=== block 1 ===
Block 1, gate-type map:
(1.5 px per um)
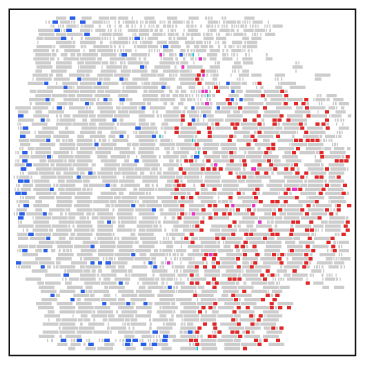
<file path="src/rtl/tlb.sv">
// rtl/tlb.sv - fully associative TLB in front of the page-table walker.
// Optional per-entry ASID tagging is compiled in with TLB_ASID_EN.
module tlb #(
  parameter int ENTRIES = 8
) (
  input  logic        clk,
  input  logic        reset,
  input  logic        req_valid,
  output logic        req_ready,
  input  logic [63:0] req_va,
  input  logic [63:0] satp,
  input  logic [1:0]  mmode,
  input  logic        flush,
  output logic        resp_valid,
  output logic [63:0] resp_pa,
  output logic        resp_fault,
  output logic        resp_hit,
  output logic        ptw_en,
  output logic [63:0] ptw_va,
  input  logic [63:0] ptw_pa,
  input  logic        ptw_valid,
  input  logic        ptw_done
);

  localparam int IW = $clog2(ENTRIES);

  typedef enum logic [1:0] {IDLE, HIT_RESP, WALK, WALK_RESP} state_t;

  state_t             state_q, state_d;
  logic [ENTRIES-1:0] valid_q, valid_d;
  logic [35:0]        tag_q [ENTRIES];
  logic [35:0]        tag_d [ENTRIES];
  logic [43:0]        ppn_q [ENTRIES];
  logic [43:0]        ppn_d [ENTRIES];
  logic [IW-1:0]      rr_q, rr_d;
  logic [63:0]        va_q, va_d;
  logic [63:0]        pa_q, pa_d;
  logic               fault_q, fault_d;
  logic               hit_q, hit_d;
  logic               walk_flushed_q, walk_flushed_d;

`ifdef TLB_ASID_EN
  logic [15:0]        asid_q [ENTRIES];
  logic [15:0]        asid_d [ENTRIES];
  logic [15:0]        req_asid_q, req_asid_d;
  logic               unused_satp;
  assign unused_satp = ^satp[43:0];
`else
  logic               unused_satp;
  assign unused_satp = ^satp[59:0];
`endif

  logic               bypass;
  logic               sv39;
  logic [ENTRIES-1:0] match;
  logic               any_hit;
  logic [43:0]        hit_ppn;
  logic [IW-1:0]      victim;
  logic               found_free;
  logic               fill;

  // Lookup against the current (pre-flush) array using the live request inputs.
  always_comb begin
    bypass  = (satp[63:60] == 4'd0) || (mmode == 2'b11);
    sv39    = (satp[63:60] == 4'd8);
    match   = '0;
    hit_ppn = '0;
    for (int i = 0; i < ENTRIES; i++) begin
      match[i] = valid_q[i] &&
                 (sv39 ? (tag_q[i][26:0] == req_va[38:12]) : (tag_q[i] == req_va[47:12]));
`ifdef TLB_ASID_EN
      match[i] = match[i] && (asid_q[i] == satp[59:44]);
`endif
      if (match[i]) begin
        hit_ppn = hit_ppn | ppn_q[i];
      end
    end
    any_hit = |match;
  end

  // Lowest free entry wins; the round-robin pointer is only a fallback.
  always_comb begin
    victim     = rr_q;
    found_free = 1'b0;
    for (int i = 0; i < ENTRIES; i++) begin
      if (!found_free && !valid_q[i]) begin
        victim     = i[IW-1:0];
        found_free = 1'b1;
      end
    end
  end

  always_comb begin
    state_d        = state_q;
    valid_d        = valid_q;
    tag_d          = tag_q;
    ppn_d          = ppn_q;
    rr_d           = rr_q;
    va_d           = va_q;
    pa_d           = pa_q;
    fault_d        = fault_q;
    hit_d          = hit_q;
    walk_flushed_d = walk_flushed_q;
    fill           = 1'b0;
`ifdef TLB_ASID_EN
    asid_d         = asid_q;
    req_asid_d     = req_asid_q;
`endif

    case (state_q)
      IDLE: begin
        if (req_valid) begin
          va_d           = req_va;
          walk_flushed_d = 1'b0;
          fault_d        = 1'b0;
`ifdef TLB_ASID_EN
          req_asid_d     = satp[59:44];
`endif
          if (bypass || any_hit) begin
            pa_d    = bypass ? req_va : {8'b0, hit_ppn, req_va[11:0]};
            hit_d   = 1'b1;
            state_d = HIT_RESP;
          end else begin
            hit_d   = 1'b0;
            state_d = WALK;
          end
        end
      end
      HIT_RESP: state_d = IDLE;
      WALK: begin
        if (flush) begin
          walk_flushed_d = 1'b1;
        end
        if (ptw_done) begin
          hit_d   = 1'b0;
          state_d = WALK_RESP;
          if (ptw_valid) begin
            pa_d    = ptw_pa;
            fault_d = 1'b0;
            fill    = !flush && !walk_flushed_q;
          end else begin
            pa_d    = '0;
            fault_d = 1'b1;
          end
        end
      end
      WALK_RESP: state_d = IDLE;
      default:   state_d = IDLE;
    endcase

    if (fill) begin
      valid_d[victim] = 1'b1;
      tag_d[victim]   = va_q[47:12];
      ppn_d[victim]   = ptw_pa[55:12];
`ifdef TLB_ASID_EN
      asid_d[victim]  = req_asid_q;
`endif
      if (!found_free) begin
        rr_d = rr_q + 1'b1;
      end
    end

    if (flush) begin
      valid_d = '0;
    end
  end

  always_ff @(posedge clk) begin
    if (reset) begin
      state_q        <= IDLE;
      valid_q        <= '0;
      rr_q           <= '0;
      va_q           <= '0;
      pa_q           <= '0;
      fault_q        <= 1'b0;
      hit_q          <= 1'b0;
      walk_flushed_q <= 1'b0;
    end else begin
      state_q        <= state_d;
      valid_q        <= valid_d;
      rr_q           <= rr_d;
      va_q           <= va_d;
      pa_q           <= pa_d;
      fault_q        <= fault_d;
      hit_q          <= hit_d;
      walk_flushed_q <= walk_flushed_d;
    end
  end

  // Entry payload is qualified by valid_q, so it needs no reset.
  always_ff @(posedge clk) begin
    for (int i = 0; i < ENTRIES; i++) begin
      tag_q[i]  <= tag_d[i];
      ppn_q[i]  <= ppn_d[i];
`ifdef TLB_ASID_EN
      asid_q[i] <= asid_d[i];
`endif
    end
`ifdef TLB_ASID_EN
    req_asid_q <= req_asid_d;
`endif
  end

  assign req_ready  = (state_q == IDLE) && !reset;
  assign resp_valid = (state_q == HIT_RESP) || (state_q == WALK_RESP);
  assign resp_pa    = pa_q;
  assign resp_fault = fault_q;
  assign resp_hit   = hit_q;
  assign ptw_en     = (state_q == WALK);
  assign ptw_va     = va_q;

endmodule

</file>
<file path="config.mk">
export PLATFORM = sky130hd
export DESIGN_NAME = tlb
export DESIGN_NICKNAME = d
export VERILOG_FILES = /design/src/rtl/tlb.sv
export SDC_FILE = /design/constraint.sdc
export NUM_CORES = 1
export LEC_CHECK = 0
export CORE_MARGIN = 2
export CORE_UTILIZATION = 60
export CTS_BUF_LIST = sky130_fd_sc_hd__clkbuf_8
export DETAILED_ROUTE_END_ITERATION = 6
export DONT_BUFFER_PORTS = 1
export PLACE_DENSITY = 0.74
export SYNTH_ARGS = -nofsm -noshare
export SYNTH_HDL_FRONTEND = slang
export SYNTH_SLANG_ARGS = --single-unit
export TNS_END_PERCENT = 20
</file>
<file path="constraint.sdc">
create_clock -name clk -period 7.8 [get_ports clk]
set_clock_uncertainty 0.2 [all_clocks]
set_input_delay 1.56 -clock clk [delete_from_list [all_inputs] [get_ports clk]]
set_output_delay 1.56 -clock clk [all_outputs]
set_load 0.05 [all_outputs]
</file>
==> GITHUB_STEP_SUMMARY <==
### Metrics collected by this job

| Metric | Value |
|---|---|
| Status | finished with violations |
| Number of standard cells reported by yosys | between 2,000 and 2,500 |
| Post-Place Setup Slack | 1.710 ns |
| Instance count of the mapped netlist | between 2,000 and 2,500 |
| Largest register FFs | 352 |
| Setup_tns | 0 ns |
| Largest family of logic cells by area | AND-OR/OR-AND gates |
| Number of clock buffers in the layout | 132 |
| Setup violators final | 0 |
| Number of buffers outside the clock class in the layout | 37 |
| Clock group power | 0.00311 W |
| Proportion of register bits with asynchronous set or reset after synthesis | 0% |
| Floorplan utilization | 60.83% |
| Largest registers in the final layout | ppn_q x352, tag_q x288 |
| Pin count of the biggest net entering global routing | 95 |
| CTS Buffer Depth | 3 |
| Clock group share of total power | 37.1% |
| Dominant cell by count in the synthesized netlist | edfxtp_1 |
| Violations in the final reports | DRC |
| XOR-XNOR Cells, Area Fraction | between 8 and 9% |
| Number of enable flip-flop cells | 640 |
| Final ANT Viol Nets | 0 |
| Number of filler instances in the final layout | 3,474 |
| Switching power total | between 0.002 and 0.0025 W |
| Height of the die | 229.8 um |
| Top-area cell share | between 60% and 70% |
| Leading cell types in the layout, fill and taps excluded | edfxtp_1, xnor2_1, nand2_1, dfxtp_1, clkbuf_8 |
| Number of multi-input combinational cells | 1,147 |
| Detailed-route wire length on metal 1 | 31,330 um |
| Final weighted congestion in routability-driven placement | around 0.83 |
| Area-dominant class | flip-flops and latches |
| Buffers on Ports | 0 |
| Setup ws final | 2.231 ns |
| Combinational gate area | approximately 7900 um^2 |
| DRT Wirelength | ~83,000 um |
| Average wire length per cell after detail routing | 28.91 um |
| CTS tree | built |
| Met3 wirelength from detailed routing | 9241 um |
| HPWL after detailed placement | 48,790 um |
| Cell internal power dissipation | 0.006311 W |
| Cell variety after synth | around 50 |
| DRC errors left | 4 |
| Tapcell count | 672 |
| Met2 wire length | 39,270 um |
| Final standard cell utilization of the core | 66.41% |
## Picture notes: 'gate-type map' of block 1
- blue: AND-OR and OR-AND gates (cells 99; most used a22o_1)
- red: XOR/XNOR gates (cells 287; most used xnor2_1)
- magenta: AND and OR gates (cells 16; most used and3_2)
- cyan: inverters (cells 6; most used inv_1)
non-filler instance count after layout: 2,865
highest-count logic cell in the final layout: edfxtp_1
fraction of area in multi-input gates: 23.61%

==> critical path, stage by stage <==
cell      delay (ns)
xnor2_1         0.14
nand4_1         0.14
nor4_1          0.75
and3_2          0.29
buf_4           0.57
nor4_2          0.15
nand3_2         0.11
buf_4           0.64
and2_2          0.51
buf_4           0.59
a311oi_1        0.19
==> through the flow <==
| step | std cells | hold slack (ns) |
|---|---|---|
| 2_1_floorplan | 2084 | 0.2661 |
| 5_1_grt | 2864 | 0.3720 |
| 4_1_cts | 2864 | 0.3071 |
| 3_5_place_dp | 2646 | 0.2920 |
| 6_report | 2865 | 0.2997 |
| 3_3_place_gp | 2646 | 0.2859 |
==> path summary, 6_finish.rpt <==
path | cells past startpoint | slack [ns] | to | from
max | 11 | 2.23 | resp_pa[4] | req_va[29]
min reg2reg | 2 | 0.30 | walk_flushed_q | walk_flushed_q
max reg2reg | 11 | 2.68 | resp_pa[4] | tag_q[187]
min | 2 | 0.30 | walk_flushed_q | walk_flushed_q
==> layer usage <==
layer,GRT usage (%),up-vias
met2,48.86,1258
met5,0,-
li1,-,8059
met3,7.304,203
met4,12.46,0
met1,41.67,9559

=== block 2 ===
Block 2, metal layers overlaid:
(3 px per um) Two of the layers only.
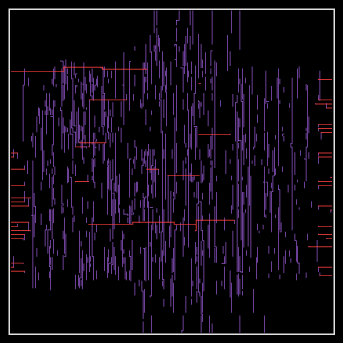
Block 2, close-up of the layout:
Region (39, 39) to (69, 69) um. Cells in grey, sequential cells in the stronger grey; small squares are vias.
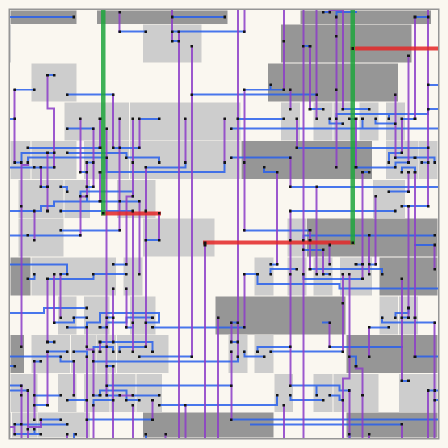
Block 2, gate-type map:
(3 px per um)
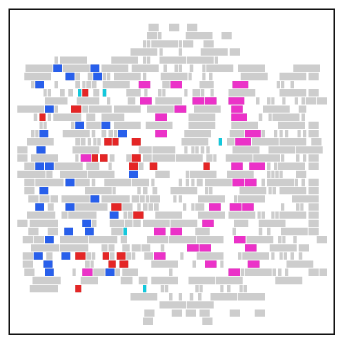
$ cat src/rtl/sseg_frame_capture.sv
// Seven-segment bus readback: filters the scanned SEG/AN lines and rebuilds 8 BCD digits.
// Optional SSEG_CAP_SYNC_EN adds a two-flop input synchronizer for asynchronous pins.
module sseg_frame_capture #(
   parameter int STABLE_CYC = 16
) (
   input  logic        clk,
   input  logic        reset,
   input  logic [6:0]  seg_in,
   input  logic [7:0]  an_in,
   input  logic        err_clr,
   output logic [31:0] digits_out,
   output logic        frame_valid,
   output logic        bad_pattern
);

   typedef enum logic {S_SETTLE, S_HOLD} state_t;

   localparam logic [15:0] CNT_MAX = 16'(STABLE_CYC - 1);

   logic [14:0] s_bus;

`ifdef SSEG_CAP_SYNC_EN
   logic [14:0] sync1_q, sync1_d;
   logic [14:0] sync2_q, sync2_d;

   always_comb begin
      sync1_d = {an_in, seg_in};
      sync2_d = sync1_q;
   end

   always_ff @(posedge clk or negedge reset) begin
      if (!reset) begin
         sync1_q <= '1;
         sync2_q <= '1;
      end else begin
         sync1_q <= sync1_d;
         sync2_q <= sync2_d;
      end
   end

   assign s_bus = sync2_q;
`else
   assign s_bus = {an_in, seg_in};
`endif

   state_t      state_q, state_d;
   logic [14:0] prev_q, prev_d;
   logic [15:0] cnt_q, cnt_d;
   logic [7:0]  seen_q, seen_d;
   logic [31:0] shadow_q, shadow_d;
   logic [31:0] digits_q, digits_d;
   logic        valid_q, valid_d;
   logic        bad_q, bad_d;

   logic        changed;
   logic        capture;
   logic [7:0]  cap_an;
   logic [4:0]  dec;

   function automatic logic one_cold(input logic [7:0] a);
      logic [7:0] z;
      z = ~a;
      return (z != 8'h00) && ((z & (z - 8'd1)) == 8'h00);
   endfunction

   // returns {undecodable, bcd}
   function automatic logic [4:0] seg_decode(input logic [6:0] s);
      logic [4:0] r;
      case (s)
         7'h40:   r = 5'h00;
         7'h79:   r = 5'h01;
         7'h24:   r = 5'h02;
         7'h30:   r = 5'h03;
         7'h19:   r = 5'h04;
         7'h12:   r = 5'h05;
         7'h02:   r = 5'h06;
         7'h78:   r = 5'h07;
         7'h00:   r = 5'h08;
         7'h10:   r = 5'h09;
         default: r = 5'h1F;
      endcase
      return r;
   endfunction

   // Capture uses prev_q: it is the value that has been stable for STABLE_CYC cycles,
   // even if the bus changes on the very edge the count completes.
   always_comb begin
      prev_d   = s_bus;
      changed  = (s_bus != prev_q);
      cap_an   = prev_q[14:7];
      dec      = seg_decode(prev_q[6:0]);

      cnt_d = cnt_q;
      if (changed)
         cnt_d = 16'd0;
      else if (cnt_q != CNT_MAX)
         cnt_d = cnt_q + 16'd1;

      capture = (state_q == S_SETTLE) && (cnt_q == CNT_MAX) && one_cold(cap_an);

      state_d = state_q;
      if (capture)
         state_d = S_HOLD;
      if (changed)
         state_d = S_SETTLE;

      shadow_d = shadow_q;
      seen_d   = seen_q;
      digits_d = digits_q;
      valid_d  = 1'b0;

      if (seen_q == 8'hFF) begin
         digits_d = shadow_q;
         valid_d  = 1'b1;
         seen_d   = 8'h00;
      end

      if (capture) begin
         for (int i = 0; i < 8; i++) begin
            if (!cap_an[i]) begin
               shadow_d[4*i +: 4] = dec[3:0];
               seen_d[i]          = 1'b1;
            end
         end
      end

      bad_d = bad_q;
      if (err_clr)
         bad_d = 1'b0;
      if (capture && dec[4])
         bad_d = 1'b1;
   end

   always_ff @(posedge clk or negedge reset) begin
      if (!reset) begin
         state_q  <= S_SETTLE;
         prev_q   <= '1;
         cnt_q    <= 16'd0;
         seen_q   <= 8'h00;
         shadow_q <= 32'h0;
         digits_q <= 32'h0;
         valid_q  <= 1'b0;
         bad_q    <= 1'b0;
      end else begin
         state_q  <= state_d;
         prev_q   <= prev_d;
         cnt_q    <= cnt_d;
         seen_q   <= seen_d;
         shadow_q <= shadow_d;
         digits_q <= digits_d;
         valid_q  <= valid_d;
         bad_q    <= bad_d;
      end
   end

   assign digits_out  = digits_q;
   assign frame_valid = valid_q;
   assign bad_pattern = bad_q;

endmodule
$ cat config.mk
export PLATFORM = sky130hd
export DESIGN_NAME = sseg_frame_capture
export DESIGN_NICKNAME = d
export VERILOG_FILES = /design/src/rtl/sseg_frame_capture.sv
export SDC_FILE = /design/constraint.sdc
export NUM_CORES = 1
export LEC_CHECK = 0
export CAP_MARGIN = 20
export CORE_MARGIN = 2
export CORE_UTILIZATION = 43
export CTS_CLUSTER_SIZE = 12
export DETAILED_ROUTE_END_ITERATION = 6
export PLACE_DENSITY = 0.67
export SYNTH_ARGS = -nofsm -noshare
export SYNTH_HDL_FRONTEND = slang
export SYNTH_SLANG_ARGS = --single-unit
$ cat constraint.sdc
create_clock -name clk -period 2.8 [get_ports clk]
set_input_delay 0.56 -clock clk [delete_from_list [all_inputs] [get_ports clk]]
set_output_delay 0.56 -clock clk [all_outputs]
set_load 0.005 [all_outputs]
==> GITHUB_STEP_SUMMARY <==
### Metrics collected by this job

| Metric | Value |
|---|---|
| Number of antenna violations at the first check in global routing | 0 |
| Reg-to-Reg Start | prev_q[5] |
| Number of buffers outside the clock class in the layout | 56 |
| Status | completed |
| Setup ws final | 0.6817 ns |
| CTS Buffer Depth | 2 |
| Max-cap violation count | 0 |
| Post-synthesis average cell area | 11.09 um^2 |
| Count of final max-slew check failures | 0 |
| Worst reg2reg setup slack | between 0.6 and 0.7 ns |
| Design Power | 0.002636 W |
| Top power group | registers |
| Number of clock buffers in the layout | 10 |
| CP Cell Sequence | nand4bb_1, or3_1, o41ai_2, o21ai_2, mux2_1 |
| Post-CTS Setup Bufs | 0 |
| Post-Place Setup Slack | 0.6281 ns |
| Power density over cell area | approximately 480 nW/um^2 |
| Vias per Instance | 4.987 |
| Clk tree area frac | under 10% |
| Leading cell types in the layout, fill and taps excluded | nand2_1, dfrtp_1, clkdlybuf4s50_1, nor2_1, xor2_1 |
| Non-clock buffering overhead | between 10% and 20% |
Notes on 'metal layers overlaid' of block 2 above:
- purple: met2 (wire length 3,920 um)
- red: met3 (wire length 290 um)
average wire length per cell after detail routing: 13.61 um
DRT Wirelength: 8315 um

Notes on 'close-up of the layout' of block 2 above:
- red: met3
- green: met4
- purple: met2
- blue: met1
- cells with their middle in the window: 58
- sequential cells in the window: 8
- netlist names of flops here include: seen_q (6), shadow_q (2)
- most frequent: nand2_1 (17), nand3_1 (8), dfrtp_1 (8)

Notes on 'gate-type map' of block 2 above:
- blue: XOR/XNOR gates (cells 29; most used xor2_1)
- red: AND and OR gates (cells 20; most used or3_1)
- magenta: multiplexers (cells 34; most used mux2_2)
- cyan: inverters (cells 5; most used inv_1)
highest-count logic cell in the final layout: nand2_1
fraction of area in multi-input gates: 34.26%
non-filler instance count after layout: 611

## registers in the layout, indices dropped and copies added (netlist names)
name and flops:
seen_q 8, bad_pattern 1, state_q 1, frame_valid 1, digits_out 32, shadow_q 32
prev_q 15, cnt_q 16
## through the flow
step                area (um^2)  std cells  hold WS (ns)
finish                     5507        611        0.1924
global route               5507        611        0.2185
CTS                        5507        611        0.2008
detailed placement         5305        595        0.4528
global placement           5305        595        0.4490
floorplan                  4636        418        0.2644
## cells in the mapped netlist, types with 2 or more instances
cell type    n  area share [%]
a21oi_1      5            0.54
and2_1       2            0.27
and2b_2      2            0.38
and3_2       2            0.32
and4_2       2            0.43
and4b_1      2            0.43
buf_1        3            0.24
clkbuf_1    10            0.81
dfrtp_1     91              49
dfstp_2     15             8.5
inv_1        5            0.40
mux2_1       6             1.5
mux2_2      20             4.9
mux2_4       6             1.9
mux2i_1      2            0.43
nand2_1    123              10
nand3_1     15             1.6
nand4_1      4            0.54
nand4_4      3             1.4
nor2_1      24             1.9
nor3_1       6            0.65
nor3b_1      2            0.32
nor4_1       4            0.54
nor4_4       3             1.4
o21ai_2      3            0.57
or3_1        3            0.40
xnor2_1      8             1.5
xor2_1      21             4.0

=== block 3 ===
Block 3, cell placement:
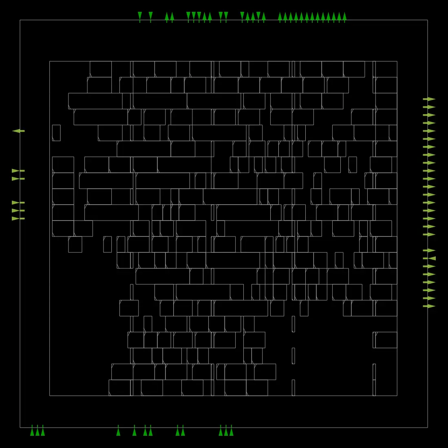
Block 3, metal layers overlaid:
(6 px per um) Two of the layers only.
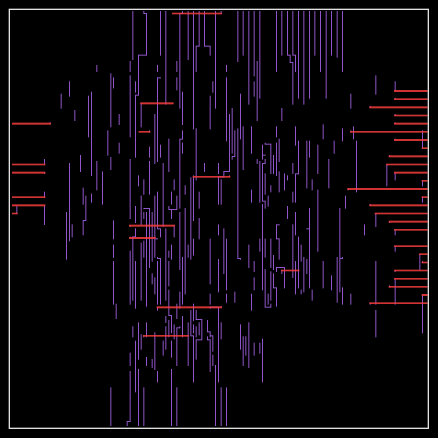
Block 3, close-up of the layout:
Region (20, 20) to (50, 50) um. Cells in grey, sequential cells in the stronger grey; small squares are vias.
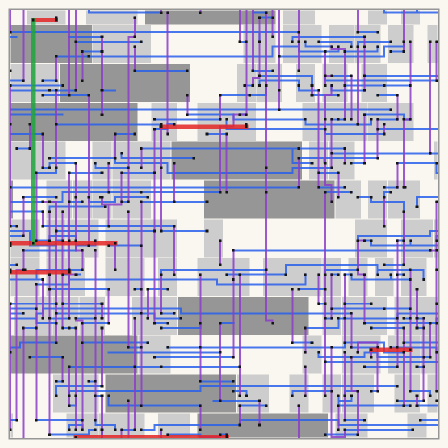
## config.mk

```make
export PLATFORM = sky130hd
export DESIGN_NAME = controller_fsm
export DESIGN_NICKNAME = d
export VERILOG_FILES = /design/src/rtl/cr16_pkg.sv /design/src/rtl/cond_eval.sv /design/src/rtl/controller_fsm.sv
export SDC_FILE = /design/constraint.sdc
export NUM_CORES = 1
export LEC_CHECK = 0
export CAP_MARGIN = 20
export CORE_MARGIN = 5
export CORE_UTILIZATION = 40
export DETAILED_ROUTE_END_ITERATION = 8
export PLACE_DENSITY = 0.77
export RECOVER_POWER = 50
export SLEW_MARGIN = 20
export SYNTH_ARGS = -nofsm -noshare
export SYNTH_HDL_FRONTEND = slang
export SYNTH_SLANG_ARGS = --single-unit
```

## constraint.sdc

```tcl
create_clock -name clk -period 3.5 [get_ports clk]
set_clock_uncertainty 0.1 [all_clocks]
set_input_delay 0.525 -clock clk [delete_from_list [all_inputs] [get_ports clk]]
set_output_delay 0.525 -clock clk [all_outputs]
set_load 0.005 [all_outputs]
```

## src/rtl/cr16_pkg.sv

```systemverilog
// cr16_pkg: shared encodings for the CR16 control unit and datapath.
package cr16_pkg;
    localparam logic [3:0] OP_RTYPE = 4'b0000;
    localparam logic [3:0] OP_ANDI  = 4'b0001;
    localparam logic [3:0] OP_ORI   = 4'b0010;
    localparam logic [3:0] OP_XORI  = 4'b0011;
    localparam logic [3:0] OP_MEM   = 4'b0100;
    localparam logic [3:0] OP_ADDI  = 4'b0101;
    localparam logic [3:0] OP_SHIFT = 4'b1000;
    localparam logic [3:0] OP_SUBI  = 4'b1001;
    localparam logic [3:0] OP_CMPI  = 4'b1011;
    localparam logic [3:0] OP_BCOND = 4'b1100;
    localparam logic [3:0] OP_MOVI  = 4'b1101;

    localparam logic [3:0] EXT_ADD   = 4'b0101;
    localparam logic [3:0] EXT_SUB   = 4'b1001;
    localparam logic [3:0] EXT_CMP   = 4'b1011;
    localparam logic [3:0] EXT_LOAD  = 4'b0000;
    localparam logic [3:0] EXT_STOR  = 4'b0100;
    localparam logic [3:0] EXT_JAL   = 4'b1000;
    localparam logic [3:0] EXT_JCOND = 4'b1100;
    localparam logic [3:0] EXT_LSH   = 4'b0100;

    localparam logic [3:0] COND_EQ = 4'd0,  COND_NE = 4'd1,  COND_CS = 4'd2,  COND_CC = 4'd3;
    localparam logic [3:0] COND_HI = 4'd4,  COND_LS = 4'd5,  COND_GT = 4'd6,  COND_LE = 4'd7;
    localparam logic [3:0] COND_FS = 4'd8,  COND_FC = 4'd9,  COND_LO = 4'd10, COND_HS = 4'd11;
    localparam logic [3:0] COND_LT = 4'd12, COND_GE = 4'd13, COND_UC = 4'd14, COND_NV = 4'd15;

    localparam int PSR_C = 0;
    localparam int PSR_L = 2;
    localparam int PSR_F = 5;
    localparam int PSR_Z = 6;
    localparam int PSR_N = 7;

    localparam logic [1:0] CR_SHIFT = 2'b00;
    localparam logic [1:0] CR_ALU   = 2'b01;
    localparam logic [1:0] CR_IMM   = 2'b10;
    localparam logic [1:0] CR_LINK  = 2'b11;

    typedef enum logic [3:0] {
        S_FETCH, S_DECODE, S_ALU, S_SHIFT, S_LOAD_ADDR, S_LOAD_WB,
        S_STORE, S_BRANCH, S_JUMP, S_JAL, S_PCINC
    } state_t;

    // R-type ext codes and immediate opcodes share the same ALU code set
    function automatic logic is_alu_code(input logic [3:0] c);
        return c inside {4'b0001, 4'b0010, 4'b0011, 4'b0101, 4'b1001, 4'b1011, 4'b1101};
    endfunction
endpackage

```

## src/rtl/cond_eval.sv

```systemverilog
// cond_eval: evaluates a branch/jump condition code against the PSR flags.
module cond_eval
    import cr16_pkg::*;
(
    input  logic [3:0] cond,
    input  logic [7:0] psr,
    output logic       take
);
    logic c, l, f, z, n;
    logic unused_flags;
    assign c = psr[PSR_C];
    assign l = psr[PSR_L];
    assign f = psr[PSR_F];
    assign z = psr[PSR_Z];
    assign n = psr[PSR_N];
    assign unused_flags = ^{psr[1], psr[4:3]};

    always_comb begin
        take = 1'b0;
        case (cond)
            COND_EQ: take = z;
            COND_NE: take = !z;
            COND_CS: take = c;
            COND_CC: take = !c;
            COND_HI: take = l;
            COND_LS: take = !l;
            COND_GT: take = n;
            COND_LE: take = !n;
            COND_FS: take = f;
            COND_FC: take = !f;
            COND_LO: take = !l && !z;
            COND_HS: take = l || z;
            COND_LT: take = !n && !z;
            COND_GE: take = n || z;
            COND_UC: take = 1'b1;
            default: take = 1'b0;
        endcase
    end
endmodule

```

## src/rtl/controller_fsm.sv

```systemverilog
// controller_fsm: multi-cycle CR16 control unit; Moore outputs from state and ir,
// except the load write-back strobe which waits for memReady.
module controller_fsm
    import cr16_pkg::*;
#(
    parameter int WIDTH   = 16,
    parameter int REGBITS = 4
) (
    input  logic               clk,
    input  logic               reset,
    input  logic [WIDTH-1:0]   memdata,
    input  logic [7:0]         PSROut,
    input  logic               memReady,
    output logic               PCEN,
    output logic               PSREN,
    output logic               nextInstruction,
    output logic               updateAddress,
    output logic               StoreReg,
    output logic               WriteData,
    output logic               regWrite,
    output logic               ZeroExtend,
    output logic               PCinstruction,
    output logic               SrcB,
    output logic               shiftType,
    output logic               resultEn,
    output logic               jumpEN,
    output logic               BranchEN,
    output logic               jalEN,
    output logic               memWrite,
    output logic [WIDTH-1:0]   shiftDir,
    output logic [7:0]         shiftAmt,
    output logic [REGBITS-1:0] ALUcond,
    output logic [1:0]         chooseResult
);
    state_t state, next, dnext;
    logic [WIDTH-1:0] ir;
    logic [3:0] op, ext, dop, dext, code;
    logic rtype, take, lshi;
    logic unused_ir;

    assign op    = ir[15:12];
    assign ext   = ir[7:4];
    assign dop   = memdata[15:12];
    assign dext  = memdata[7:4];
    assign rtype = op == OP_RTYPE;
    assign code  = rtype ? ext : op;
    assign lshi  = ext[3:1] == 3'b000;
    assign unused_ir = ^ir[11:8];

    // condition is judged on the incoming word, so it uses the live PSR
    cond_eval u_cond (.cond(memdata[11:8]), .psr(PSROut), .take(take));

    always_ff @(posedge clk or negedge reset) begin
        if (!reset) begin
            state <= S_FETCH;
            ir    <= '0;
        end else begin
            state <= next;
            if (state == S_DECODE) ir <= memdata;
        end
    end

    always_comb begin
        dnext = S_PCINC;
        if ((dop == OP_RTYPE && is_alu_code(dext)) || is_alu_code(dop)) dnext = S_ALU;
        else if (dop == OP_SHIFT) dnext = S_SHIFT;
        else if (dop == OP_BCOND) dnext = take ? S_BRANCH : S_PCINC;
        else if (dop == OP_MEM)
            dnext = dext == EXT_LOAD ? S_LOAD_ADDR :
                    dext == EXT_STOR ? S_STORE :
                    dext == EXT_JAL  ? S_JAL :
                    (dext == EXT_JCOND && take) ? S_JUMP : S_PCINC;
    end

    always_comb begin
        next = S_FETCH;
        case (state)
            S_FETCH:     next = memReady ? S_DECODE : S_FETCH;
            S_DECODE:    next = dnext;
            S_ALU:       next = S_PCINC;
            S_SHIFT:     next = S_PCINC;
            S_LOAD_ADDR: next = S_LOAD_WB;
            S_LOAD_WB:   next = memReady ? S_PCINC : S_LOAD_WB;
            S_STORE:     next = memReady ? S_PCINC : S_STORE;
            default:     next = S_FETCH;
        endcase
    end

    always_comb begin
        PCEN = 1'b0; PSREN = 1'b0; nextInstruction = 1'b0; updateAddress = 1'b0;
        StoreReg = 1'b0; WriteData = 1'b0; regWrite = 1'b0; ZeroExtend = 1'b0;
        PCinstruction = 1'b0; SrcB = 1'b0; shiftType = 1'b0; resultEn = 1'b0;
        jumpEN = 1'b0; BranchEN = 1'b0; jalEN = 1'b0; memWrite = 1'b0;
        shiftDir = '0; shiftAmt = '0; ALUcond = '0; chooseResult = CR_SHIFT;
        case (state)
            S_DECODE: nextInstruction = 1'b1;
            S_ALU: begin
                resultEn     = 1'b1;
                chooseResult = CR_ALU;
                ALUcond      = REGBITS'(code);
                SrcB         = rtype;
                ZeroExtend   = !rtype && op inside {OP_ANDI, OP_ORI, OP_XORI, OP_MOVI};
                regWrite     = code != EXT_CMP;
                PSREN        = code inside {EXT_ADD, EXT_SUB, EXT_CMP};
            end
            S_SHIFT: begin
                regWrite  = 1'b1;
                shiftType = ext == EXT_LSH;
                shiftAmt  = lshi ? {4'b0, ir[3:0]} : 8'd0;
                shiftDir  = {WIDTH{lshi && ext[0]}};
            end
            S_LOAD_ADDR: updateAddress = 1'b1;
            S_LOAD_WB: begin
                updateAddress = 1'b1;
                regWrite      = memReady;
            end
            S_STORE: begin
                updateAddress = 1'b1;
                StoreReg      = 1'b1;
                memWrite      = 1'b1;
            end
            S_BRANCH: begin
                PCEN     = 1'b1;
                BranchEN = 1'b1;
            end
            S_JUMP: begin
                PCEN   = 1'b1;
                jumpEN = 1'b1;
            end
            S_JAL: begin
                PCEN         = 1'b1;
                jalEN        = 1'b1;
                regWrite     = 1'b1;
                chooseResult = CR_LINK;
            end
            S_PCINC: begin
                PCEN          = 1'b1;
                PCinstruction = 1'b1;
            end
            default: ;
        endcase
    end
endmodule

```

==> GITHUB_STEP_SUMMARY <==
### Metrics collected by this job

| Metric | Value |
|---|---|
| Setup_tns | 0 ns |
| Reg-to-Reg Start | state[1] |
| Final ANT Viol Nets | 0 |
| Final critical-path required period | 3.096 ns |
| Yosys warnings | 0 |
| DRC errors left | 0 |
| Status | completed |
| Hold slack | 0.4026 ns |
| Number of clock buffers in the layout | 4 |
| Proportion of register bits with asynchronous set or reset after synthesis | 100.0% |
| Total count of hold-check failures in the final report | 0 |
| Maximum fanout encountered on the critical timing path | 16 |
| Placed instance area | 1946 um^2 |
| Vias per Instance | 5.015 |
| Post-Place Setup Slack | just under 0.7 ns |
| Number of buffers outside the clock class in the layout | 65 |
| Detailed-route wire length on metal 1 | 1637 um |
| Top FF cell, synth | dfrtp_1 |
| Area-dominant class | logic gates |
| Buffer-and-inverter tally for the worst setup path | 1 |
| Max transition margin | 52.24% |
| Setup ws final | 0.4036 ns |
| Number of enable flip-flop cells | 0 |
| Post-CTS Setup Bufs | 0 |
| Biggest area cells | dfrtp_1, buf_4, mux2_2 |
| Number of multi-input combinational cells | 126 |
| Required @ worst endpoint | 2.87 ns |
| RSZ-0062 raised after global routing | false |
| Final weighted congestion in routability-driven placement | 0.7667 |
| Adder-Cell Fraction of Synth Area | 0% |
| Flip-flops | 16 |
| Number of iterations in the first detailed-routing pass | 4 |
| DRT iter0 DRCs | 45 |
| Number of filler instances in the final layout | 313 |
| Post-synthesis average cell area | 8.264 um^2 |
| Area fraction in and, or, nand and nor cells | about a quarter |
| Share of the cycle needed by the critical path after routing | around 90% |
| Register-to-Register Path Depth | 5 |
| Seq/Total Area, Yosys | 28.17% |
| Highest layer used for signal routing | met4 |
| Count of final max-slew check failures | 0 |
## Picture notes: 'cell placement' of block 3
non-filler instance count after layout: 263
sequential cell area share: 20.32%
core outline area: 3390 um^2

## Picture notes: 'metal layers overlaid' of block 3
- red: met3 (wire length 227 um)
- purple: met2 (wire length 1,500 um)
combined global-route utilization of all metal layers: 13.05%
DRT Wirelength: 3397 um
routed vias: 1,319
average wire length per cell after detail routing: 12.92 um

## Picture notes: 'close-up of the layout' of block 3
- blue: met1
- green: met4
- red: met3
- purple: met2
- sequential cells in the window: 9
- cells with their middle in the window: 78
- netlist names of flops here include: ir (5), state (4)
- most frequent: nor2_1 (10), dfrtp_1 (9), a21oi_1 (6)

## registers in the layout (all words and copies together), names as in the netlist
name,count
ir,12
state,4
## cell usage after synthesis, types with 2 or more instances
cell       number
dfrtp_1        16
nand3_1         2
inv_1           6
nor2b_1         4
buf_4          21
a2bb2oi_1       3
a22oi_1         2
a32oi_1         2
nor3_1          3
mux2_2         11
nand4_1         2
o221ai_1        2
o21ai_0         9
clkbuf_1        2
nand2b_1        7
and2_1          6
xor2_1          2
nand2_1         6
a21boi_0        3
nand3b_1        2
buf_2           4
mux2i_1         2
nor2_1         23
a21oi_1         9
## worst min path at each step
stage            end   from  cells past startpoint
6_report       ir[3]  ir[3]                      1
5_1_grt        ir[3]  ir[3]                      1
4_1_cts        ir[2]  ir[2]                      1
3_5_place_dp   ir[2]  ir[2]                      1
3_3_place_gp   ir[2]  ir[2]                      1
2_1_floorplan  ir[0]  reset                      0
## power by group
| group | internal, W | leakage [nW] | total [W] | switching, W |
|---|---|---|---|---|
| clock network | 0.0000633 | 0.0210 | 0.000122 | 0.0000590 |
| registers | 0.000267 | 0.198 | 0.000364 | 0.0000972 |
| logic | 0.000255 | 0.563 | 0.000444 | 0.000189 |
| total | 0.000586 | 0.781 | 0.000931 | 0.000345 |

=== block 4 ===
Block 4, wire density map:
(4 px per um) The die is cut into 15 by 15 equal tiles; dark purple is low, yellow is high, scaled to the fullest tile. Values are wire area over tile area, all layers added.
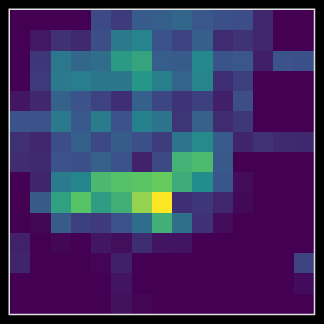
[config.mk]
export PLATFORM = sky130hd
export DESIGN_NAME = adder_accum_ctrl
export DESIGN_NICKNAME = d
export VERILOG_FILES = /design/src/rtl/adder_accum_ctrl.sv
export SDC_FILE = /design/constraint.sdc
export NUM_CORES = 1
export LEC_CHECK = 0
export CAP_MARGIN = 40
export CORE_MARGIN = 4
export CORE_UTILIZATION = 31
export DETAILED_ROUTE_END_ITERATION = 12
export MAX_ROUTING_LAYER = met4
export PLACE_DENSITY = 0.62
export SLEW_MARGIN = 15
export SYNTH_ARGS = -nofsm -noshare
export SYNTH_HDL_FRONTEND = slang
export SYNTH_SLANG_ARGS = --single-unit
[constraint.sdc]
create_clock -name clk -period 2.8 [get_ports clk]
set_input_delay 0.56 -clock clk [delete_from_list [all_inputs] [get_ports clk]]
set_output_delay 0.56 -clock clk [all_outputs]
set_load 0.02 [all_outputs]
[src/rtl/adder_accum_ctrl.sv]
// rtl/adder_accum_ctrl.sv - batch accumulator controller around an external 6-bit adder
//
// Purpose:
//   Drives an external combinational adder with X = incoming operand and
//   Y = running sum. Captures the adder's S output back into the accumulator
//   and counts its carry-outs. After N_OPS operands, it presents the batch
//   sum and the carry count on a valid/ready output.
//
// Optional feature (macro ADDER_ACC_SAT_EN):
//   When this macro is defined, any accepted add with a carry-out loads
//   all-ones into the accumulator, so the sum saturates. When it is not
//   defined, the accumulator wraps modulo 2^W.
//
// Ports:
//   clk, rst                   rising-edge clock, asynchronous active-high reset
//   in_valid/in_ready/in_data  operand stream
//   add_x, add_y               to the adder (operand, accumulator)
//   add_s, add_cout            from the adder
//   out_valid/out_ready        batch result handshake
//   out_sum, out_carries       registered batch sum and saturating carry count
//   busy                       batch partially accumulated or result held
module adder_accum_ctrl #(
  parameter int W     = 6,
  parameter int N_OPS = 4,
  parameter int CNT_W = 3
) (
  input  logic             clk,
  input  logic             rst,
  input  logic             in_valid,
  output logic             in_ready,
  input  logic [W-1:0]     in_data,
  output logic [W-1:0]     add_x,
  output logic [W-1:0]     add_y,
  input  logic [W-1:0]     add_s,
  input  logic             add_cout,
  output logic             out_valid,
  input  logic             out_ready,
  output logic [W-1:0]     out_sum,
  output logic [CNT_W-1:0] out_carries,
  output logic             busy
);

  typedef enum logic [1:0] {IDLE, ACC, DONE} state_t;

  localparam logic [CNT_W-1:0] CNT_MAX  = {CNT_W{1'b1}};
  localparam logic [3:0]       LAST_IDX = 4'(N_OPS - 1);

  state_t           state_q, state_d;
  logic [W-1:0]     acc_q, acc_d;
  logic [3:0]       op_cnt_q, op_cnt_d;
  logic [CNT_W-1:0] car_cnt_q, car_cnt_d;
  logic             out_valid_q, out_valid_d;
  logic [W-1:0]     out_sum_q, out_sum_d;
  logic [CNT_W-1:0] out_carries_q, out_carries_d;
  logic             busy_q, busy_d;

  logic [W-1:0]     acc_next;
  logic [CNT_W-1:0] car_inc;

  // The operand goes straight to the adder so that S and cout are valid in the
  // same cycle as the handshake that consumes them.
  assign add_x       = in_data;
  assign add_y       = acc_q;
  // in_ready is held low during reset and rises as soon as reset is released,
  // without waiting for a clock edge.
  assign in_ready    = ~rst & (state_q != DONE);
  assign out_valid   = out_valid_q;
  assign out_sum     = out_sum_q;
  assign out_carries = out_carries_q;
  assign busy        = busy_q;

`ifdef ADDER_ACC_SAT_EN
  assign acc_next = add_cout ? {W{1'b1}} : add_s;
`else
  assign acc_next = add_s;
`endif

  // The carry counter stops at its maximum value instead of wrapping.
  assign car_inc = (car_cnt_q == CNT_MAX) ? car_cnt_q : car_cnt_q + CNT_W'(add_cout);

  always_comb begin
    state_d       = state_q;
    acc_d         = acc_q;
    op_cnt_d      = op_cnt_q;
    car_cnt_d     = car_cnt_q;
    out_valid_d   = out_valid_q;
    out_sum_d     = out_sum_q;
    out_carries_d = out_carries_q;
    busy_d        = busy_q;
    case (state_q)
      IDLE: begin
        if (in_valid) begin
          acc_d     = acc_next;
          car_cnt_d = CNT_W'(add_cout);
          op_cnt_d  = 4'd1;
          busy_d    = 1'b1;
          state_d   = ACC;
        end
      end
      ACC: begin
        if (in_valid) begin
          acc_d     = acc_next;
          car_cnt_d = car_inc;
          op_cnt_d  = op_cnt_q + 4'd1;
          if (op_cnt_q == LAST_IDX) begin
            out_sum_d     = acc_next;
            out_carries_d = car_inc;
            out_valid_d   = 1'b1;
            state_d       = DONE;
          end
        end
      end
      DONE: begin
        // The result registers keep their values after the output handshake.
        if (out_ready) begin
          out_valid_d = 1'b0;
          acc_d       = '0;
          op_cnt_d    = '0;
          car_cnt_d   = '0;
          busy_d      = 1'b0;
          state_d     = IDLE;
        end
      end
      default: begin
        state_d = IDLE;
        busy_d  = 1'b0;
      end
    endcase
  end

  always_ff @(posedge clk or posedge rst) begin
    if (rst) begin
      state_q       <= IDLE;
      acc_q         <= '0;
      op_cnt_q      <= '0;
      car_cnt_q     <= '0;
      out_valid_q   <= 1'b0;
      out_sum_q     <= '0;
      out_carries_q <= '0;
      busy_q        <= 1'b0;
    end else begin
      state_q       <= state_d;
      acc_q         <= acc_d;
      op_cnt_q      <= op_cnt_d;
      car_cnt_q     <= car_cnt_d;
      out_valid_q   <= out_valid_d;
      out_sum_q     <= out_sum_d;
      out_carries_q <= out_carries_d;
      busy_q        <= busy_d;
    end
  end

endmodule

==> GITHUB_STEP_SUMMARY <==
### Metrics collected by this job

| Metric | Value |
|---|---|
| Placement row count | 24 |
| Status | completed |
| Cells after DPL | 195 |
| Largest family of logic cells by area | multiplexers |
| Nature of the critical path startpoint | register |
| Cell internal power dissipation | 0.001101 W |
| Chip area line of the yosys report | 1430 um^2 |
| Number of standard cells reported by yosys | 124 |
| Final critical-path required period | roughly 2.3 ns |
| Clock group power | 0.000244 W |
| Post-Place Setup Slack | 0.5113 ns |
| Number of global-route vias before repair | 1,061 |
| Non-clock buffering overhead | between 10% and 20% |
| Layout area overhead | 23.80% |
| Instance count of the mapped netlist | 124 |
| Overall die area | a little under 6000 um^2 |
| Top FF cell, synth | dfrtp_1 |
| Fraction of area in multi-input gates | 37.88% |
## Picture notes: 'wire density map' of block 4
- nearly empty tiles: 38%
- fullest tile: 0.47
- densest ninth of the die: centre
- tiles over half the peak: 7.6%
- mean over tiles: 0.082
- emptiest ninth of the die: lower right
routed vias: 998
DRT Wirelength: 3030 um
combined global-route utilization of all metal layers: 11.25%

path summary, 6_finish.rpt:
check / slack (ns) / start / depth (start not counted) / end
setup / recovery: 0.45 / state_q[0] / 4 / in_ready
hold / removal: 0.51 / out_sum[5] / 1 / out_sum[5]
setup reg to reg: 0.66 / state_q[1] / 5 / car_cnt_q[0]
hold reg to reg: 0.51 / out_sum[5] / 1 / out_sum[5]
max in group asynchronous: 1.86 / rst / 3 / out_carries[1]
min in group asynchronous: 0.69 / rst / 3 / add_y[0]
registers in the layout, indices dropped and copies added (netlist names):
name / count
add_y: 6
busy: 1
car_cnt_q: 3
op_cnt_q: 4
out_carries: 3
out_sum: 6
out_valid: 1
state_q: 2
synth_stat cells (2+ instances only):
cell / n
mux2_4: 2
a21oi_1: 2
ha_1: 8
nand2b_1: 3
nor2b_1: 7
mux2_2: 15
buf_6: 2
clkbuf_1: 4
nand3_1: 2
inv_1: 7
mux2i_1: 2
and2_1: 2
a22o_1: 2
o21ai_0: 2
nand2_1: 6
nor2_1: 2
o32a_1: 2
o41ai_1: 2
dfrtp_1: 26
o31ai_1: 3
buf_4: 6
kinds of logic after synthesis:
family	after synthesis
flops	26
fa+ha+maj	8
compound gates	21
mux	19
simple gates	31
buf+inv	19

=== block 5 ===
Block 5, cell placement:
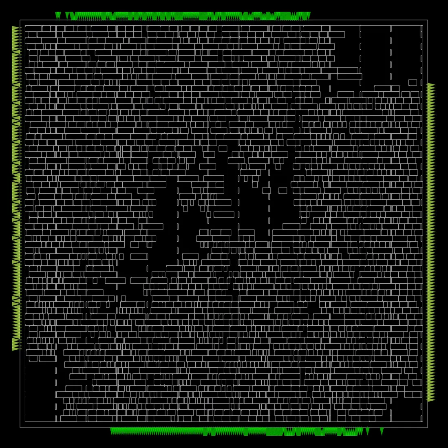
Block 5, close-up of the layout:
Region (77, 77) to (107, 107) um. Cells in grey, sequential cells in the stronger grey; small squares are vias.
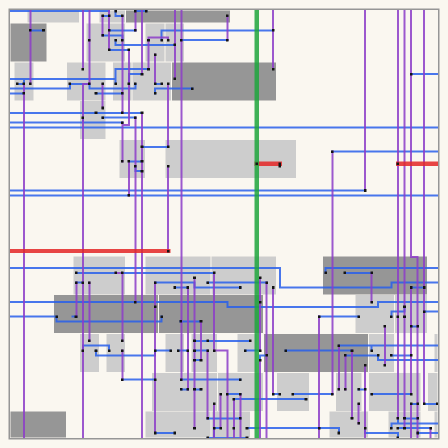
File: src/rtl/aes_pkg.sv
// Shared widths, FSM state encoding and word-slicing helper for the AES word I/O wrapper.
package aes_pkg;

    localparam int unsigned AES_BLK_W  = 128;
    localparam int unsigned AES_WORD_W = 32;
    localparam int unsigned AES_NWORDS = 4;
    localparam int unsigned AES_IDX_W  = 2;

    localparam logic [AES_IDX_W-1:0] LAST_IDX = AES_IDX_W'(AES_NWORDS - 1);

    typedef enum logic [1:0] {
        ST_LOAD,
        ST_START,
        ST_WAIT,
        ST_DRAIN
    } state_t;

    // Word 0 is the most significant word of the block.
    function automatic int unsigned word_lsb(input logic [AES_IDX_W-1:0] idx);
        return (AES_NWORDS - 1 - 32'(idx)) * AES_WORD_W;
    endfunction

endpackage

File: src/rtl/aes_word_ser.sv
// Holds one 128-bit core result and hands it out as four 32-bit words, MSW first,
// over a valid/ready handshake.
module aes_word_ser
    import aes_pkg::*;
(
    input  logic                  clk,
    input  logic                  rst_n,
    input  logic                  load,
    input  logic [AES_BLK_W-1:0]  data,
    input  logic                  rd_ready,
    output logic [AES_WORD_W-1:0] rd_data,
    output logic                  rd_valid,
    output logic                  last
);

    logic [AES_BLK_W-1:0] res;
    logic [AES_IDX_W-1:0] idx;

    always_ff @(posedge clk) begin
        if (!rst_n) begin
            res      <= '0;
            idx      <= '0;
            rd_valid <= 1'b0;
        end else if (load) begin
            res      <= data;
            idx      <= '0;
            rd_valid <= 1'b1;
        end else if (rd_valid && rd_ready) begin
            // Index wraps back to 0 naturally after the final word.
            idx <= idx + 1'b1;
            if (idx == LAST_IDX) begin
                rd_valid <= 1'b0;
            end
        end
    end

    assign rd_data = res[word_lsb(idx) +: AES_WORD_W];
    assign last    = rd_valid && rd_ready && (idx == LAST_IDX);

endmodule

File: src/rtl/aes_word_io.sv
// 32-bit word front end for a 128-bit AES core: assembles key and text words,
// launches the core, and streams the result back out word by word.
module aes_word_io
    import aes_pkg::*;
#(
    parameter bit P_KEEP_KEY = 1'b1
) (
    input  logic                  i_Clk,
    input  logic                  i_Rst,
    input  logic                  i_fWrValid,
    output logic                  o_fWrReady,
    input  logic [AES_WORD_W-1:0] i_WrData,
    input  logic                  i_fWrIsKey,
    input  logic                  i_fEnc,
    output logic [AES_BLK_W-1:0]  o_Key,
    output logic [AES_BLK_W-1:0]  o_Text,
    output logic                  o_fEnc,
    output logic                  o_fStart,
    input  logic [AES_BLK_W-1:0]  i_CoreData,
    input  logic                  i_fCoreDone,
    output logic [AES_WORD_W-1:0] o_RdData,
    output logic                  o_fRdValid,
    input  logic                  i_fRdReady,
    output logic                  o_fBusy,
    output logic                  o_fErr
);

    state_t               state;
    logic [AES_IDX_W-1:0] key_cnt;
    logic [AES_IDX_W-1:0] txt_cnt;
    logic                 key_valid;
    logic                 wr_fire;
    logic                 rd_last;

    assign o_fWrReady = (state == ST_LOAD);
    assign o_fBusy    = (state != ST_LOAD);
    assign wr_fire    = i_fWrValid && o_fWrReady;

    always_ff @(posedge i_Clk) begin
        if (!i_Rst) begin
            state     <= ST_LOAD;
            key_cnt   <= '0;
            txt_cnt   <= '0;
            key_valid <= 1'b0;
            o_Key     <= '0;
            o_Text    <= '0;
            o_fEnc    <= 1'b0;
            o_fStart  <= 1'b0;
            o_fErr    <= 1'b0;
        end else begin
            o_fStart <= 1'b0;
            o_fErr   <= 1'b0;
            case (state)
                ST_LOAD: begin
                    if (wr_fire) begin
                        if (i_fWrIsKey) begin
                            // key_valid implies key_cnt==0, so a key word after a
                            // complete key restarts at index 0 and clears key_valid.
                            o_Key[word_lsb(key_cnt) +: AES_WORD_W] <= i_WrData;
                            key_cnt   <= key_cnt + 1'b1;
                            key_valid <= (key_cnt == LAST_IDX);
                            if (txt_cnt != '0) begin
                                txt_cnt <= '0;
                                o_fErr  <= 1'b1;
                            end
                        end else if (!key_valid) begin
                            o_fErr <= 1'b1;
                        end else begin
                            o_Text[word_lsb(txt_cnt) +: AES_WORD_W] <= i_WrData;
                            txt_cnt <= txt_cnt + 1'b1;
                            if (txt_cnt == LAST_IDX) begin
                                o_fEnc   <= i_fEnc;
                                o_fStart <= 1'b1;
                                state    <= ST_START;
                            end
                        end
                    end
                end
                ST_START: state <= ST_WAIT;
                ST_WAIT: begin
                    if (i_fCoreDone) begin
                        state <= ST_DRAIN;
                    end
                end
                ST_DRAIN: begin
                    if (rd_last) begin
                        state <= ST_LOAD;
                        if (!P_KEEP_KEY) begin
                            key_valid <= 1'b0;
                        end
                    end
                end
                default: state <= ST_LOAD;
            endcase
        end
    end

    aes_word_ser u_ser (
        .clk      (i_Clk),
        .rst_n    (i_Rst),
        .load     ((state == ST_WAIT) && i_fCoreDone),
        .data     (i_CoreData),
        .rd_ready (i_fRdReady),
        .rd_data  (o_RdData),
        .rd_valid (o_fRdValid),
        .last     (rd_last)
    );

endmodule

File: config.mk
export PLATFORM = sky130hd
export DESIGN_NAME = aes_word_io
export DESIGN_NICKNAME = d
export VERILOG_FILES = /design/src/rtl/aes_pkg.sv /design/src/rtl/aes_word_ser.sv /design/src/rtl/aes_word_io.sv
export SDC_FILE = /design/constraint.sdc
export NUM_CORES = 1
export LEC_CHECK = 0
export CAP_MARGIN = 20
export CORE_MARGIN = 2
export CORE_UTILIZATION = 53
export CTS_CLUSTER_SIZE = 30
export DETAILED_ROUTE_END_ITERATION = 10
export PLACE_DENSITY = 0.84
export SYNTH_ARGS = -nofsm -noshare
export SYNTH_HDL_FRONTEND = slang
export SYNTH_HIERARCHICAL = 1
export SYNTH_SLANG_ARGS = --single-unit
File: constraint.sdc
create_clock -name i_Clk -period 3.69 [get_ports i_Clk]
set_input_delay 0.5535 -clock i_Clk [delete_from_list [all_inputs] [get_ports i_Clk]]
set_output_delay 0.5535 -clock i_Clk [all_outputs]
set_load 0.005 [all_outputs]
==> GITHUB_STEP_SUMMARY <==
### Metrics collected by this job

| Metric | Value |
|---|---|
| Area-dominant class | logic gates |
| Cell variety after synth | approximately 53 |
| Floorplan utilization | 53.51% |
| Commonest cells in the synthesized netlist | dfxtp_1, a21boi_0, o21ai_0, nand2_1 |
| Buffers on Ports | approximately 460 |
| DRT Wirelength | 58,250 um |
| Power density over cell area | 399.3 nW/um^2 |
| Setup violators final | 0 |
| Status | completed |
| Yosys warnings | 6 |
| Top-area cell share | 45.89% |
| Highest-count logic cell in the final layout | clkdlybuf4s50_1 |
| HPWL after detailed placement | 38,860 um |
| Design Power | 0.009151 W |
| Hold Path Stages | 2 |
| Max rail drop VDD | 0.0003512 V |
| Instance count of the mapped netlist | roughly 1,800 |
| Share of the cycle needed by the critical path after routing | approximately 83% |
| Overall die area | 34,140 um^2 |
| Post-synthesis average cell area | 9.852 um^2 |
| Type of the tightest min-delay check | register to register |
| RSZ-0062 raised after global routing | false |
| Number of clock buffers in the layout | 62 |
| Reg-to-Reg Start | txt_cnt[0] |
| Resized Gates After CTS | 0 |
| Combinational gate area | 8043 um^2 |
| Fraction of area in multi-input gates | 35.09% |
| Average wire length per cell after detail routing | 22.79 um |
| Sequential cell area | about 8000 um^2 |
| Tightest Pin Transition | 0.9401 ns |
| Register-to-Register Path Depth | 4 |
Notes on 'cell placement' of block 5 above:
number of filler instances in the final layout: 2,356
placement row count: 66
non-filler instance count after layout: 2,556
final standard cell utilization of the core: 70.80%
core outline area: 32,370 um^2

Notes on 'close-up of the layout' of block 5 above:
- green: met4
- purple: met2
- blue: met1
- red: met3
- sequential cells in the window: 6
- netlist names of flops here include: o_Key (2), o_Text (2), state (2)
- most frequent: nand2_1 (6), dfxtp_1 (6)
- cells with their middle in the window: 36

-- where the power goes --
part	switching (W)	internal, W
clock	0.00172	0.00255
combinational	0.000283	0.000283
sequential	0.0000148	0.00431
total	0.00202	0.00714
-- cell families (layout without fill, tap and decap cells) --
family	Yosys count	in the layout	share of synthesized area, %
adders and majority gates	15	15	1.084
buffers and inverters	222	574	7.816
AOI/OAI and AO/OA	399	399	15.16
xor gates and xnor gates	1	1	0.05058
DFF	397	397	45.89
and+or+nand+nor	561	561	18.12
muxes	163	163	11.88
other	0	4	0
-- registers in the layout, summed over array words and instances, names as in the netlist --
register	cells
o_Text	128
o_fErr	1
o_Key	128
u_ser/idx	2
key_cnt	2
u_ser/res	128
u_ser/rd_valid	1
o_fEnc	1
key_valid	1
txt_cnt	2
state	2
o_fStart	1
-- through the flow --
| stage | hold slack (ns) | cells |
|---|---|---|
| CTS | 0.4503 | 2552 |
| global route | 0.4664 | 2555 |
| global placement | 0.4373 | 2477 |
| floorplan | 0.4471 | 1758 |
| detailed placement | 0.4422 | 2477 |
| finish | 0.4507 | 2556 |
-- critical path, cell delays in order, from the launching register on --
cell	delay (ns)
dfxtp_2	0.57
buf_4	0.33
mux4_1	0.57
clkdlybuf4s50_1	0.51

=== block 6 ===
Block 6, cell placement:
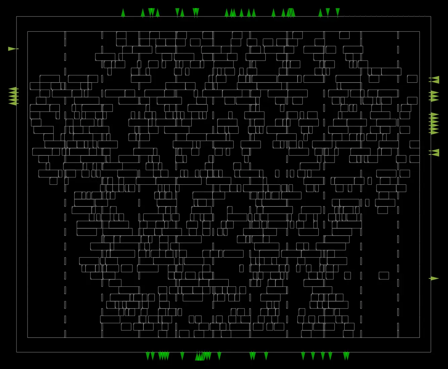
Block 6, close-up of the layout:
Region (62, 48) to (92, 78) um. Cells in grey, sequential cells in the stronger grey; small squares are vias.
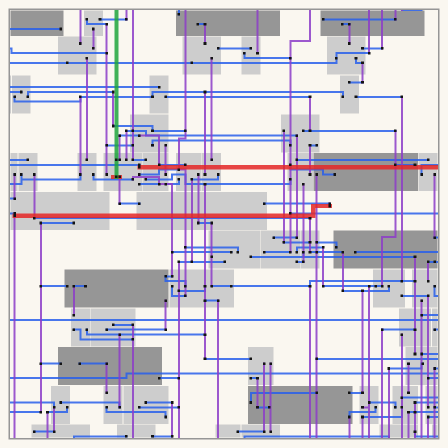
--- src/rtl/imm_pkg.sv ---
// -----------------------------------------------------------------------------
// imm_pkg
// Shared types and widths for the image masking core (imm) pixel paths.
//   PIX_W/ROW_W/COL_W : pixel, row and column widths
//   state_t           : scan controller states
//   beat_t            : one pixel beat {pix, row, col} as carried on the stream
// -----------------------------------------------------------------------------
package imm_pkg;

    localparam int unsigned PIX_W = 12;
    localparam int unsigned ROW_W = 8;
    localparam int unsigned COL_W = 9;

    typedef enum logic [1:0] {
        IDLE,
        RUN,
        DRAIN,
        DONE
    } state_t;

    typedef struct packed {
        logic [PIX_W-1:0] pix;
        logic [ROW_W-1:0] row;
        logic [COL_W-1:0] col;
    } beat_t;

endpackage

--- src/rtl/imm_pixel_feeder_if.sv ---
// -----------------------------------------------------------------------------
// imm_pixel_feeder_if
// Pixel stream between the feeder and imm.
//   image_pixel : pixel value
//   pixel_row   : row of image_pixel
//   pixel_col   : col of image_pixel
//   pixel_valid : beat valid (source -> sink)
//   pixel_ready : sink accepts beat (sink -> source)
// Modports: master = stream source, slave = stream sink.
// -----------------------------------------------------------------------------
interface imm_pixel_feeder_if;
    import imm_pkg::*;

    logic [PIX_W-1:0] image_pixel;
    logic [ROW_W-1:0] pixel_row;
    logic [COL_W-1:0] pixel_col;
    logic             pixel_valid;
    logic             pixel_ready;

    modport master (
        output image_pixel,
        output pixel_row,
        output pixel_col,
        output pixel_valid,
        input  pixel_ready
    );

    modport slave (
        input  image_pixel,
        input  pixel_row,
        input  pixel_col,
        input  pixel_valid,
        output pixel_ready
    );

endinterface

--- src/rtl/imm_skid_buf.sv ---
// -----------------------------------------------------------------------------
// imm_skid_buf
// Output register plus one-entry skid register carrying beat_t.
//   clk, rst_n  : clock, synchronous active-low reset
//   in_valid    : input beat valid (no input ready: the producer meters its
//                 issue rate so that at most one beat ever needs the skid)
//   in_beat     : input beat
//   out_valid   : output beat valid
//   out_beat    : output beat, held stable while out_valid & !out_ready
//   out_ready   : sink accepts output beat
//   skid_valid  : skid entry occupied (producers use it for space accounting)
// The skid is always drained into the output before new input is taken.
// -----------------------------------------------------------------------------
module imm_skid_buf
    import imm_pkg::*;
(
    input  logic  clk,
    input  logic  rst_n,
    input  logic  in_valid,
    input  beat_t in_beat,
    output logic  out_valid,
    output beat_t out_beat,
    input  logic  out_ready,
    output logic  skid_valid
);

    beat_t skid_beat;
    logic  out_free;

    // Output can take a new beat when empty or transferring this cycle.
    assign out_free = !out_valid || out_ready;

    always_ff @(posedge clk) begin
        if (!rst_n) begin
            out_valid  <= 1'b0;
            out_beat   <= '0;
            skid_valid <= 1'b0;
            skid_beat  <= '0;
        end else if (out_free) begin
            if (skid_valid) begin
                out_valid  <= 1'b1;
                out_beat   <= skid_beat;
                skid_valid <= in_valid;
                if (in_valid) begin
                    skid_beat <= in_beat;
                end
            end else begin
                out_valid <= in_valid;
                if (in_valid) begin
                    out_beat <= in_beat;
                end
            end
        end else if (in_valid) begin
            skid_valid <= 1'b1;
            skid_beat  <= in_beat;
        end
    end

endmodule

--- src/rtl/imm_pixel_feeder.sv ---
// -----------------------------------------------------------------------------
// imm_pixel_feeder
// Scans a frame held in synchronous-read image RAM in raster order (col
// fastest) and streams each pixel with its row/col to imm.
//   clk, rst_n  : clock, synchronous active-low reset
//   start       : pulse, starts a frame scan when idle
//   mem_rd_en   : RAM read strobe
//   mem_addr    : RAM read address (row*IMG_WIDTH+col)
//   mem_data    : RAM read data, valid the cycle after mem_rd_en
//   pix_if      : pixel stream source (image_pixel/pixel_row/pixel_col,
//                 pixel_valid/pixel_ready)
//   busy        : frame in progress (RUN, DRAIN, DONE)
//   frame_done  : one-cycle pulse after the last pixel transfers
// Optional build macro IMM_FEED_ROI_EN adds roi_row0/roi_row1/roi_col0/
// roi_col1 (sampled at start); only the rectangle they bound is scanned.
// -----------------------------------------------------------------------------
module imm_pixel_feeder
    import imm_pkg::*;
#(
    parameter int unsigned IMG_WIDTH  = 320,
    parameter int unsigned IMG_HEIGHT = 240,
    parameter int unsigned ADDR_W     = 17
) (
    input  logic                  clk,
    input  logic                  rst_n,
    input  logic                  start,
`ifdef IMM_FEED_ROI_EN
    input  logic [ROW_W-1:0]      roi_row0,
    input  logic [ROW_W-1:0]      roi_row1,
    input  logic [COL_W-1:0]      roi_col0,
    input  logic [COL_W-1:0]      roi_col1,
`endif
    output logic                  mem_rd_en,
    output logic [ADDR_W-1:0]     mem_addr,
    input  logic [PIX_W-1:0]      mem_data,
    imm_pixel_feeder_if.master    pix_if,
    output logic                  busy,
    output logic                  frame_done
);

    state_t            state, state_nx;
    logic [ROW_W-1:0]  frow;
    logic [COL_W-1:0]  fcol;
    logic [ADDR_W-1:0] addr;

    logic              rd_pending;
    logic [ROW_W-1:0]  pend_row;
    logic [COL_W-1:0]  pend_col;

    logic              out_valid;
    logic              skid_valid;
    beat_t             in_beat;
    beat_t             out_beat;

    logic [1:0]        occ;
    logic              xfer;
    logic              space;
    logic              rd_issue;
    logic              last_read;
    logic              last_xfer;
    logic              scan_go;
    logic              scan_empty;

    // Scan rectangle: col_lo/col_hi/row_hi bound the fetch counters,
    // row_step is the address jump taken at each row wrap.
    logic [ROW_W-1:0]  row_hi;
    logic [COL_W-1:0]  col_lo;
    logic [COL_W-1:0]  col_hi;
    logic [ADDR_W-1:0] row_step;

`ifdef IMM_FEED_ROI_EN
    logic [ROW_W-1:0]  roi_row1_q;
    logic [COL_W-1:0]  roi_col0_q;
    logic [COL_W-1:0]  roi_col1_q;
    logic [ADDR_W-1:0] row_step_q;

    assign row_hi     = roi_row1_q;
    assign col_lo     = roi_col0_q;
    assign col_hi     = roi_col1_q;
    assign row_step   = row_step_q;
    assign scan_empty = (roi_row0 > roi_row1) || (roi_col0 > roi_col1);

    always_ff @(posedge clk) begin
        if (!rst_n) begin
            roi_row1_q <= '0;
            roi_col0_q <= '0;
            roi_col1_q <= '0;
            row_step_q <= '0;
        end else if (scan_go) begin
            roi_row1_q <= roi_row1;
            roi_col0_q <= roi_col0;
            roi_col1_q <= roi_col1;
            row_step_q <= ADDR_W'(IMG_WIDTH - 32'(roi_col1 - roi_col0));
        end
    end
`else
    localparam logic [ROW_W-1:0] LAST_ROW = ROW_W'(IMG_HEIGHT - 1);
    localparam logic [COL_W-1:0] LAST_COL = COL_W'(IMG_WIDTH - 1);

    assign row_hi     = LAST_ROW;
    assign col_lo     = '0;
    assign col_hi     = LAST_COL;
    assign row_step   = ADDR_W'(1);
    assign scan_empty = 1'b0;
`endif

    // Space accounting: beats in the output, the skid and the RAM pipeline.
    assign occ       = {1'b0, out_valid} + {1'b0, skid_valid} + {1'b0, rd_pending};
    assign xfer      = out_valid && pix_if.pixel_ready;
    assign space     = (occ < 2'd2) || ((occ == 2'd2) && xfer);
    assign rd_issue  = (state == RUN) && space;
    assign last_read = (frow == row_hi) && (fcol == col_hi);
    // Once all reads are issued, the final beat is the sole occupant.
    assign last_xfer = xfer && !skid_valid && !rd_pending;

    assign mem_rd_en  = rd_issue;
    assign mem_addr   = (state == RUN) ? addr : '0;
    assign busy       = (state != IDLE);
    assign frame_done = (state == DONE);

    always_ff @(posedge clk) begin
        if (!rst_n) begin
            state <= IDLE;
        end else begin
            state <= state_nx;
        end
    end

    always_comb begin
        state_nx = state;
        scan_go  = 1'b0;
        case (state)
            IDLE: begin
                if (start) begin
                    scan_go  = 1'b1;
                    state_nx = scan_empty ? DONE : RUN;
                end
            end
            RUN: begin
                if (rd_issue && last_read) begin
                    state_nx = DRAIN;
                end
            end
            DRAIN: begin
                if (last_xfer) begin
                    state_nx = DONE;
                end
            end
            DONE: begin
                state_nx = IDLE;
            end
            default: begin
                state_nx = IDLE;
            end
        endcase
    end

    // Fetch counters advance only when a read issues; the coordinates of
    // each read ride along in pend_row/pend_col to meet the returning data.
    always_ff @(posedge clk) begin
        if (!rst_n) begin
            frow       <= '0;
            fcol       <= '0;
            addr       <= '0;
            rd_pending <= 1'b0;
            pend_row   <= '0;
            pend_col   <= '0;
        end else begin
            rd_pending <= rd_issue;
            if (rd_issue) begin
                pend_row <= frow;
                pend_col <= fcol;
            end
            if (scan_go) begin
`ifdef IMM_FEED_ROI_EN
                frow <= roi_row0;
                fcol <= roi_col0;
                addr <= ADDR_W'(32'(roi_row0) * IMG_WIDTH + 32'(roi_col0));
`else
                frow <= '0;
                fcol <= '0;
                addr <= '0;
`endif
            end else if (rd_issue) begin
                if (fcol == col_hi) begin
                    fcol <= col_lo;
                    frow <= frow + ROW_W'(1);
                    addr <= addr + row_step;
                end else begin
                    fcol <= fcol + COL_W'(1);
                    addr <= addr + ADDR_W'(1);
                end
            end
        end
    end

    always_comb begin
        in_beat     = '0;
        in_beat.pix = mem_data;
        in_beat.row = pend_row;
        in_beat.col = pend_col;
    end

    imm_skid_buf u_skid (
        .clk        (clk),
        .rst_n      (rst_n),
        .in_valid   (rd_pending),
        .in_beat    (in_beat),
        .out_valid  (out_valid),
        .out_beat   (out_beat),
        .out_ready  (pix_if.pixel_ready),
        .skid_valid (skid_valid)
    );

    assign pix_if.pixel_valid = out_valid;
    assign pix_if.image_pixel = out_beat.pix;
    assign pix_if.pixel_row   = out_beat.row;
    assign pix_if.pixel_col   = out_beat.col;

endmodule
--- src/flat_wrapper.sv ---
// flat-port wrapper written by rule: the top's interface ports become plain ports
module imm_pixel_feeder_flat import imm_pkg::*;
#(
    parameter int unsigned IMG_WIDTH  = 320,
    parameter int unsigned IMG_HEIGHT = 240,
    parameter int unsigned ADDR_W     = 17
)
  (clk, rst_n, start, mem_rd_en, mem_addr, mem_data, busy, frame_done, pix_if_image_pixel, pix_if_pixel_row, pix_if_pixel_col, pix_if_pixel_valid, pix_if_pixel_ready);
  imm_pixel_feeder_if pix_if_i ();
  input  logic clk;
  input  logic rst_n;
  input  logic start;
  output logic mem_rd_en;
  output logic [ADDR_W-1:0] mem_addr;
  input  logic [PIX_W-1:0] mem_data;
  output logic busy;
  output logic frame_done;
  output wire logic [$bits(pix_if_i.image_pixel)-1:0] pix_if_image_pixel;
  output wire logic [$bits(pix_if_i.pixel_row)-1:0] pix_if_pixel_row;
  output wire logic [$bits(pix_if_i.pixel_col)-1:0] pix_if_pixel_col;
  output wire logic [$bits(pix_if_i.pixel_valid)-1:0] pix_if_pixel_valid;
  input wire logic [$bits(pix_if_i.pixel_ready)-1:0] pix_if_pixel_ready;
  assign pix_if_image_pixel = pix_if_i.image_pixel;
  assign pix_if_pixel_row = pix_if_i.pixel_row;
  assign pix_if_pixel_col = pix_if_i.pixel_col;
  assign pix_if_pixel_valid = pix_if_i.pixel_valid;
  assign pix_if_i.pixel_ready = pix_if_pixel_ready;
  imm_pixel_feeder #(.IMG_WIDTH(IMG_WIDTH), .IMG_HEIGHT(IMG_HEIGHT), .ADDR_W(ADDR_W)) u_core (.clk(clk), .rst_n(rst_n), .start(start), .mem_rd_en(mem_rd_en), .mem_addr(mem_addr), .mem_data(mem_data), .pix_if(pix_if_i), .busy(busy), .frame_done(frame_done));
endmodule
--- config.mk ---
export PLATFORM = sky130hd
export DESIGN_NAME = imm_pixel_feeder_flat
export DESIGN_NICKNAME = d
export VERILOG_FILES = /design/src/rtl/imm_pkg.sv /design/src/rtl/imm_pixel_feeder_if.sv /design/src/rtl/imm_skid_buf.sv /design/src/rtl/imm_pixel_feeder.sv /design/src/flat_wrapper.sv
export SDC_FILE = /design/constraint.sdc
export NUM_CORES = 1
export LEC_CHECK = 0
export CORE_ASPECT_RATIO = 0.8
export CORE_MARGIN = 4
export CORE_UTILIZATION = 30
export CTS_CLUSTER_SIZE = 40
export DETAILED_ROUTE_END_ITERATION = 7
export PLACE_DENSITY_LB_ADDON = 0.12
export SETUP_SLACK_MARGIN = 0.5
export SYNTH_ARGS = -nofsm -noshare
export SYNTH_HDL_FRONTEND = slang
export SYNTH_SLANG_ARGS = --single-unit
--- constraint.sdc ---
create_clock -name clk -period 3.35 [get_ports clk]
set_input_delay 0.67 -clock clk [delete_from_list [all_inputs] [get_ports clk]]
set_output_delay 0.67 -clock clk [all_outputs]
set_load 0.01 [all_outputs]
==> GITHUB_STEP_SUMMARY <==
### Metrics collected by this job

| Metric | Value |
|---|---|
| Status | completed |
| Critical path start-end classification | register to output port |
| Post-route standard cell area excluding fillers | 6613 um^2 |
| Biggest area cells | dfxtp_1, nand2_1, a21boi_0 |
| Count of final max-slew check failures | 0 |
| DRC errors left | 0 |
| Sequential cell area share | 34.57% |
| Floorplan utilization | a little under a third |
| Height of the die | 125.3 um |
| Yosys warnings | 0 |
| XOR-XNOR Cells, Area Fraction | under 10% |
| Placed instance area | 6001 um^2 |
| Clock buffers created by TritonCTS | 17 |
| RSZ-0062 raised after global routing | false |
| Final ANT Viol Nets | 0 |
| Power density over cell area | 619.1 nW/um^2 |
| Boundary Pins | between 60 and 70 |
| Met2 wire length | ~5700 um |
| Number of buffers outside the clock class in the layout | 73 |
| DRT iter0 DRCs | 236 |
| Core outline area | 16,710 um^2 |
| Area fraction in and, or, nand and nor cells | about a fifth |
| Highest layer used for signal routing | met4 |
| Setup violators final | 0 |
| Total count of hold-check failures in the final report | 0 |
| CTS tree | built |
| Design Power | 0.004094 W |
| Fmax | ~0.37 GHz |
About 'cell placement' of block 6:
tapcell count: 220
number of filler instances in the final layout: 1,726
placement row count: 42

About 'close-up of the layout' of block 6:
- purple: met2
- blue: met1
- green: met4
- red: met3
- netlist names of flops here include: u_core.fcol (5), u_core.pend_col (3)
- sequential cells in the window: 8
- most frequent: nand2_1 (12), dfxtp_1 (8)
- cells with their middle in the window: 44

-- cells in the final DEF (no fill, tap or decap), drive strengths merged, types with 6 or more instances in the layout --
cell type      count
o211a             30
a21oi             22
mux2i             32
and2              18
nand3             13
buf                9
ha                 8
clkbuf            22
nand2            143
o21ai             10
a21boi            48
nand4              6
o31ai             14
nor2              14
dfxtp            114
clkinv             6
or4               13
clkdlybuf4s50     63
inv                9
-- worst min path at each step --
stage	from	endpoint	slack (ns)	depth (start not counted)
5_1_grt	u_core.u_skid.skid_beat[10]	u_core.u_skid.skid_beat[10]	0.48	2
4_1_cts	u_core.u_skid.skid_beat[3]	u_core.u_skid.skid_beat[3]	0.47	2
2_1_floorplan	u_core.u_skid.skid_beat[0]	u_core.u_skid.skid_beat[0]	0.44	2
3_3_place_gp	u_core.u_skid.skid_beat[20]	u_core.u_skid.skid_beat[20]	0.45	2
3_5_place_dp	u_core.u_skid.skid_beat[3]	u_core.u_skid.skid_beat[3]	0.46	2
6_report	u_core.u_skid.skid_beat[14]	u_core.u_skid.skid_beat[14]	0.46	2
-- repair_timing --
item | in CTS | in global routing
buffers inserted | 0 | 0
gates resized | 4 | 1
setup endpoints to repair | 1 | 1

=== block 7 ===
**config.mk**
```make
export PLATFORM = sky130hd
export DESIGN_NAME = fifo_gray_ptr
export DESIGN_NICKNAME = d
export VERILOG_FILES = /design/src/rtl/fifo_ptr_pkg.sv /design/src/rtl/fifo_gray_ptr_gray_sync.sv /design/src/rtl/fifo_gray_ptr.sv
export SDC_FILE = /design/constraint.sdc
export NUM_CORES = 1
export LEC_CHECK = 0
export CORE_AREA = 2 2 50 52
export CTS_CLUSTER_SIZE = 12
export DETAILED_ROUTE_END_ITERATION = 16
export DIE_AREA = 0 0 52 54
export GPL_TIMING_DRIVEN = 0
export PLACE_DENSITY = 0.73
export SYNTH_ARGS = -nofsm -noshare
export SYNTH_HDL_FRONTEND = slang
export SYNTH_SLANG_ARGS = --single-unit
```
**constraint.sdc**
```tcl
create_clock -name clk -period 2.16 [get_ports clk]
set_input_delay 0.324 -clock clk [delete_from_list [all_inputs] [get_ports clk]]
set_output_delay 0.324 -clock clk [all_outputs]
set_load 0.005 [all_outputs]
```
**src/rtl/fifo_ptr_pkg.sv**
```systemverilog
// Shared constants and Gray/binary helpers for the async FIFO pointer engines.
// Helpers operate at PTR_MAX_W bits; callers zero-extend and truncate with casts.
package fifo_ptr_pkg;

    localparam int PTR_MODE_WR = 0;
    localparam int PTR_MODE_RD = 1;
    localparam int PTR_MAX_W   = 32;

    function automatic logic [PTR_MAX_W-1:0] bin2gray(input logic [PTR_MAX_W-1:0] bin);
        return bin ^ (bin >> 1);
    endfunction

    function automatic logic [PTR_MAX_W-1:0] gray2bin(input logic [PTR_MAX_W-1:0] gray);
        logic [PTR_MAX_W-1:0] bin;
        bin[PTR_MAX_W-1] = gray[PTR_MAX_W-1];
        for (int i = PTR_MAX_W - 2; i >= 0; i--) begin
            bin[i] = bin[i+1] ^ gray[i];
        end
        return bin;
    endfunction

endpackage

```
**src/rtl/fifo_gray_ptr_gray_sync.sv**
```systemverilog
// Reset-clearable flop chain carrying the remote Gray pointer into clk; STAGES cycles latency.
// No backpressure: samples d every cycle. Isolated so CDC constraints target this module only.
module gray_sync
    import fifo_ptr_pkg::*;
#(
    parameter int WIDTH  = 4,
    parameter int STAGES = 2
) (
    input  logic             clk,
    input  logic             rst_n,
    input  logic [WIDTH-1:0] d,
    output logic [WIDTH-1:0] q
);

    logic [WIDTH-1:0] chain [STAGES];

    always_ff @(posedge clk or negedge rst_n) begin
        if (!rst_n) begin
            for (int i = 0; i < STAGES; i++) begin
                chain[i] <= '0;
            end
        end else begin
            chain[0] <= d;
            for (int i = 1; i < STAGES; i++) begin
                chain[i] <= chain[i-1];
            end
        end
    end

    assign q = chain[STAGES-1];

endmodule

```
**src/rtl/fifo_gray_ptr.sv**
```systemverilog
// Pointer engine for one side of the async FIFO: binary/Gray pointer, synced remote pointer, full/empty flag.
// Flag is registered; inc_i is ignored while the flag is set. Optional level_o under FIFO_PTR_LEVEL_EN.
module fifo_gray_ptr
    import fifo_ptr_pkg::*;
#(
    parameter  int DEPTH       = 32,
    parameter  int SYNC_STAGES = 2,
    parameter  int MODE        = PTR_MODE_WR,
    localparam int AW          = $clog2(DEPTH)
) (
    input  logic          clk,
    input  logic          rst_n,
    input  logic          inc_i,
    input  logic [AW:0]   rgray_i,
    output logic [AW:0]   ptr_o,
    output logic [AW-1:0] addr_o,
    output logic [AW:0]   gray_o,
    output logic          flag_o
`ifdef FIFO_PTR_LEVEL_EN
    ,
    output logic [AW:0]   level_o
`endif
);

    // Full means the remote pointer is one lap behind: top two Gray bits inverted.
    localparam logic [AW:0] FULL_MASK = (AW+1)'(3) << (AW - 1);

    logic [AW:0] rsync;
    logic [AW:0] bin_nxt;
    logic [AW:0] gray_nxt;
    logic        accept;
    logic        flag_nxt;

    gray_sync #(
        .WIDTH  (AW + 1),
        .STAGES (SYNC_STAGES)
    ) u_gray_sync (
        .clk   (clk),
        .rst_n (rst_n),
        .d     (rgray_i),
        .q     (rsync)
    );

    always_comb begin
        accept   = inc_i & ~flag_o;
        bin_nxt  = ptr_o + (AW+1)'(accept);
        gray_nxt = (AW+1)'(bin2gray(PTR_MAX_W'(bin_nxt)));
        if (MODE == PTR_MODE_WR) begin
            flag_nxt = (gray_nxt == (rsync ^ FULL_MASK));
        end else begin
            flag_nxt = (gray_nxt == rsync);
        end
    end

    always_ff @(posedge clk or negedge rst_n) begin
        if (!rst_n) begin
            ptr_o  <= '0;
            gray_o <= '0;
            flag_o <= (MODE == PTR_MODE_RD);
        end else begin
            ptr_o  <= bin_nxt;
            gray_o <= gray_nxt;
            flag_o <= flag_nxt;
        end
    end

    assign addr_o = ptr_o[AW-1:0];

`ifdef FIFO_PTR_LEVEL_EN
    logic [AW:0] rbin;

    assign rbin = (AW+1)'(gray2bin(PTR_MAX_W'(rsync)));

    always_ff @(posedge clk or negedge rst_n) begin
        if (!rst_n) begin
            level_o <= '0;
        end else if (MODE == PTR_MODE_WR) begin
            level_o <= bin_nxt - rbin;
        end else begin
            level_o <= rbin - bin_nxt;
        end
    end
`endif

endmodule

```
==> GITHUB_STEP_SUMMARY <==
### Metrics collected by this job

| Metric | Value |
|---|---|
| Switching power total | between 0.0006 and 0.0007 W |
| Vias per Instance | ~4.6 |
| Seq/Total Area, Yosys | 61.15% |
| Critical path start-end classification | primary input to register |
| Buffer-and-inverter tally for the worst setup path | 1 |
| Clk tree area frac | 1.622% |
| Commonest cells in the synthesized netlist | dfrtp_1, xor2_1, buf_4, nand2_1, nand3_1 |
| Sequential cell area | 600.6 um^2 |
| Top-area cell share | 61.15% |
| CTS tree | built |
| Required @ worst endpoint | roughly 2.4 ns |
| Pin count of the biggest net entering global routing | 25 |
| Proportion of register bits with asynchronous set or reset after synthesis | 100.0% |
| Clock group share of total power | 8.9% |
| HPWL after detailed placement | 1072 um |
| DRC errors left | 0 |
| Leading cell types in the layout, fill and taps excluded | clkdlybuf4s50_1, dfrtp_1, buf_4, xor2_1 |
| Height of the die | ~54 um |
| Leakage | 0.6231 nW |
| Number of enable flip-flop cells | 0 |
| Fraction of power consumed by sequential logic | 31.9% |
| Proportion of power drawn by combinational gates | roughly 60% |
| Placement row count | 18 |
| Nature of the critical path startpoint | primary input |
| Met2 wire length | 799 um |
| Worst reg2reg setup slack | ~0.14 ns |
| Worst Hold Endpoint | u_gray_sync.q[5] |
| Status | completed |
| Number of clock buffers in the layout | 3 |
| Biggest area cells | dfrtp_1, xor2_1, buf_4 |
| Final critical-path required period | between 2 and 2.5 ns |
| Final ANT Viol Nets | 0 |
| Source of the worst hold timing path | u_gray_sync.chain[11] |
| GRT Residual Overflow | 0 |
| Clock slew at reported path FFs | about 0.12 ns |
==> stage by stage <==
step                      cell area (um^2)  hold WS [ns]
after global placement                1280        0.3323
after detailed placement              1280        0.3347
after floorplan                      982.2       0.02841
after CTS                             1331        0.3636
final                                 1389        0.3601
after global routing                  1389        0.3743
==> worst register-to-register path, cell delays in order, from the launching register on <==
cell and delay, ns:
dfrtp_1 0.42, nor2b_4 0.14, ha_4 0.17, ha_4 0.17, xor2_4 0.23, xor2_2 0.11
or3_4 0.37, a21oi_2 0.13, and4_1 0.22
==> metal layers <==
layer  global-route usage, %  vias to the layer above
li1                        -                      287
met1                   13.00                      295
met2                   20.04                       29
met3                   4.167                        4
met4                   8.333                        0
met5                       0                        -
==> power groups by stage <==
stage          logic (W)  registers [W]  clock network, W
6_report         0.00123       0.000660          0.000184
5_1_grt          0.00134       0.000683          0.000209
4_1_cts          0.00113       0.000655          0.000190
3_5_place_dp     0.00108       0.000660                 0
3_3_place_gp     0.00104       0.000656                 0
2_1_floorplan   0.000625       0.000670                 0
==> registers in the layout, summed over array words and instances (netlist names) <==
register           flops
ptr_o                  5
u_gray_sync.q          6
flag_o                 1
gray_o                 6
u_gray_sync.chain      6
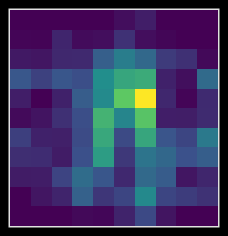
Block 7: wire density map
(4 px per um) The die is cut into 10 by 11 equal tiles; dark purple is low, yellow is high, scaled to the fullest tile. Values are wire area over tile area, all layers added.
- densest ninth of the die: centre
- nearly empty tiles: 20%
- tiles over half the peak: 8.2%
- mean over tiles: 0.091
- fullest tile: 0.49
average wire length per cell after detail routing: 11.71 um
combined global-route utilization of all metal layers: 12.08%
routed vias: 615
DRT Wirelength: 1558 um


=== block 8 ===
Block 8, cell placement:
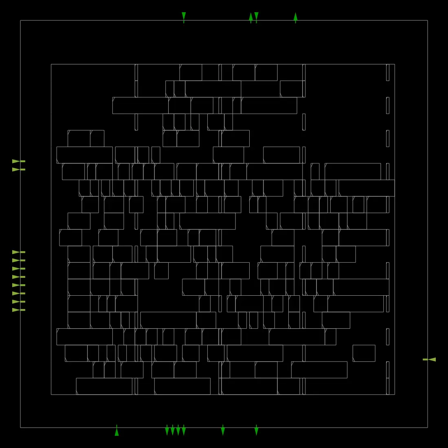
$ cat src/rtl/usb_rx_rcu.sv
// USB 1.1 full-speed receive control unit.
// Sits behind the bit timer. It checks SYNC and PID, forwards DATA payload
// bytes to the RX FIFO, and reports packet type, completion and error.
// Every output is a register, so each response appears one clock after its cause.
module usb_rx_rcu #(
    parameter int MAX_DATA_BYTES = 66,
    parameter int CNT_BITS       = 7
) (
    input  logic       clk,
    input  logic       n_rst,
    input  logic       d_edge,
    input  logic       eop,
    input  logic       shift_enable,
    input  logic       byte_received,
    input  logic [7:0] rcv_data,
    output logic       rcving,
    output logic       w_enable,
    output logic       flush,
    output logic [2:0] rx_packet,
    output logic       rx_done,
    output logic       r_error
);

    typedef enum logic [2:0] {
        IDLE, SYNC_WAIT, PID_WAIT, BODY, EOP_CHK, DONE, ERR_WAIT
    } state_t;

    localparam logic [CNT_BITS-1:0] MAX_C = CNT_BITS'(MAX_DATA_BYTES);
    localparam logic [CNT_BITS-1:0] SAT_C = CNT_BITS'(MAX_DATA_BYTES + 1);

    state_t              state_q;
    logic                rcving_q;
    logic                w_enable_q;
    logic                flush_q;
    logic [2:0]          rx_packet_q;
    logic                rx_done_q;
    logic                r_error_q;
    logic [CNT_BITS-1:0] cnt_q;
    logic [CNT_BITS-1:0] cnt_d;
    logic                eop_bit;
    logic                is_data;
    logic                is_token;
    logic                is_hshake;
    logic                count_ok;
    logic [2:0]          pid_code;

    // Map a PID byte to its packet code. Return 0 if the check nibble is wrong
    // or the PID is not one this unit handles.
    function automatic logic [2:0] pid_decode(input logic [7:0] b);
        logic [2:0] code;
        code = 3'd0;
        if (b[7:4] == ~b[3:0]) begin
            case (b[3:0])
                4'b0001: code = 3'd1;
                4'b1001: code = 3'd2;
                4'b0011: code = 3'd3;
                4'b1011: code = 3'd4;
                4'b0010: code = 3'd5;
                4'b1010: code = 3'd6;
                4'b1110: code = 3'd7;
                default: code = 3'd0;
            endcase
        end
        return code;
    endfunction

    // EOP counts only when sampled at a bit centre; this also filters glitches.
    // The next byte count stops at MAX+1 and never wraps.
    always_comb begin
        eop_bit   = eop & shift_enable;
        cnt_d     = (cnt_q == SAT_C) ? cnt_q : cnt_q + 1'b1;
        pid_code  = pid_decode(rcv_data);
        is_token  = (rx_packet_q == 3'd1) || (rx_packet_q == 3'd2);
        is_data   = (rx_packet_q == 3'd3) || (rx_packet_q == 3'd4);
        is_hshake = (rx_packet_q >= 3'd5);
        count_ok  = 1'b0;
        if (is_hshake)
            count_ok = (cnt_q == '0);
        else if (is_token)
            count_ok = (cnt_q == CNT_BITS'(2));
        else if (is_data)
            count_ok = (cnt_q >= CNT_BITS'(2)) && (cnt_q <= MAX_C);
    end

    // Packet control FSM. It drives all outputs as registers.
    always_ff @(posedge clk or negedge n_rst) begin
        if (!n_rst) begin
            state_q     <= IDLE;
            rcving_q    <= 1'b0;
            w_enable_q  <= 1'b0;
            flush_q     <= 1'b0;
            rx_packet_q <= 3'd0;
            rx_done_q   <= 1'b0;
            r_error_q   <= 1'b0;
            cnt_q       <= '0;
        end else begin
            flush_q    <= 1'b0;
            w_enable_q <= 1'b0;
            rx_done_q  <= 1'b0;
            case (state_q)
                IDLE: begin
                    if (d_edge) begin
                        state_q     <= SYNC_WAIT;
                        rcving_q    <= 1'b1;
                        flush_q     <= 1'b1;
                        r_error_q   <= 1'b0;
                        rx_packet_q <= 3'd0;
                    end
                end
                SYNC_WAIT: begin
                    if (byte_received && rcv_data == 8'h80 && !eop_bit) begin
                        state_q <= PID_WAIT;
                    end else if (byte_received || eop_bit) begin
                        state_q   <= ERR_WAIT;
                        r_error_q <= 1'b1;
                    end
                end
                PID_WAIT: begin
                    if (byte_received && pid_code != 3'd0) begin
                        rx_packet_q <= pid_code;
                        cnt_q       <= '0;
                        state_q     <= eop_bit ? EOP_CHK : BODY;
                    end else if (byte_received || eop_bit) begin
                        state_q   <= ERR_WAIT;
                        r_error_q <= 1'b1;
                    end
                end
                BODY: begin
                    if (byte_received) begin
                        cnt_q <= cnt_d;
                        if (is_hshake || cnt_d > MAX_C) begin
                            state_q   <= ERR_WAIT;
                            r_error_q <= 1'b1;
                        end else begin
                            w_enable_q <= is_data;
                            if (eop_bit)
                                state_q <= EOP_CHK;
                        end
                    end else if (eop_bit) begin
                        state_q <= EOP_CHK;
                    end
                end
                EOP_CHK: begin
                    if (count_ok) begin
                        state_q   <= DONE;
                        rx_done_q <= 1'b1;
                        rcving_q  <= 1'b0;
                    end else begin
                        state_q   <= ERR_WAIT;
                        r_error_q <= 1'b1;
                    end
                end
                DONE: begin
                    state_q <= IDLE;
                end
                ERR_WAIT: begin
                    if (eop_bit) begin
                        rcving_q <= 1'b0;
                        state_q  <= IDLE;
                    end
                end
                default: begin
                    state_q <= IDLE;
                end
            endcase
        end
    end

    assign rcving    = rcving_q;
    assign w_enable  = w_enable_q;
    assign flush     = flush_q;
    assign rx_packet = rx_packet_q;
    assign rx_done   = rx_done_q;
    assign r_error   = r_error_q;

endmodule
$ cat config.mk
export PLATFORM = sky130hd
export DESIGN_NAME = usb_rx_rcu
export DESIGN_NICKNAME = d
export VERILOG_FILES = /design/src/rtl/usb_rx_rcu.sv
export SDC_FILE = /design/constraint.sdc
export NUM_CORES = 1
export LEC_CHECK = 0
export CORE_MARGIN = 5
export CORE_UTILIZATION = 43
export CTS_CLUSTER_SIZE = 25
export DETAILED_ROUTE_END_ITERATION = 16
export HOLD_SLACK_MARGIN = 0.15
export PLACE_DENSITY_LB_ADDON = 0.3
export RECOVER_POWER = 25
export SYNTH_ARGS = -nofsm -noshare
export SYNTH_HDL_FRONTEND = slang
export SYNTH_SLANG_ARGS = --single-unit
$ cat constraint.sdc
create_clock -name clk -period 2.7 [get_ports clk]
set_clock_uncertainty 0.1 [all_clocks]
set_input_delay 0.405 -clock clk [delete_from_list [all_inputs] [get_ports clk]]
set_output_delay 0.405 -clock clk [all_outputs]
set_load 0.05 [all_outputs]
==> GITHUB_STEP_SUMMARY <==
### Metrics collected by this job

| Metric | Value |
|---|---|
| Final ANT Viol Nets | 0 |
| Status | completed |
| Synthesized cell area | 1400 um^2 |
| Share of the cycle needed by the critical path after routing | about four fifths |
| Setup_tns | 0 ns |
| Buffers on Ports | 21 |
| Resized Gates After CTS | 0 |
| Final critical-path required period | roughly 2.1 ns |
| Reg-to-Reg Start | cnt_q[2] |
| Type of element capturing the critical path | output port |
| Post-Place Setup Slack | 0.3397 ns |
| DRT iter0 DRCs | 95 |
| Highest-count logic cell in the final layout | o21ai_0 |
| Crit path largest cell delay | around 0.84 ns |
| Post-route standard cell area excluding fillers | around 1700 um^2 |
| Leading cell types in the layout, fill and taps excluded | o21ai_0, clkdlybuf4s50_1, dfrtp_1, inv_1, nor2_1 |
| Clk sinks | 18 |
| Hold Path Stages | 2 |
| Worst Hold Endpoint | r_error |
| GRT Residual Overflow | 0 |
| RSZ-0062 raised after global routing | false |
| Top power group | combinational cells |
| Overall die area | 4497 um^2 |
Notes on 'cell placement' of block 8 above:
non-filler instance count after layout: 228
final standard cell utilization of the core: 54.27%
number of filler instances in the final layout: 303
sequential cell area share: 26.97%

cells in the mapped netlist, drive strengths merged (2+ instances only):
cell,instances
a21boi,2
a21oi,9
a31oi,2
and2,3
and4,3
buf,4
clkbuf,4
dfrtp,18
ha,3
inv,14
mux2i,4
nand2,9
nand2b,3
nand3,10
nor2,11
nor3,4
nor4,3
nor4b,2
o211ai,2
o21ai,22
o22ai,2
o2bb2ai,3
o31ai,3
xnor2,6
kinds of logic (layout without fill, tap and decap cells):
group	Yosys count	count (layout)
XOR/XNOR	7	7
AND/OR/NAND/NOR	54	54
adder cells (fa/ha/maj)	4	4
multiplexers	4	4
buffers and inverters	22	41
AND-OR/OR-AND	56	56
flip-flops	18	18
per-layer routing:
layer / global-route usage [%] / vias to the layer above / wire [um] / part of all wire, %
met5: 0 / - / 0 / 0
met4: 8.354 / 0 / 88 / 2.7
met3: 1.518 / 7 / 140 / 4.2
met2: 28.22 / 38 / 1626 / 49
met1: 20.84 / 628 / 1454 / 44
li1: - / 642 / - / -
state kept, by name, indices dropped and copies added, names as in the netlist:
name and flops:
rx_done 1, cnt_q 7, flush 1, rcving 1, rx_packet 3, r_error 1, state_q 3, w_enable 1

=== block 9 ===
File: src/rtl/add8_err_pkg.sv
// Shared types and widths for the 8-bit adder error meter.
// Imported by the meter top and its stage-2 datapath.
package add8_err_pkg;

  localparam int OP_W  = 8;
  localparam int SUM_W = 9;
  localparam int SAE_W = 25;
  localparam int CNT_W = 17;
  localparam int HD_W  = 4;
  localparam int IDX_W = 2 * OP_W;

  typedef enum logic [1:0] {
    ST_IDLE,
    ST_SWEEP,
    ST_DRAIN,
    ST_DONE
  } state_t;

  typedef struct packed {
    logic             valid;
    logic [SUM_W-1:0] dut;
    logic [SUM_W-1:0] exact;
  } s1_t;

endpackage

File: src/rtl/add8_err_stage.sv
// Stage-2 datapath: absolute error and Hamming distance
// between the adder result and the exact sum.
module add8_err_stage
  import add8_err_pkg::*;
(
  input  logic [SUM_W-1:0] dut,
  input  logic [SUM_W-1:0] exact,
  output logic [SUM_W-1:0] abs_err,
  output logic [HD_W-1:0]  hd
);

  // unsigned |dut - exact| and popcount of differing bits
  always_comb begin
    abs_err = (dut >= exact) ? (dut - exact) : (exact - dut);
    hd = '0;
    for (int i = 0; i < SUM_W; i++) begin
      hd = hd + HD_W'(dut[i] ^ exact[i]);
    end
  end

endmodule

File: src/rtl/add8_err_meter.sv
// Exhaustive operand sweep of an external 8-bit adder with
// a two-stage pipeline accumulating error statistics.
module add8_err_meter
  import add8_err_pkg::*;
(
  input  logic             clk,
  input  logic             rst_n,
  input  logic             start,
  output logic [OP_W-1:0]  a_o,
  output logic [OP_W-1:0]  b_o,
  input  logic [SUM_W-1:0] dut_o,
  output logic             busy,
  output logic             done,
  output logic [SUM_W-1:0] wce,
  output logic [SAE_W-1:0] sae,
  output logic [CNT_W-1:0] err_cnt,
  output logic [HD_W-1:0]  hd_max
);

  state_t           state;
  logic [IDX_W-1:0] idx;
  logic             drain_cnt;
  s1_t              s1;
  logic             sweeping;
  logic             accept;
  logic [SUM_W-1:0] exact;
  logic [SUM_W-1:0] e;
  logic [HD_W-1:0]  hd;

  assign sweeping = (state == ST_SWEEP);
  assign accept   = (state == ST_IDLE) && start;

  assign a_o   = sweeping ? idx[IDX_W-1:OP_W] : '0;
  assign b_o   = sweeping ? idx[OP_W-1:0] : '0;
  assign exact = {1'b0, a_o} + {1'b0, b_o};

  add8_err_stage u_stage (
    .dut     (s1.dut),
    .exact   (s1.exact),
    .abs_err (e),
    .hd      (hd)
  );

  // sequencer: sweep all pairs, flush two stages, pulse done
  always_ff @(posedge clk or negedge rst_n) begin
    if (!rst_n) begin
      state     <= ST_IDLE;
      idx       <= '0;
      drain_cnt <= 1'b0;
      busy      <= 1'b0;
      done      <= 1'b0;
    end else begin
      done <= 1'b0;
      unique case (state)
        ST_IDLE: begin
          if (start) begin
            state <= ST_SWEEP;
            idx   <= '0;
            busy  <= 1'b1;
          end
        end
        ST_SWEEP: begin
          idx <= idx + 1'b1;
          if (idx == '1) begin
            state     <= ST_DRAIN;
            drain_cnt <= 1'b0;
          end
        end
        ST_DRAIN: begin
          drain_cnt <= 1'b1;
          if (drain_cnt) begin
            state <= ST_DONE;
            busy  <= 1'b0;
            done  <= 1'b1;
          end
        end
        ST_DONE: state <= ST_IDLE;
        default: state <= ST_IDLE;
      endcase
    end
  end

  // stage 1 capture and stage 2 accumulation
  always_ff @(posedge clk or negedge rst_n) begin
    if (!rst_n) begin
      s1      <= '0;
      wce     <= '0;
      sae     <= '0;
      err_cnt <= '0;
      hd_max  <= '0;
    end else begin
      s1.valid <= sweeping;
      s1.dut   <= dut_o;
      s1.exact <= exact;
      if (accept) begin
        wce     <= '0;
        sae     <= '0;
        err_cnt <= '0;
        hd_max  <= '0;
      end else if (s1.valid) begin
        wce     <= (e > wce) ? e : wce;
        sae     <= sae + SAE_W'(e);
        err_cnt <= err_cnt + CNT_W'(e != '0);
        hd_max  <= (hd > hd_max) ? hd : hd_max;
      end
    end
  end

endmodule

File: config.mk
export PLATFORM = sky130hd
export DESIGN_NAME = add8_err_meter
export DESIGN_NICKNAME = d
export VERILOG_FILES = /design/src/rtl/add8_err_pkg.sv /design/src/rtl/add8_err_stage.sv /design/src/rtl/add8_err_meter.sv
export SDC_FILE = /design/constraint.sdc
export NUM_CORES = 1
export LEC_CHECK = 0
export CORE_AREA = 2 2 115 229
export DETAILED_ROUTE_END_ITERATION = 8
export DIE_AREA = 0 0 117 231
export GPL_TIMING_DRIVEN = 0
export PLACE_DENSITY = 0.45
export SYNTH_ARGS = -nofsm -noshare
export SYNTH_HDL_FRONTEND = slang
export SYNTH_SLANG_ARGS = --single-unit
File: constraint.sdc
create_clock -name clk -period 5.8 [get_ports clk]
set_clock_uncertainty 0.15 [all_clocks]
set_input_delay 1.16 -clock clk [delete_from_list [all_inputs] [get_ports clk]]
set_output_delay 1.16 -clock clk [all_outputs]
set_load 0.01 [all_outputs]
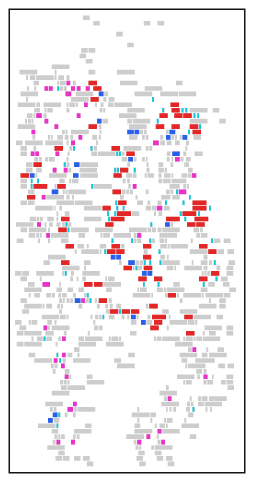
Block 9: gate-type map
(2 px per um)
- blue: AND-OR and OR-AND gates (cells 24; most used a21o_1)
- magenta: AND and OR gates (cells 49; most used and2_1)
- red: adder and majority cells (cells 66; most used ha_1)
- cyan: inverters (cells 65; most used inv_1)
non-filler instance count after layout: 1,117
fraction of area in multi-input gates: 45.07%
highest-count logic cell in the final layout: dfrtp_1

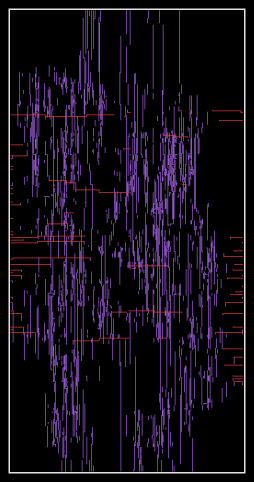
Block 9: metal layers overlaid
(2 px per um) Two of the layers only.
- purple: met2 (wire length 8,170 um)
- red: met3 (wire length 575 um)
DRT Wirelength: 16,910 um
combined global-route utilization of all metal layers: 13.06%

[kinds of logic after synthesis]
kind of cell | after synthesis
xor gates and xnor gates | 43
adders and majority gates | 66
DFF | 95
and+or+nand+nor | 238
muxes | 23
AOI/OAI and AO/OA | 127
buffers and inverters | 84
[power by group through the flow]
| stage | logic, W | registers, W | clock network [W] |
|---|---|---|---|
| floorplan | 0.000788 | 0.00104 | 0 |
| global placement | 0.00135 | 0.00101 | 0 |
| detailed placement | 0.00137 | 0.00101 | 0 |
| CTS | 0.00138 | 0.00100 | 0.000612 |
| global route | 0.00154 | 0.00103 | 0.000631 |
| finish | 0.00136 | 0.00100 | 0.000580 |
[per-stage QoR]
step / cell area (um^2) / hold slack, ns / instances / setup WS, ns
detailed placement: 7538 / 0.3533 / 1101 / 0.6313
global route: 7820 / 0.4279 / 1117 / 0.3392
floorplan: 6247 / 0.3480 / 676 / 1.040
finish: 7820 / 0.3724 / 1117 / 0.6344
CTS: 7820 / 0.3785 / 1117 / 0.6045
global placement: 7513 / 0.3524 / 1100 / -0.6915
[registers in the layout (all words and copies together), names as in the netlist]
register / flops
wce: 9
done: 1
drain_cnt: 1
state: 2
busy: 1
sae: 25
hd_max: 4
idx: 16
err_cnt: 17
s1: 19
==> GITHUB_STEP_SUMMARY <==
### Metrics collected by this job

| Metric | Value |
|---|---|
| Status | completed |
| Area fraction in and, or, nand and nor cells | 19.47% |
| Top FF cell, synth | dfrtp_1 |
| Detailed-route wire length on metal 1 | 7875 um |
| HPWL after detailed placement | between 10,000 and 15,000 um |
| CTS Buffer Depth | 2 |
| Setup violators final | 0 |
| Hold Path Stages | 2 |
| Sequential cell area | 2377 um^2 |
| Fraction of power spent switching nets | 38.52% |
| Final weighted congestion in routability-driven placement | 0.8067 |
| Floorplan utilization | 24.55% |
| Number of antenna violations at the first check in global routing | 0 |
| Routed vias | 5,043 |
| Number of nets at floorplan | ~750 |
| Area leader, netlist | dfrtp_1 |
| First-pass GRT wire length | 27,510 um |
| Share of cells above drive strength 1 | 5.663% |
| Post-CTS Setup Bufs | 0 |
| Type of the tightest min-delay check | register to register |
| Highest layer used for signal routing | met4 |
| Skew-Pair Late Insertion Delay | 0.36 ns |
| Met3 wirelength from detailed routing | 574 um |
| Critical path start-end classification | register to register |

=== block 10 ===
File: src/rtl/id_ex_stage.sv
// ID/EX pipeline register for the RV32I core, with load-use bubble insertion.
// Define ID_EX_LOAD_USE_DETECT_EN to enable the internal load-use detector.
module id_ex_stage #(
    parameter int unsigned XLEN = 32
) (
    input  logic            clk,
    input  logic            rst,
    input  logic            stall_in,
    input  logic            flush,
    input  logic            id_valid,
    input  logic [12:0]     id_ctrl,
    input  logic [XLEN-1:0] id_pc,
    input  logic [XLEN-1:0] id_rs1_data,
    input  logic [XLEN-1:0] id_rs2_data,
    input  logic [XLEN-1:0] id_imm,
    input  logic [4:0]      id_rs1,
    input  logic [4:0]      id_rs2,
    input  logic [4:0]      id_rd,
    input  logic [2:0]      id_funct3,
    input  logic            id_funct7b5,
    output logic            ex_valid,
    output logic [12:0]     ex_ctrl,
    output logic [XLEN-1:0] ex_pc,
    output logic [XLEN-1:0] ex_rs1_data,
    output logic [XLEN-1:0] ex_rs2_data,
    output logic [XLEN-1:0] ex_imm,
    output logic [4:0]      ex_rs1,
    output logic [4:0]      ex_rs2,
    output logic [4:0]      ex_rd,
    output logic [2:0]      ex_funct3,
    output logic            ex_funct7b5,
    output logic            hazard_stall
);

    localparam int unsigned MemReadBit = 11;

    logic            valid_q, valid_d;
    logic [12:0]     ctrl_q, ctrl_d;
    logic            data_load;
    logic [XLEN-1:0] pc_q, rs1_data_q, rs2_data_q, imm_q;
    logic [4:0]      rs1_q, rs2_q, rd_q;
    logic [2:0]      funct3_q;
    logic            funct7b5_q;

`ifdef ID_EX_LOAD_USE_DETECT_EN
    logic load_use;
    assign load_use = id_valid & valid_q & ctrl_q[MemReadBit] & (rd_q != 5'd0) &
                      ((rd_q == id_rs1) | (rd_q == id_rs2));
    // Flush, external stall and reset all override the detector.
    assign hazard_stall = load_use & ~flush & ~stall_in & ~rst;
`else
    assign hazard_stall = 1'b0;
`endif

    always_comb begin
        valid_d   = valid_q;
        ctrl_d    = ctrl_q;
        data_load = 1'b0;
        if (flush) begin
            valid_d = 1'b0;
            ctrl_d  = '0;
        end else if (stall_in) begin
            valid_d = valid_q;
            ctrl_d  = ctrl_q;
        end else if (hazard_stall) begin
            valid_d = 1'b0;
            ctrl_d  = '0;
        end else begin
            valid_d   = id_valid;
            ctrl_d    = id_valid ? id_ctrl : 13'd0;
            data_load = 1'b1;
        end
    end

    always_ff @(posedge clk) begin
        if (rst) begin
            valid_q    <= 1'b0;
            ctrl_q     <= '0;
            pc_q       <= '0;
            rs1_data_q <= '0;
            rs2_data_q <= '0;
            imm_q      <= '0;
            rs1_q      <= '0;
            rs2_q      <= '0;
            rd_q       <= '0;
            funct3_q   <= '0;
            funct7b5_q <= 1'b0;
        end else begin
            valid_q <= valid_d;
            ctrl_q  <= ctrl_d;
            // Bubbles leave the data fields untouched; only a real load updates them.
            if (data_load) begin
                pc_q       <= id_pc;
                rs1_data_q <= id_rs1_data;
                rs2_data_q <= id_rs2_data;
                imm_q      <= id_imm;
                rs1_q      <= id_rs1;
                rs2_q      <= id_rs2;
                rd_q       <= id_rd;
                funct3_q   <= id_funct3;
                funct7b5_q <= id_funct7b5;
            end
        end
    end

    assign ex_valid    = valid_q;
    assign ex_ctrl     = ctrl_q;
    assign ex_pc       = pc_q;
    assign ex_rs1_data = rs1_data_q;
    assign ex_rs2_data = rs2_data_q;
    assign ex_imm      = imm_q;
    assign ex_rs1      = rs1_q;
    assign ex_rs2      = rs2_q;
    assign ex_rd       = rd_q;
    assign ex_funct3   = funct3_q;
    assign ex_funct7b5 = funct7b5_q;

endmodule

File: config.mk
export PLATFORM = sky130hd
export DESIGN_NAME = id_ex_stage
export DESIGN_NICKNAME = d
export VERILOG_FILES = /design/src/rtl/id_ex_stage.sv
export SDC_FILE = /design/constraint.sdc
export NUM_CORES = 1
export LEC_CHECK = 0
export ABC_AREA = 0
export CAP_MARGIN = 15
export CORE_MARGIN = 2
export CORE_UTILIZATION = 44
export DETAILED_ROUTE_END_ITERATION = 16
export PLACE_DENSITY = 0.86
export REMOVE_ABC_BUFFERS = 1
export SLEW_MARGIN = 10
export SYNTH_ARGS = -nofsm -noshare
export SYNTH_HDL_FRONTEND = slang
export SYNTH_SLANG_ARGS = --single-unit
File: constraint.sdc
create_clock -name clk -period 2.2 [get_ports clk]
set_input_delay 0.55 -clock clk [delete_from_list [all_inputs] [get_ports clk]]
set_output_delay 0.55 -clock clk [all_outputs]
set_load 0.02 [all_outputs]
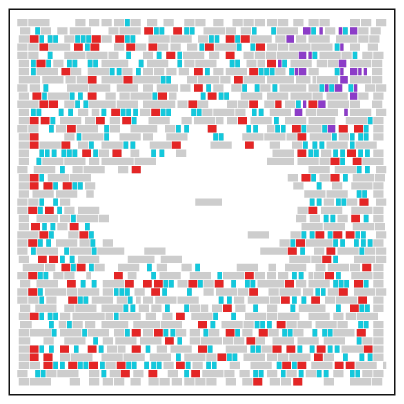
Block 10: gate-type map
(3 px per um)
- cyan: inverting AOI/OAI gates (cells 307; most used a21oi_1; where widely spread)
- red: AND and OR gates (cells 148; most used or3b_1; where widely spread)
- purple: NAND gates (cells 26; where upper right)
highest-count logic cell in the final layout: clkdlybuf4s50_1
fraction of area in multi-input gates: 28.44%

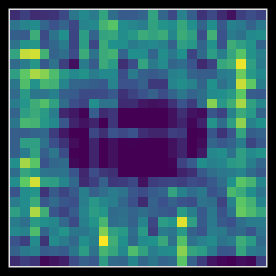
Block 10: wire density map
(2 px per um) The die is cut into 26 by 26 equal tiles; dark purple is low, yellow is high, scaled to the fullest tile. Values are wire area over tile area, all layers added.
- tiles over half the peak: 23%
- nearly empty tiles: 7.5%
- fullest tile: 0.55
combined global-route utilization of all metal layers: 22.65%
average wire length per cell after detail routing: 15.90 um
DRT Wirelength: 19,170 um
routed vias: 6,412

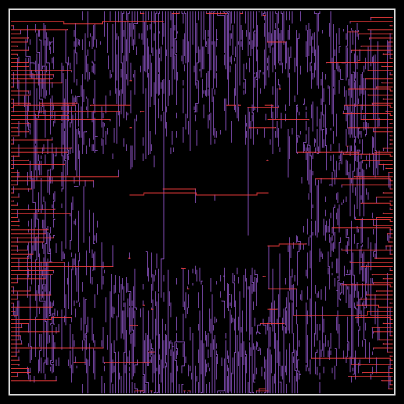
Block 10: metal layers overlaid
(3 px per um) Two of the layers only.
- purple: met2 (wire length 9,140 um)
- red: met3 (wire length 1,760 um)

==> GITHUB_STEP_SUMMARY <==
### Metrics collected by this job

| Metric | Value |
|---|---|
| Status | completed |
| Number of synthesized register bits | 161 |
| Slowest stage cell on the critical path | clkdlybuf4s50_1 |
| Height of the die | 128.0 um |
| Cell variety after synth | 17 |
| Register-to-Register Path Depth | 2 |
| Reg-to-Reg Start | ex_rs1_data[16] |
| Crit path max-delay family | buffers and inverters |
| Worst setup path endpoint | ex_rs1_data[19] |
| Met3 wirelength from detailed routing | 1763 um |
| Multiplexer fraction of the synthesized cell area | 0.1480% |
| Area fraction in and, or, nand and nor cells | 21.35% |
| Aoi/oai-family share of the synthesized area | 22.72% |
| Clock buffers created by TritonCTS | 17 |
| FF-to-FF End | ex_rs1_data[16] |
| CP Cell Sequence | clkdlybuf4s50_1 |
| Max transition margin | between 60% and 70% |
-- synth_stat cells, drive strengths merged --
library cell and n:
dfxtp 161, a21oi 160, o21ai 147, or3b 147, clkbuf 52, buf 36, nand2 13, nand3b 13
conb 1, mux2i 1, nor2 1, or2 1
-- layout make-up --
type                            instances  share of cell area, %
Sequential cell                       161                  30.62
Clock inverter                         12                  1.474
Timing Repair Buffer                  340                  32.80
Clock buffer                           20                  4.433
Multi-Input combinational cell        484                  28.44
Tap cell                              188                  2.234
-- report_power, final --
group | total, W | switching (W) | internal (W)
Clock | 0.00306 | 0.00118 | 0.00188
Combinational | 0.00115 | 0.000522 | 0.000627
Sequential | 0.00310 | 0.0000605 | 0.00304
Total | 0.00732 | 0.00176 | 0.00555
-- stage by stage --
step / util [%] / setup slack (ns) / instance area, um^2 / hold slack [ns]
final: 69.77 / 0.2354 / 10530 / 0.4661
after floorplan: - / 1.108 / 6217 / 0.5282
after global placement: 65.65 / 0.5038 / 9906 / 0.4413
after global routing: 69.77 / 0.1747 / 10530 / 0.4863
after CTS: 69.77 / 0.2051 / 10530 / 0.4652
after detailed placement: 65.65 / 0.4739 / 9906 / 0.4556

=== block 11 ===
Block 11, metal layers overlaid:
(1.5 px per um) Two of the layers only.
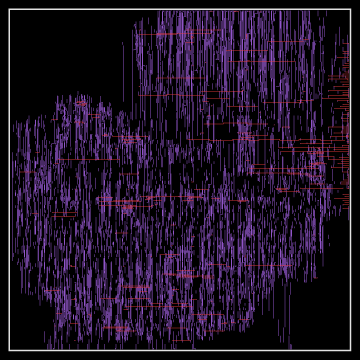
===== src/rtl/fc_pkg.sv =====
// ---------------------------------------------------------------------------
// fc_pkg
// Shared definitions for the final fully-connected classifier layer:
//   DATA_W / FRAC_W : signed Q4.11 data format of activations, weights,
//                     biases and scores
//   N_OUT           : number of class scores produced per run
//   SAT_W           : working width used by the round/saturate helper
//   fc_state_e      : sequencing FSM states
//   sat_round()     : widened accumulator -> rounded, saturated Q4.11 score
// Optional feature macro used by the layer: FC_BIAS_EN (per-neuron bias).
// ---------------------------------------------------------------------------
package fc_pkg;

    localparam int DATA_W = 16;
    localparam int FRAC_W = 11;
    localparam int N_OUT  = 10;
    localparam int SAT_W  = 64;

    typedef enum logic [2:0] {
        IDLE,
        ISSUE,
        DRAIN,
        FINAL,
        DONE
    } fc_state_e;

    // Takes a Q8.22 sum (already including any bias) held in a wide signed
    // word, rounds half up at the FRAC_W boundary, shifts back to Q4.11 and
    // clamps into the representable 16-bit signed range.
    function automatic logic [DATA_W-1:0] sat_round(input logic signed [SAT_W-1:0] acc);
        logic signed [SAT_W-1:0] half;
        logic signed [SAT_W-1:0] smax;
        logic signed [SAT_W-1:0] smin;
        logic signed [SAT_W-1:0] rounded;
        logic [DATA_W-1:0]       result;
        half    = 64'sd1 <<< (FRAC_W - 1);
        smax    = (64'sd1 <<< (DATA_W - 1)) - 64'sd1;
        smin    = -(64'sd1 <<< (DATA_W - 1));
        rounded = acc + half;
        rounded = rounded >>> FRAC_W;
        if (rounded > smax) begin
            result = {1'b0, {(DATA_W-1){1'b1}}};
        end else if (rounded < smin) begin
            result = {1'b1, {(DATA_W-1){1'b0}}};
        end else begin
            result = rounded[DATA_W-1:0];
        end
        return result;
    endfunction

endpackage


===== src/rtl/fc_output_layer_mac.sv =====
// ---------------------------------------------------------------------------
// fc_mac
// Signed multiply-accumulate engine for one neuron at a time.
//   clk, reset   : clock and synchronous active-high reset
//   act_i, wt_i  : Q4.11 activation and weight operands
//   bias_i       : Q4.11 bias folded in when the score is formed
//   acc_en_i     : add act_i*wt_i into the accumulator this cycle
//   acc_clr_i    : clear the accumulator (wins over acc_en_i)
//   result_o     : rounded, saturated Q4.11 score of acc + bias
// ---------------------------------------------------------------------------
module fc_mac
    import fc_pkg::*;
#(
    parameter int ACC_W = 34
) (
    input  logic                     clk,
    input  logic                     reset,
    input  logic signed [DATA_W-1:0] act_i,
    input  logic signed [DATA_W-1:0] wt_i,
    input  logic signed [DATA_W-1:0] bias_i,
    input  logic                     acc_en_i,
    input  logic                     acc_clr_i,
    output logic        [DATA_W-1:0] result_o
);

    logic signed [2*DATA_W-1:0] act_ext;
    logic signed [2*DATA_W-1:0] wt_ext;
    logic signed [2*DATA_W-1:0] product;
    logic signed [ACC_W-1:0]    acc_q;
    logic signed [ACC_W-1:0]    acc_d;
    logic signed [SAT_W-1:0]    final_sum;

    // Operands are sign-extended to the full product width first so the
    // Q8.22 product of two Q4.11 values never loses its upper bits.
    always_comb begin
        act_ext = (2*DATA_W)'(act_i);
        wt_ext  = (2*DATA_W)'(wt_i);
        product = act_ext * wt_ext;
    end

    // Accumulator next-state: clearing takes priority so the FINAL cycle can
    // both read the finished sum and prepare for the following neuron.
    always_comb begin
        acc_d = acc_q;
        if (acc_clr_i) begin
            acc_d = '0;
        end else if (acc_en_i) begin
            acc_d = acc_q + ACC_W'(product);
        end
    end

    // Accumulator register.
    always_ff @(posedge clk) begin
        if (reset) begin
            acc_q <= '0;
        end else begin
            acc_q <= acc_d;
        end
    end

    // Bias is aligned to the Q8.22 accumulator by shifting it up FRAC_W bits
    // before the shared round/saturate step.
    always_comb begin
        final_sum = SAT_W'(acc_q) + (SAT_W'(bias_i) <<< FRAC_W);
        result_o  = sat_round(final_sum);
    end

endmodule


===== src/rtl/fc_output_layer.sv =====
// ---------------------------------------------------------------------------
// fc_output_layer
// Last fully-connected layer of the classifier: computes N_OUT class scores by
// serial MAC over N_IN activations and a neuron-major weight ROM.
//   clk, reset            : clock, synchronous active-high reset
//   enable                : level start request (needs low->high to restart)
//   act_addr / act_data   : activation buffer port, 1-cycle read latency
//   wt_addr / wt_data     : weight ROM port (k*N_IN + j), 1-cycle latency
//   bias_addr / bias_data : bias ROM port, only when FC_BIAS_EN is defined
//   score0..score9        : registered Q4.11 class scores
//   done                  : all scores of the current run valid
// Configuration macro: FC_BIAS_EN adds a per-neuron bias; without it the bias
// ports are absent and the bias is zero, with identical latency.
// ---------------------------------------------------------------------------
module fc_output_layer
    import fc_pkg::*;
#(
    parameter int N_IN = 84,
    localparam int AW  = (N_IN > 1) ? $clog2(N_IN) : 1,
    localparam int WAW = $clog2(N_OUT * N_IN)
) (
    input  logic              clk,
    input  logic              reset,
    input  logic              enable,
    output logic [AW-1:0]     act_addr,
    input  logic [DATA_W-1:0] act_data,
    output logic [WAW-1:0]    wt_addr,
    input  logic [DATA_W-1:0] wt_data,
`ifdef FC_BIAS_EN
    output logic [3:0]        bias_addr,
    input  logic [DATA_W-1:0] bias_data,
`endif
    output logic [DATA_W-1:0] score0,
    output logic [DATA_W-1:0] score1,
    output logic [DATA_W-1:0] score2,
    output logic [DATA_W-1:0] score3,
    output logic [DATA_W-1:0] score4,
    output logic [DATA_W-1:0] score5,
    output logic [DATA_W-1:0] score6,
    output logic [DATA_W-1:0] score7,
    output logic [DATA_W-1:0] score8,
    output logic [DATA_W-1:0] score9,
    output logic              done
);

    localparam int ACC_W = 2*DATA_W + $clog2(N_IN);

    fc_state_e          state_q, state_d;
    logic [3:0]         k_q, k_d;
    logic [AW-1:0]      j_q, j_d;
    logic [WAW-1:0]     wt_addr_q, wt_addr_d;
    logic               done_q, done_d;
    logic               acc_en, acc_clr, score_we;
    logic               last_j, last_k;
    logic [DATA_W-1:0]  bias_val;
    logic [DATA_W-1:0]  mac_result;
    logic [DATA_W-1:0]  score_q [N_OUT];

    assign last_j = (j_q == AW'(N_IN - 1));
    assign last_k = (k_q == 4'(N_OUT - 1));

    // State register. A synchronous reset abandons any run in progress.
    always_ff @(posedge clk) begin
        if (reset) begin
            state_q <= IDLE;
        end else begin
            state_q <= state_d;
        end
    end

    // Next-state logic. enable only matters in IDLE (start) and DONE (leave
    // once it drops), so a held enable cannot retrigger a finished run.
    always_comb begin
        state_d = state_q;
        unique case (state_q)
            IDLE:    if (enable) state_d = ISSUE;
            ISSUE:   if (last_j) state_d = DRAIN;
            DRAIN:   state_d = FINAL;
            FINAL:   state_d = last_k ? DONE : ISSUE;
            DONE:    if (!enable) state_d = IDLE;
            default: state_d = IDLE;
        endcase
    end

    // Control outputs. Memory data lags its address by one cycle, so the
    // first ISSUE cycle of a neuron has nothing to accumulate yet and DRAIN
    // picks up the product of the last address.
    always_comb begin
        acc_en   = 1'b0;
        acc_clr  = 1'b0;
        score_we = 1'b0;
        case (state_q)
            IDLE:  acc_clr = 1'b1;
            ISSUE: acc_en  = (j_q != '0);
            DRAIN: acc_en  = 1'b1;
            FINAL: begin
                score_we = 1'b1;
                acc_clr  = 1'b1;
            end
            default: ;
        endcase
    end

    // Counter and address next-state. The weight address simply walks
    // forward because the ROM is neuron-major: the step out of FINAL lands on
    // k*N_IN for the next neuron. done is held only while the FSM stays in
    // DONE, so it drops on the same edge the FSM returns to IDLE.
    always_comb begin
        k_d       = k_q;
        j_d       = j_q;
        wt_addr_d = wt_addr_q;
        case (state_q)
            IDLE: begin
                if (enable) begin
                    k_d       = '0;
                    j_d       = '0;
                    wt_addr_d = '0;
                end
            end
            ISSUE: begin
                if (last_j) begin
                    j_d = '0;
                end else begin
                    j_d       = j_q + AW'(1);
                    wt_addr_d = wt_addr_q + WAW'(1);
                end
            end
            FINAL: begin
                if (!last_k) begin
                    k_d       = k_q + 4'd1;
                    wt_addr_d = wt_addr_q + WAW'(1);
                end
            end
            default: ;
        endcase
        done_d = (state_q == DONE) && (state_d == DONE);
    end

    // Counter, address and done registers.
    always_ff @(posedge clk) begin
        if (reset) begin
            k_q       <= '0;
            j_q       <= '0;
            wt_addr_q <= '0;
            done_q    <= 1'b0;
        end else begin
            k_q       <= k_d;
            j_q       <= j_d;
            wt_addr_q <= wt_addr_d;
            done_q    <= done_d;
        end
    end

    // Score registers: each neuron's result lands in its own slot at its
    // FINAL edge; untouched slots keep whatever the previous run left.
    always_ff @(posedge clk) begin
        if (reset) begin
            for (int i = 0; i < N_OUT; i++) begin
                score_q[i] <= '0;
            end
        end else begin
            for (int i = 0; i < N_OUT; i++) begin
                if (score_we && (k_q == 4'(i))) begin
                    score_q[i] <= mac_result;
                end
            end
        end
    end

    // The bias ROM is addressed by the neuron counter itself, which already
    // points at the current neuron well before DRAIN, so bias data is ready
    // in FINAL.
`ifdef FC_BIAS_EN
    assign bias_addr = k_q;
    assign bias_val  = bias_data;
`else
    assign bias_val  = '0;
`endif

    fc_mac #(
        .ACC_W (ACC_W)
    ) u_mac (
        .clk       (clk),
        .reset     (reset),
        .act_i     (act_data),
        .wt_i      (wt_data),
        .bias_i    (bias_val),
        .acc_en_i  (acc_en),
        .acc_clr_i (acc_clr),
        .result_o  (mac_result)
    );

    assign act_addr = j_q;
    assign wt_addr  = wt_addr_q;
    assign done     = done_q;
    assign score0   = score_q[0];
    assign score1   = score_q[1];
    assign score2   = score_q[2];
    assign score3   = score_q[3];
    assign score4   = score_q[4];
    assign score5   = score_q[5];
    assign score6   = score_q[6];
    assign score7   = score_q[7];
    assign score8   = score_q[8];
    assign score9   = score_q[9];

endmodule


===== config.mk =====
export PLATFORM = sky130hd
export DESIGN_NAME = fc_output_layer
export DESIGN_NICKNAME = d
export VERILOG_FILES = /design/src/rtl/fc_pkg.sv /design/src/rtl/fc_output_layer_mac.sv /design/src/rtl/fc_output_layer.sv
export SDC_FILE = /design/constraint.sdc
export NUM_CORES = 1
export LEC_CHECK = 0
export CORE_UTILIZATION = 45
export CTS_CLUSTER_SIZE = 14
export DETAILED_ROUTE_END_ITERATION = 6
export PLACE_DENSITY = 0.68
export SYNTH_ARGS = -nofsm -noshare
export SYNTH_HDL_FRONTEND = slang
export SYNTH_HIERARCHICAL = 1
export SYNTH_SLANG_ARGS = --single-unit

===== constraint.sdc =====
create_clock -name clk -period 8.41 [get_ports clk]
set_input_delay 1.682 -clock clk [delete_from_list [all_inputs] [get_ports clk]]
set_output_delay 1.682 -clock clk [all_outputs]
set_load 0.01 [all_outputs]

==> GITHUB_STEP_SUMMARY <==
### Metrics collected by this job

| Metric | Value |
|---|---|
| Status | completed |
| Synthesized cell area | 22,700 um^2 |
| Crit path largest cell delay | 0.66 ns |
| Layout area overhead | 19.85% |
| Number of synthesized register bits | 224 |
| Leading cell types in the layout, fill and taps excluded | inv_1, fa_1, and2_1, clkdlybuf4s50_1, nand2_1 |
| DRC errors left | 0 |
| Resized Gates After CTS | 0 |
| Nature of the critical path startpoint | primary input |
| Instance count of the mapped netlist | 2,247 |
| Post-CTS Setup Bufs | 0 |
| Share of the cycle needed by the critical path after routing | between 90% and 100% |
| Area leader, netlist | fa_1 |
| Most numerous cell on the critical path | fa_1 |
| Top FF cell, synth | edfxtp_1 |
| Number of warnings in the stage logs | 31 |
| Clk sinks | 224 |
| Worst reg2reg setup slack | 2.87 ns |
| Source of the worst hold timing path | wt_addr[9] |
| Chip area line of the yosys report | 22,700 um^2 |
| Pin count of the biggest net entering global routing | 46 |
| Core outline area | 49,360 um^2 |
| Boundary Pins | 213 |
| Die width | 226.6 um |
| Cells after DPL | 3,196 |
## Picture notes: 'metal layers overlaid' of block 11
- purple: met2 (wire length 28.6 mm)
- red: met3 (wire length 2,150 um)
routed vias: 16,674
average wire length per cell after detail routing: 16.67 um
DRT Wirelength: 53,980 um

## registers in the layout, indices dropped and copies added (netlist names)
signal       count
k_q              4
wt_addr         10
score_q        160
done             1
state_q          3
act_addr         7
u_mac/acc_q     39
## per-layer routing
metal | GRT usage [%] | wire, um | vias up
met1 | 27.68 | 21890 | 8401
li1 | - | - | 7798
met5 | 0 | 0 | -
met2 | 40.50 | 28640 | 388
met4 | 4.948 | 1300 | 0
met3 | 2.268 | 2149 | 87
## final cells by class
type / count / area [um^2] / area share (%)
Inverter: 389 / 1460 / 5.368
Sequential cell: 224 / 6086 / 22.37
Tap cell: 664 / 830.8 / 3.054
Timing Repair Buffer: 337 / 3110 / 11.44
Clock inverter: 15 / 135.1 / 0.4968
Multi-Input combinational cell: 1582 / 14960 / 55.01
Clock buffer: 28 / 615.6 / 2.263


==> screenshots <==
Wire density map.
Plate I
(1 px per um) The die is cut into 23 by 23 equal tiles; dark purple is low, yellow is high, scaled to the fullest tile. Values are wire area over tile area, all layers added.
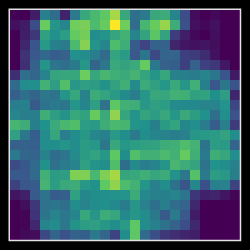
Plate II
(2 px per um) The die is cut into 22 by 22 equal tiles; dark purple is low, yellow is high, scaled to the fullest tile. Values are wire area over tile area, all layers added.
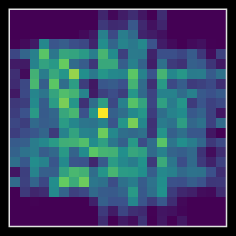
Plate III
(1 px per um) The die is cut into 23 by 23 equal tiles; dark purple is low, yellow is high, scaled to the fullest tile. Values are wire area over tile area, all layers added.
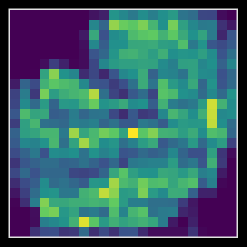
Plate IV
(1.5 px per um) The die is cut into 37 by 37 equal tiles; dark purple is low, yellow is high, scaled to the fullest tile. Values are wire area over tile area, all layers added.
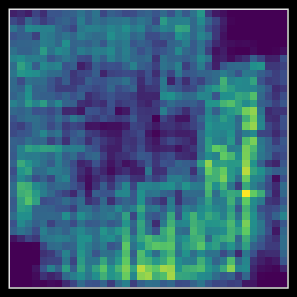
Plate V
(2 px per um) The die is cut into 31 by 25 equal tiles; dark purple is low, yellow is high, scaled to the fullest tile. Values are wire area over tile area, all layers added.
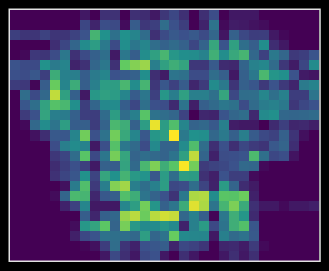
Plate VI
(4 px per um) The die is cut into 14 by 14 equal tiles; dark purple is low, yellow is high, scaled to the fullest tile. Values are wire area over tile area, all layers added.
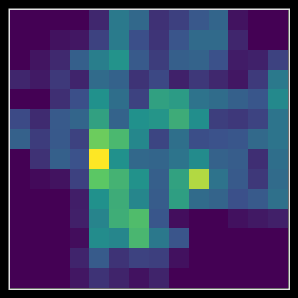
- smallest die: Plate VI
- block 11 = Plate III
- block 5 = Plate IV
- block 2 = Plate II
- block 3 = Plate VI
- block 1 = Plate I
- block 6 = Plate V


==> notes/layouts.md <==
Pictures saved along the way, in no particular order.

Cell placement.
panel A
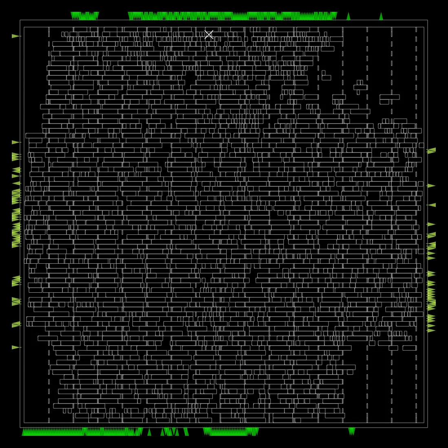
panel B
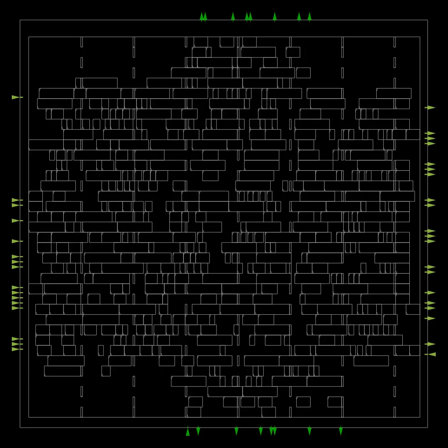
panel C
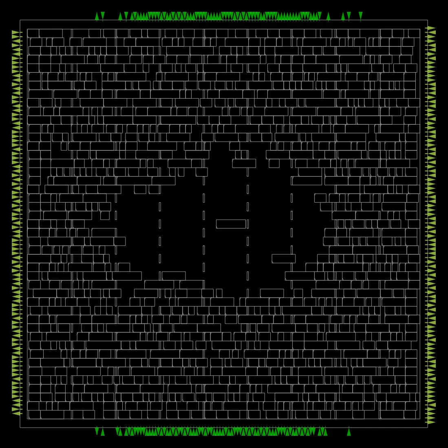
panel D
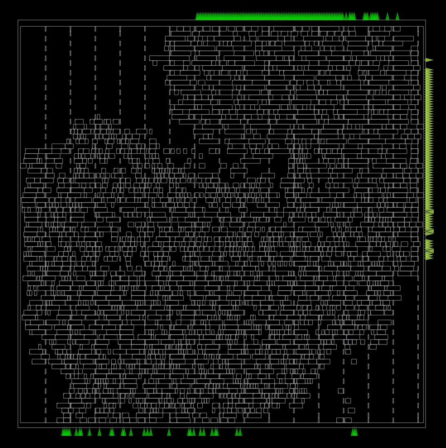
panel E
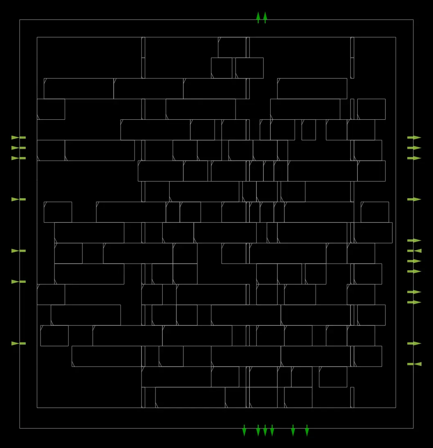
panel F
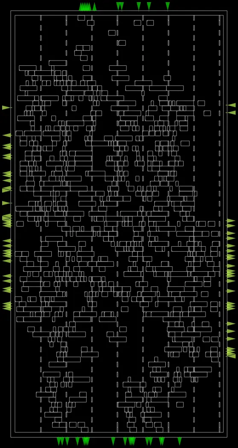
Of these, lowest utilization: panel F
Of these, fewest sequential cells: panel E
Panel D comes from block 11.
Panel C comes from block 10.
Panel B comes from block 2.
Panel F comes from block 9.
Panel E comes from block 7.
Panel A comes from block 1.

No activity file was given, so power comes from the tool's default toggle rates.
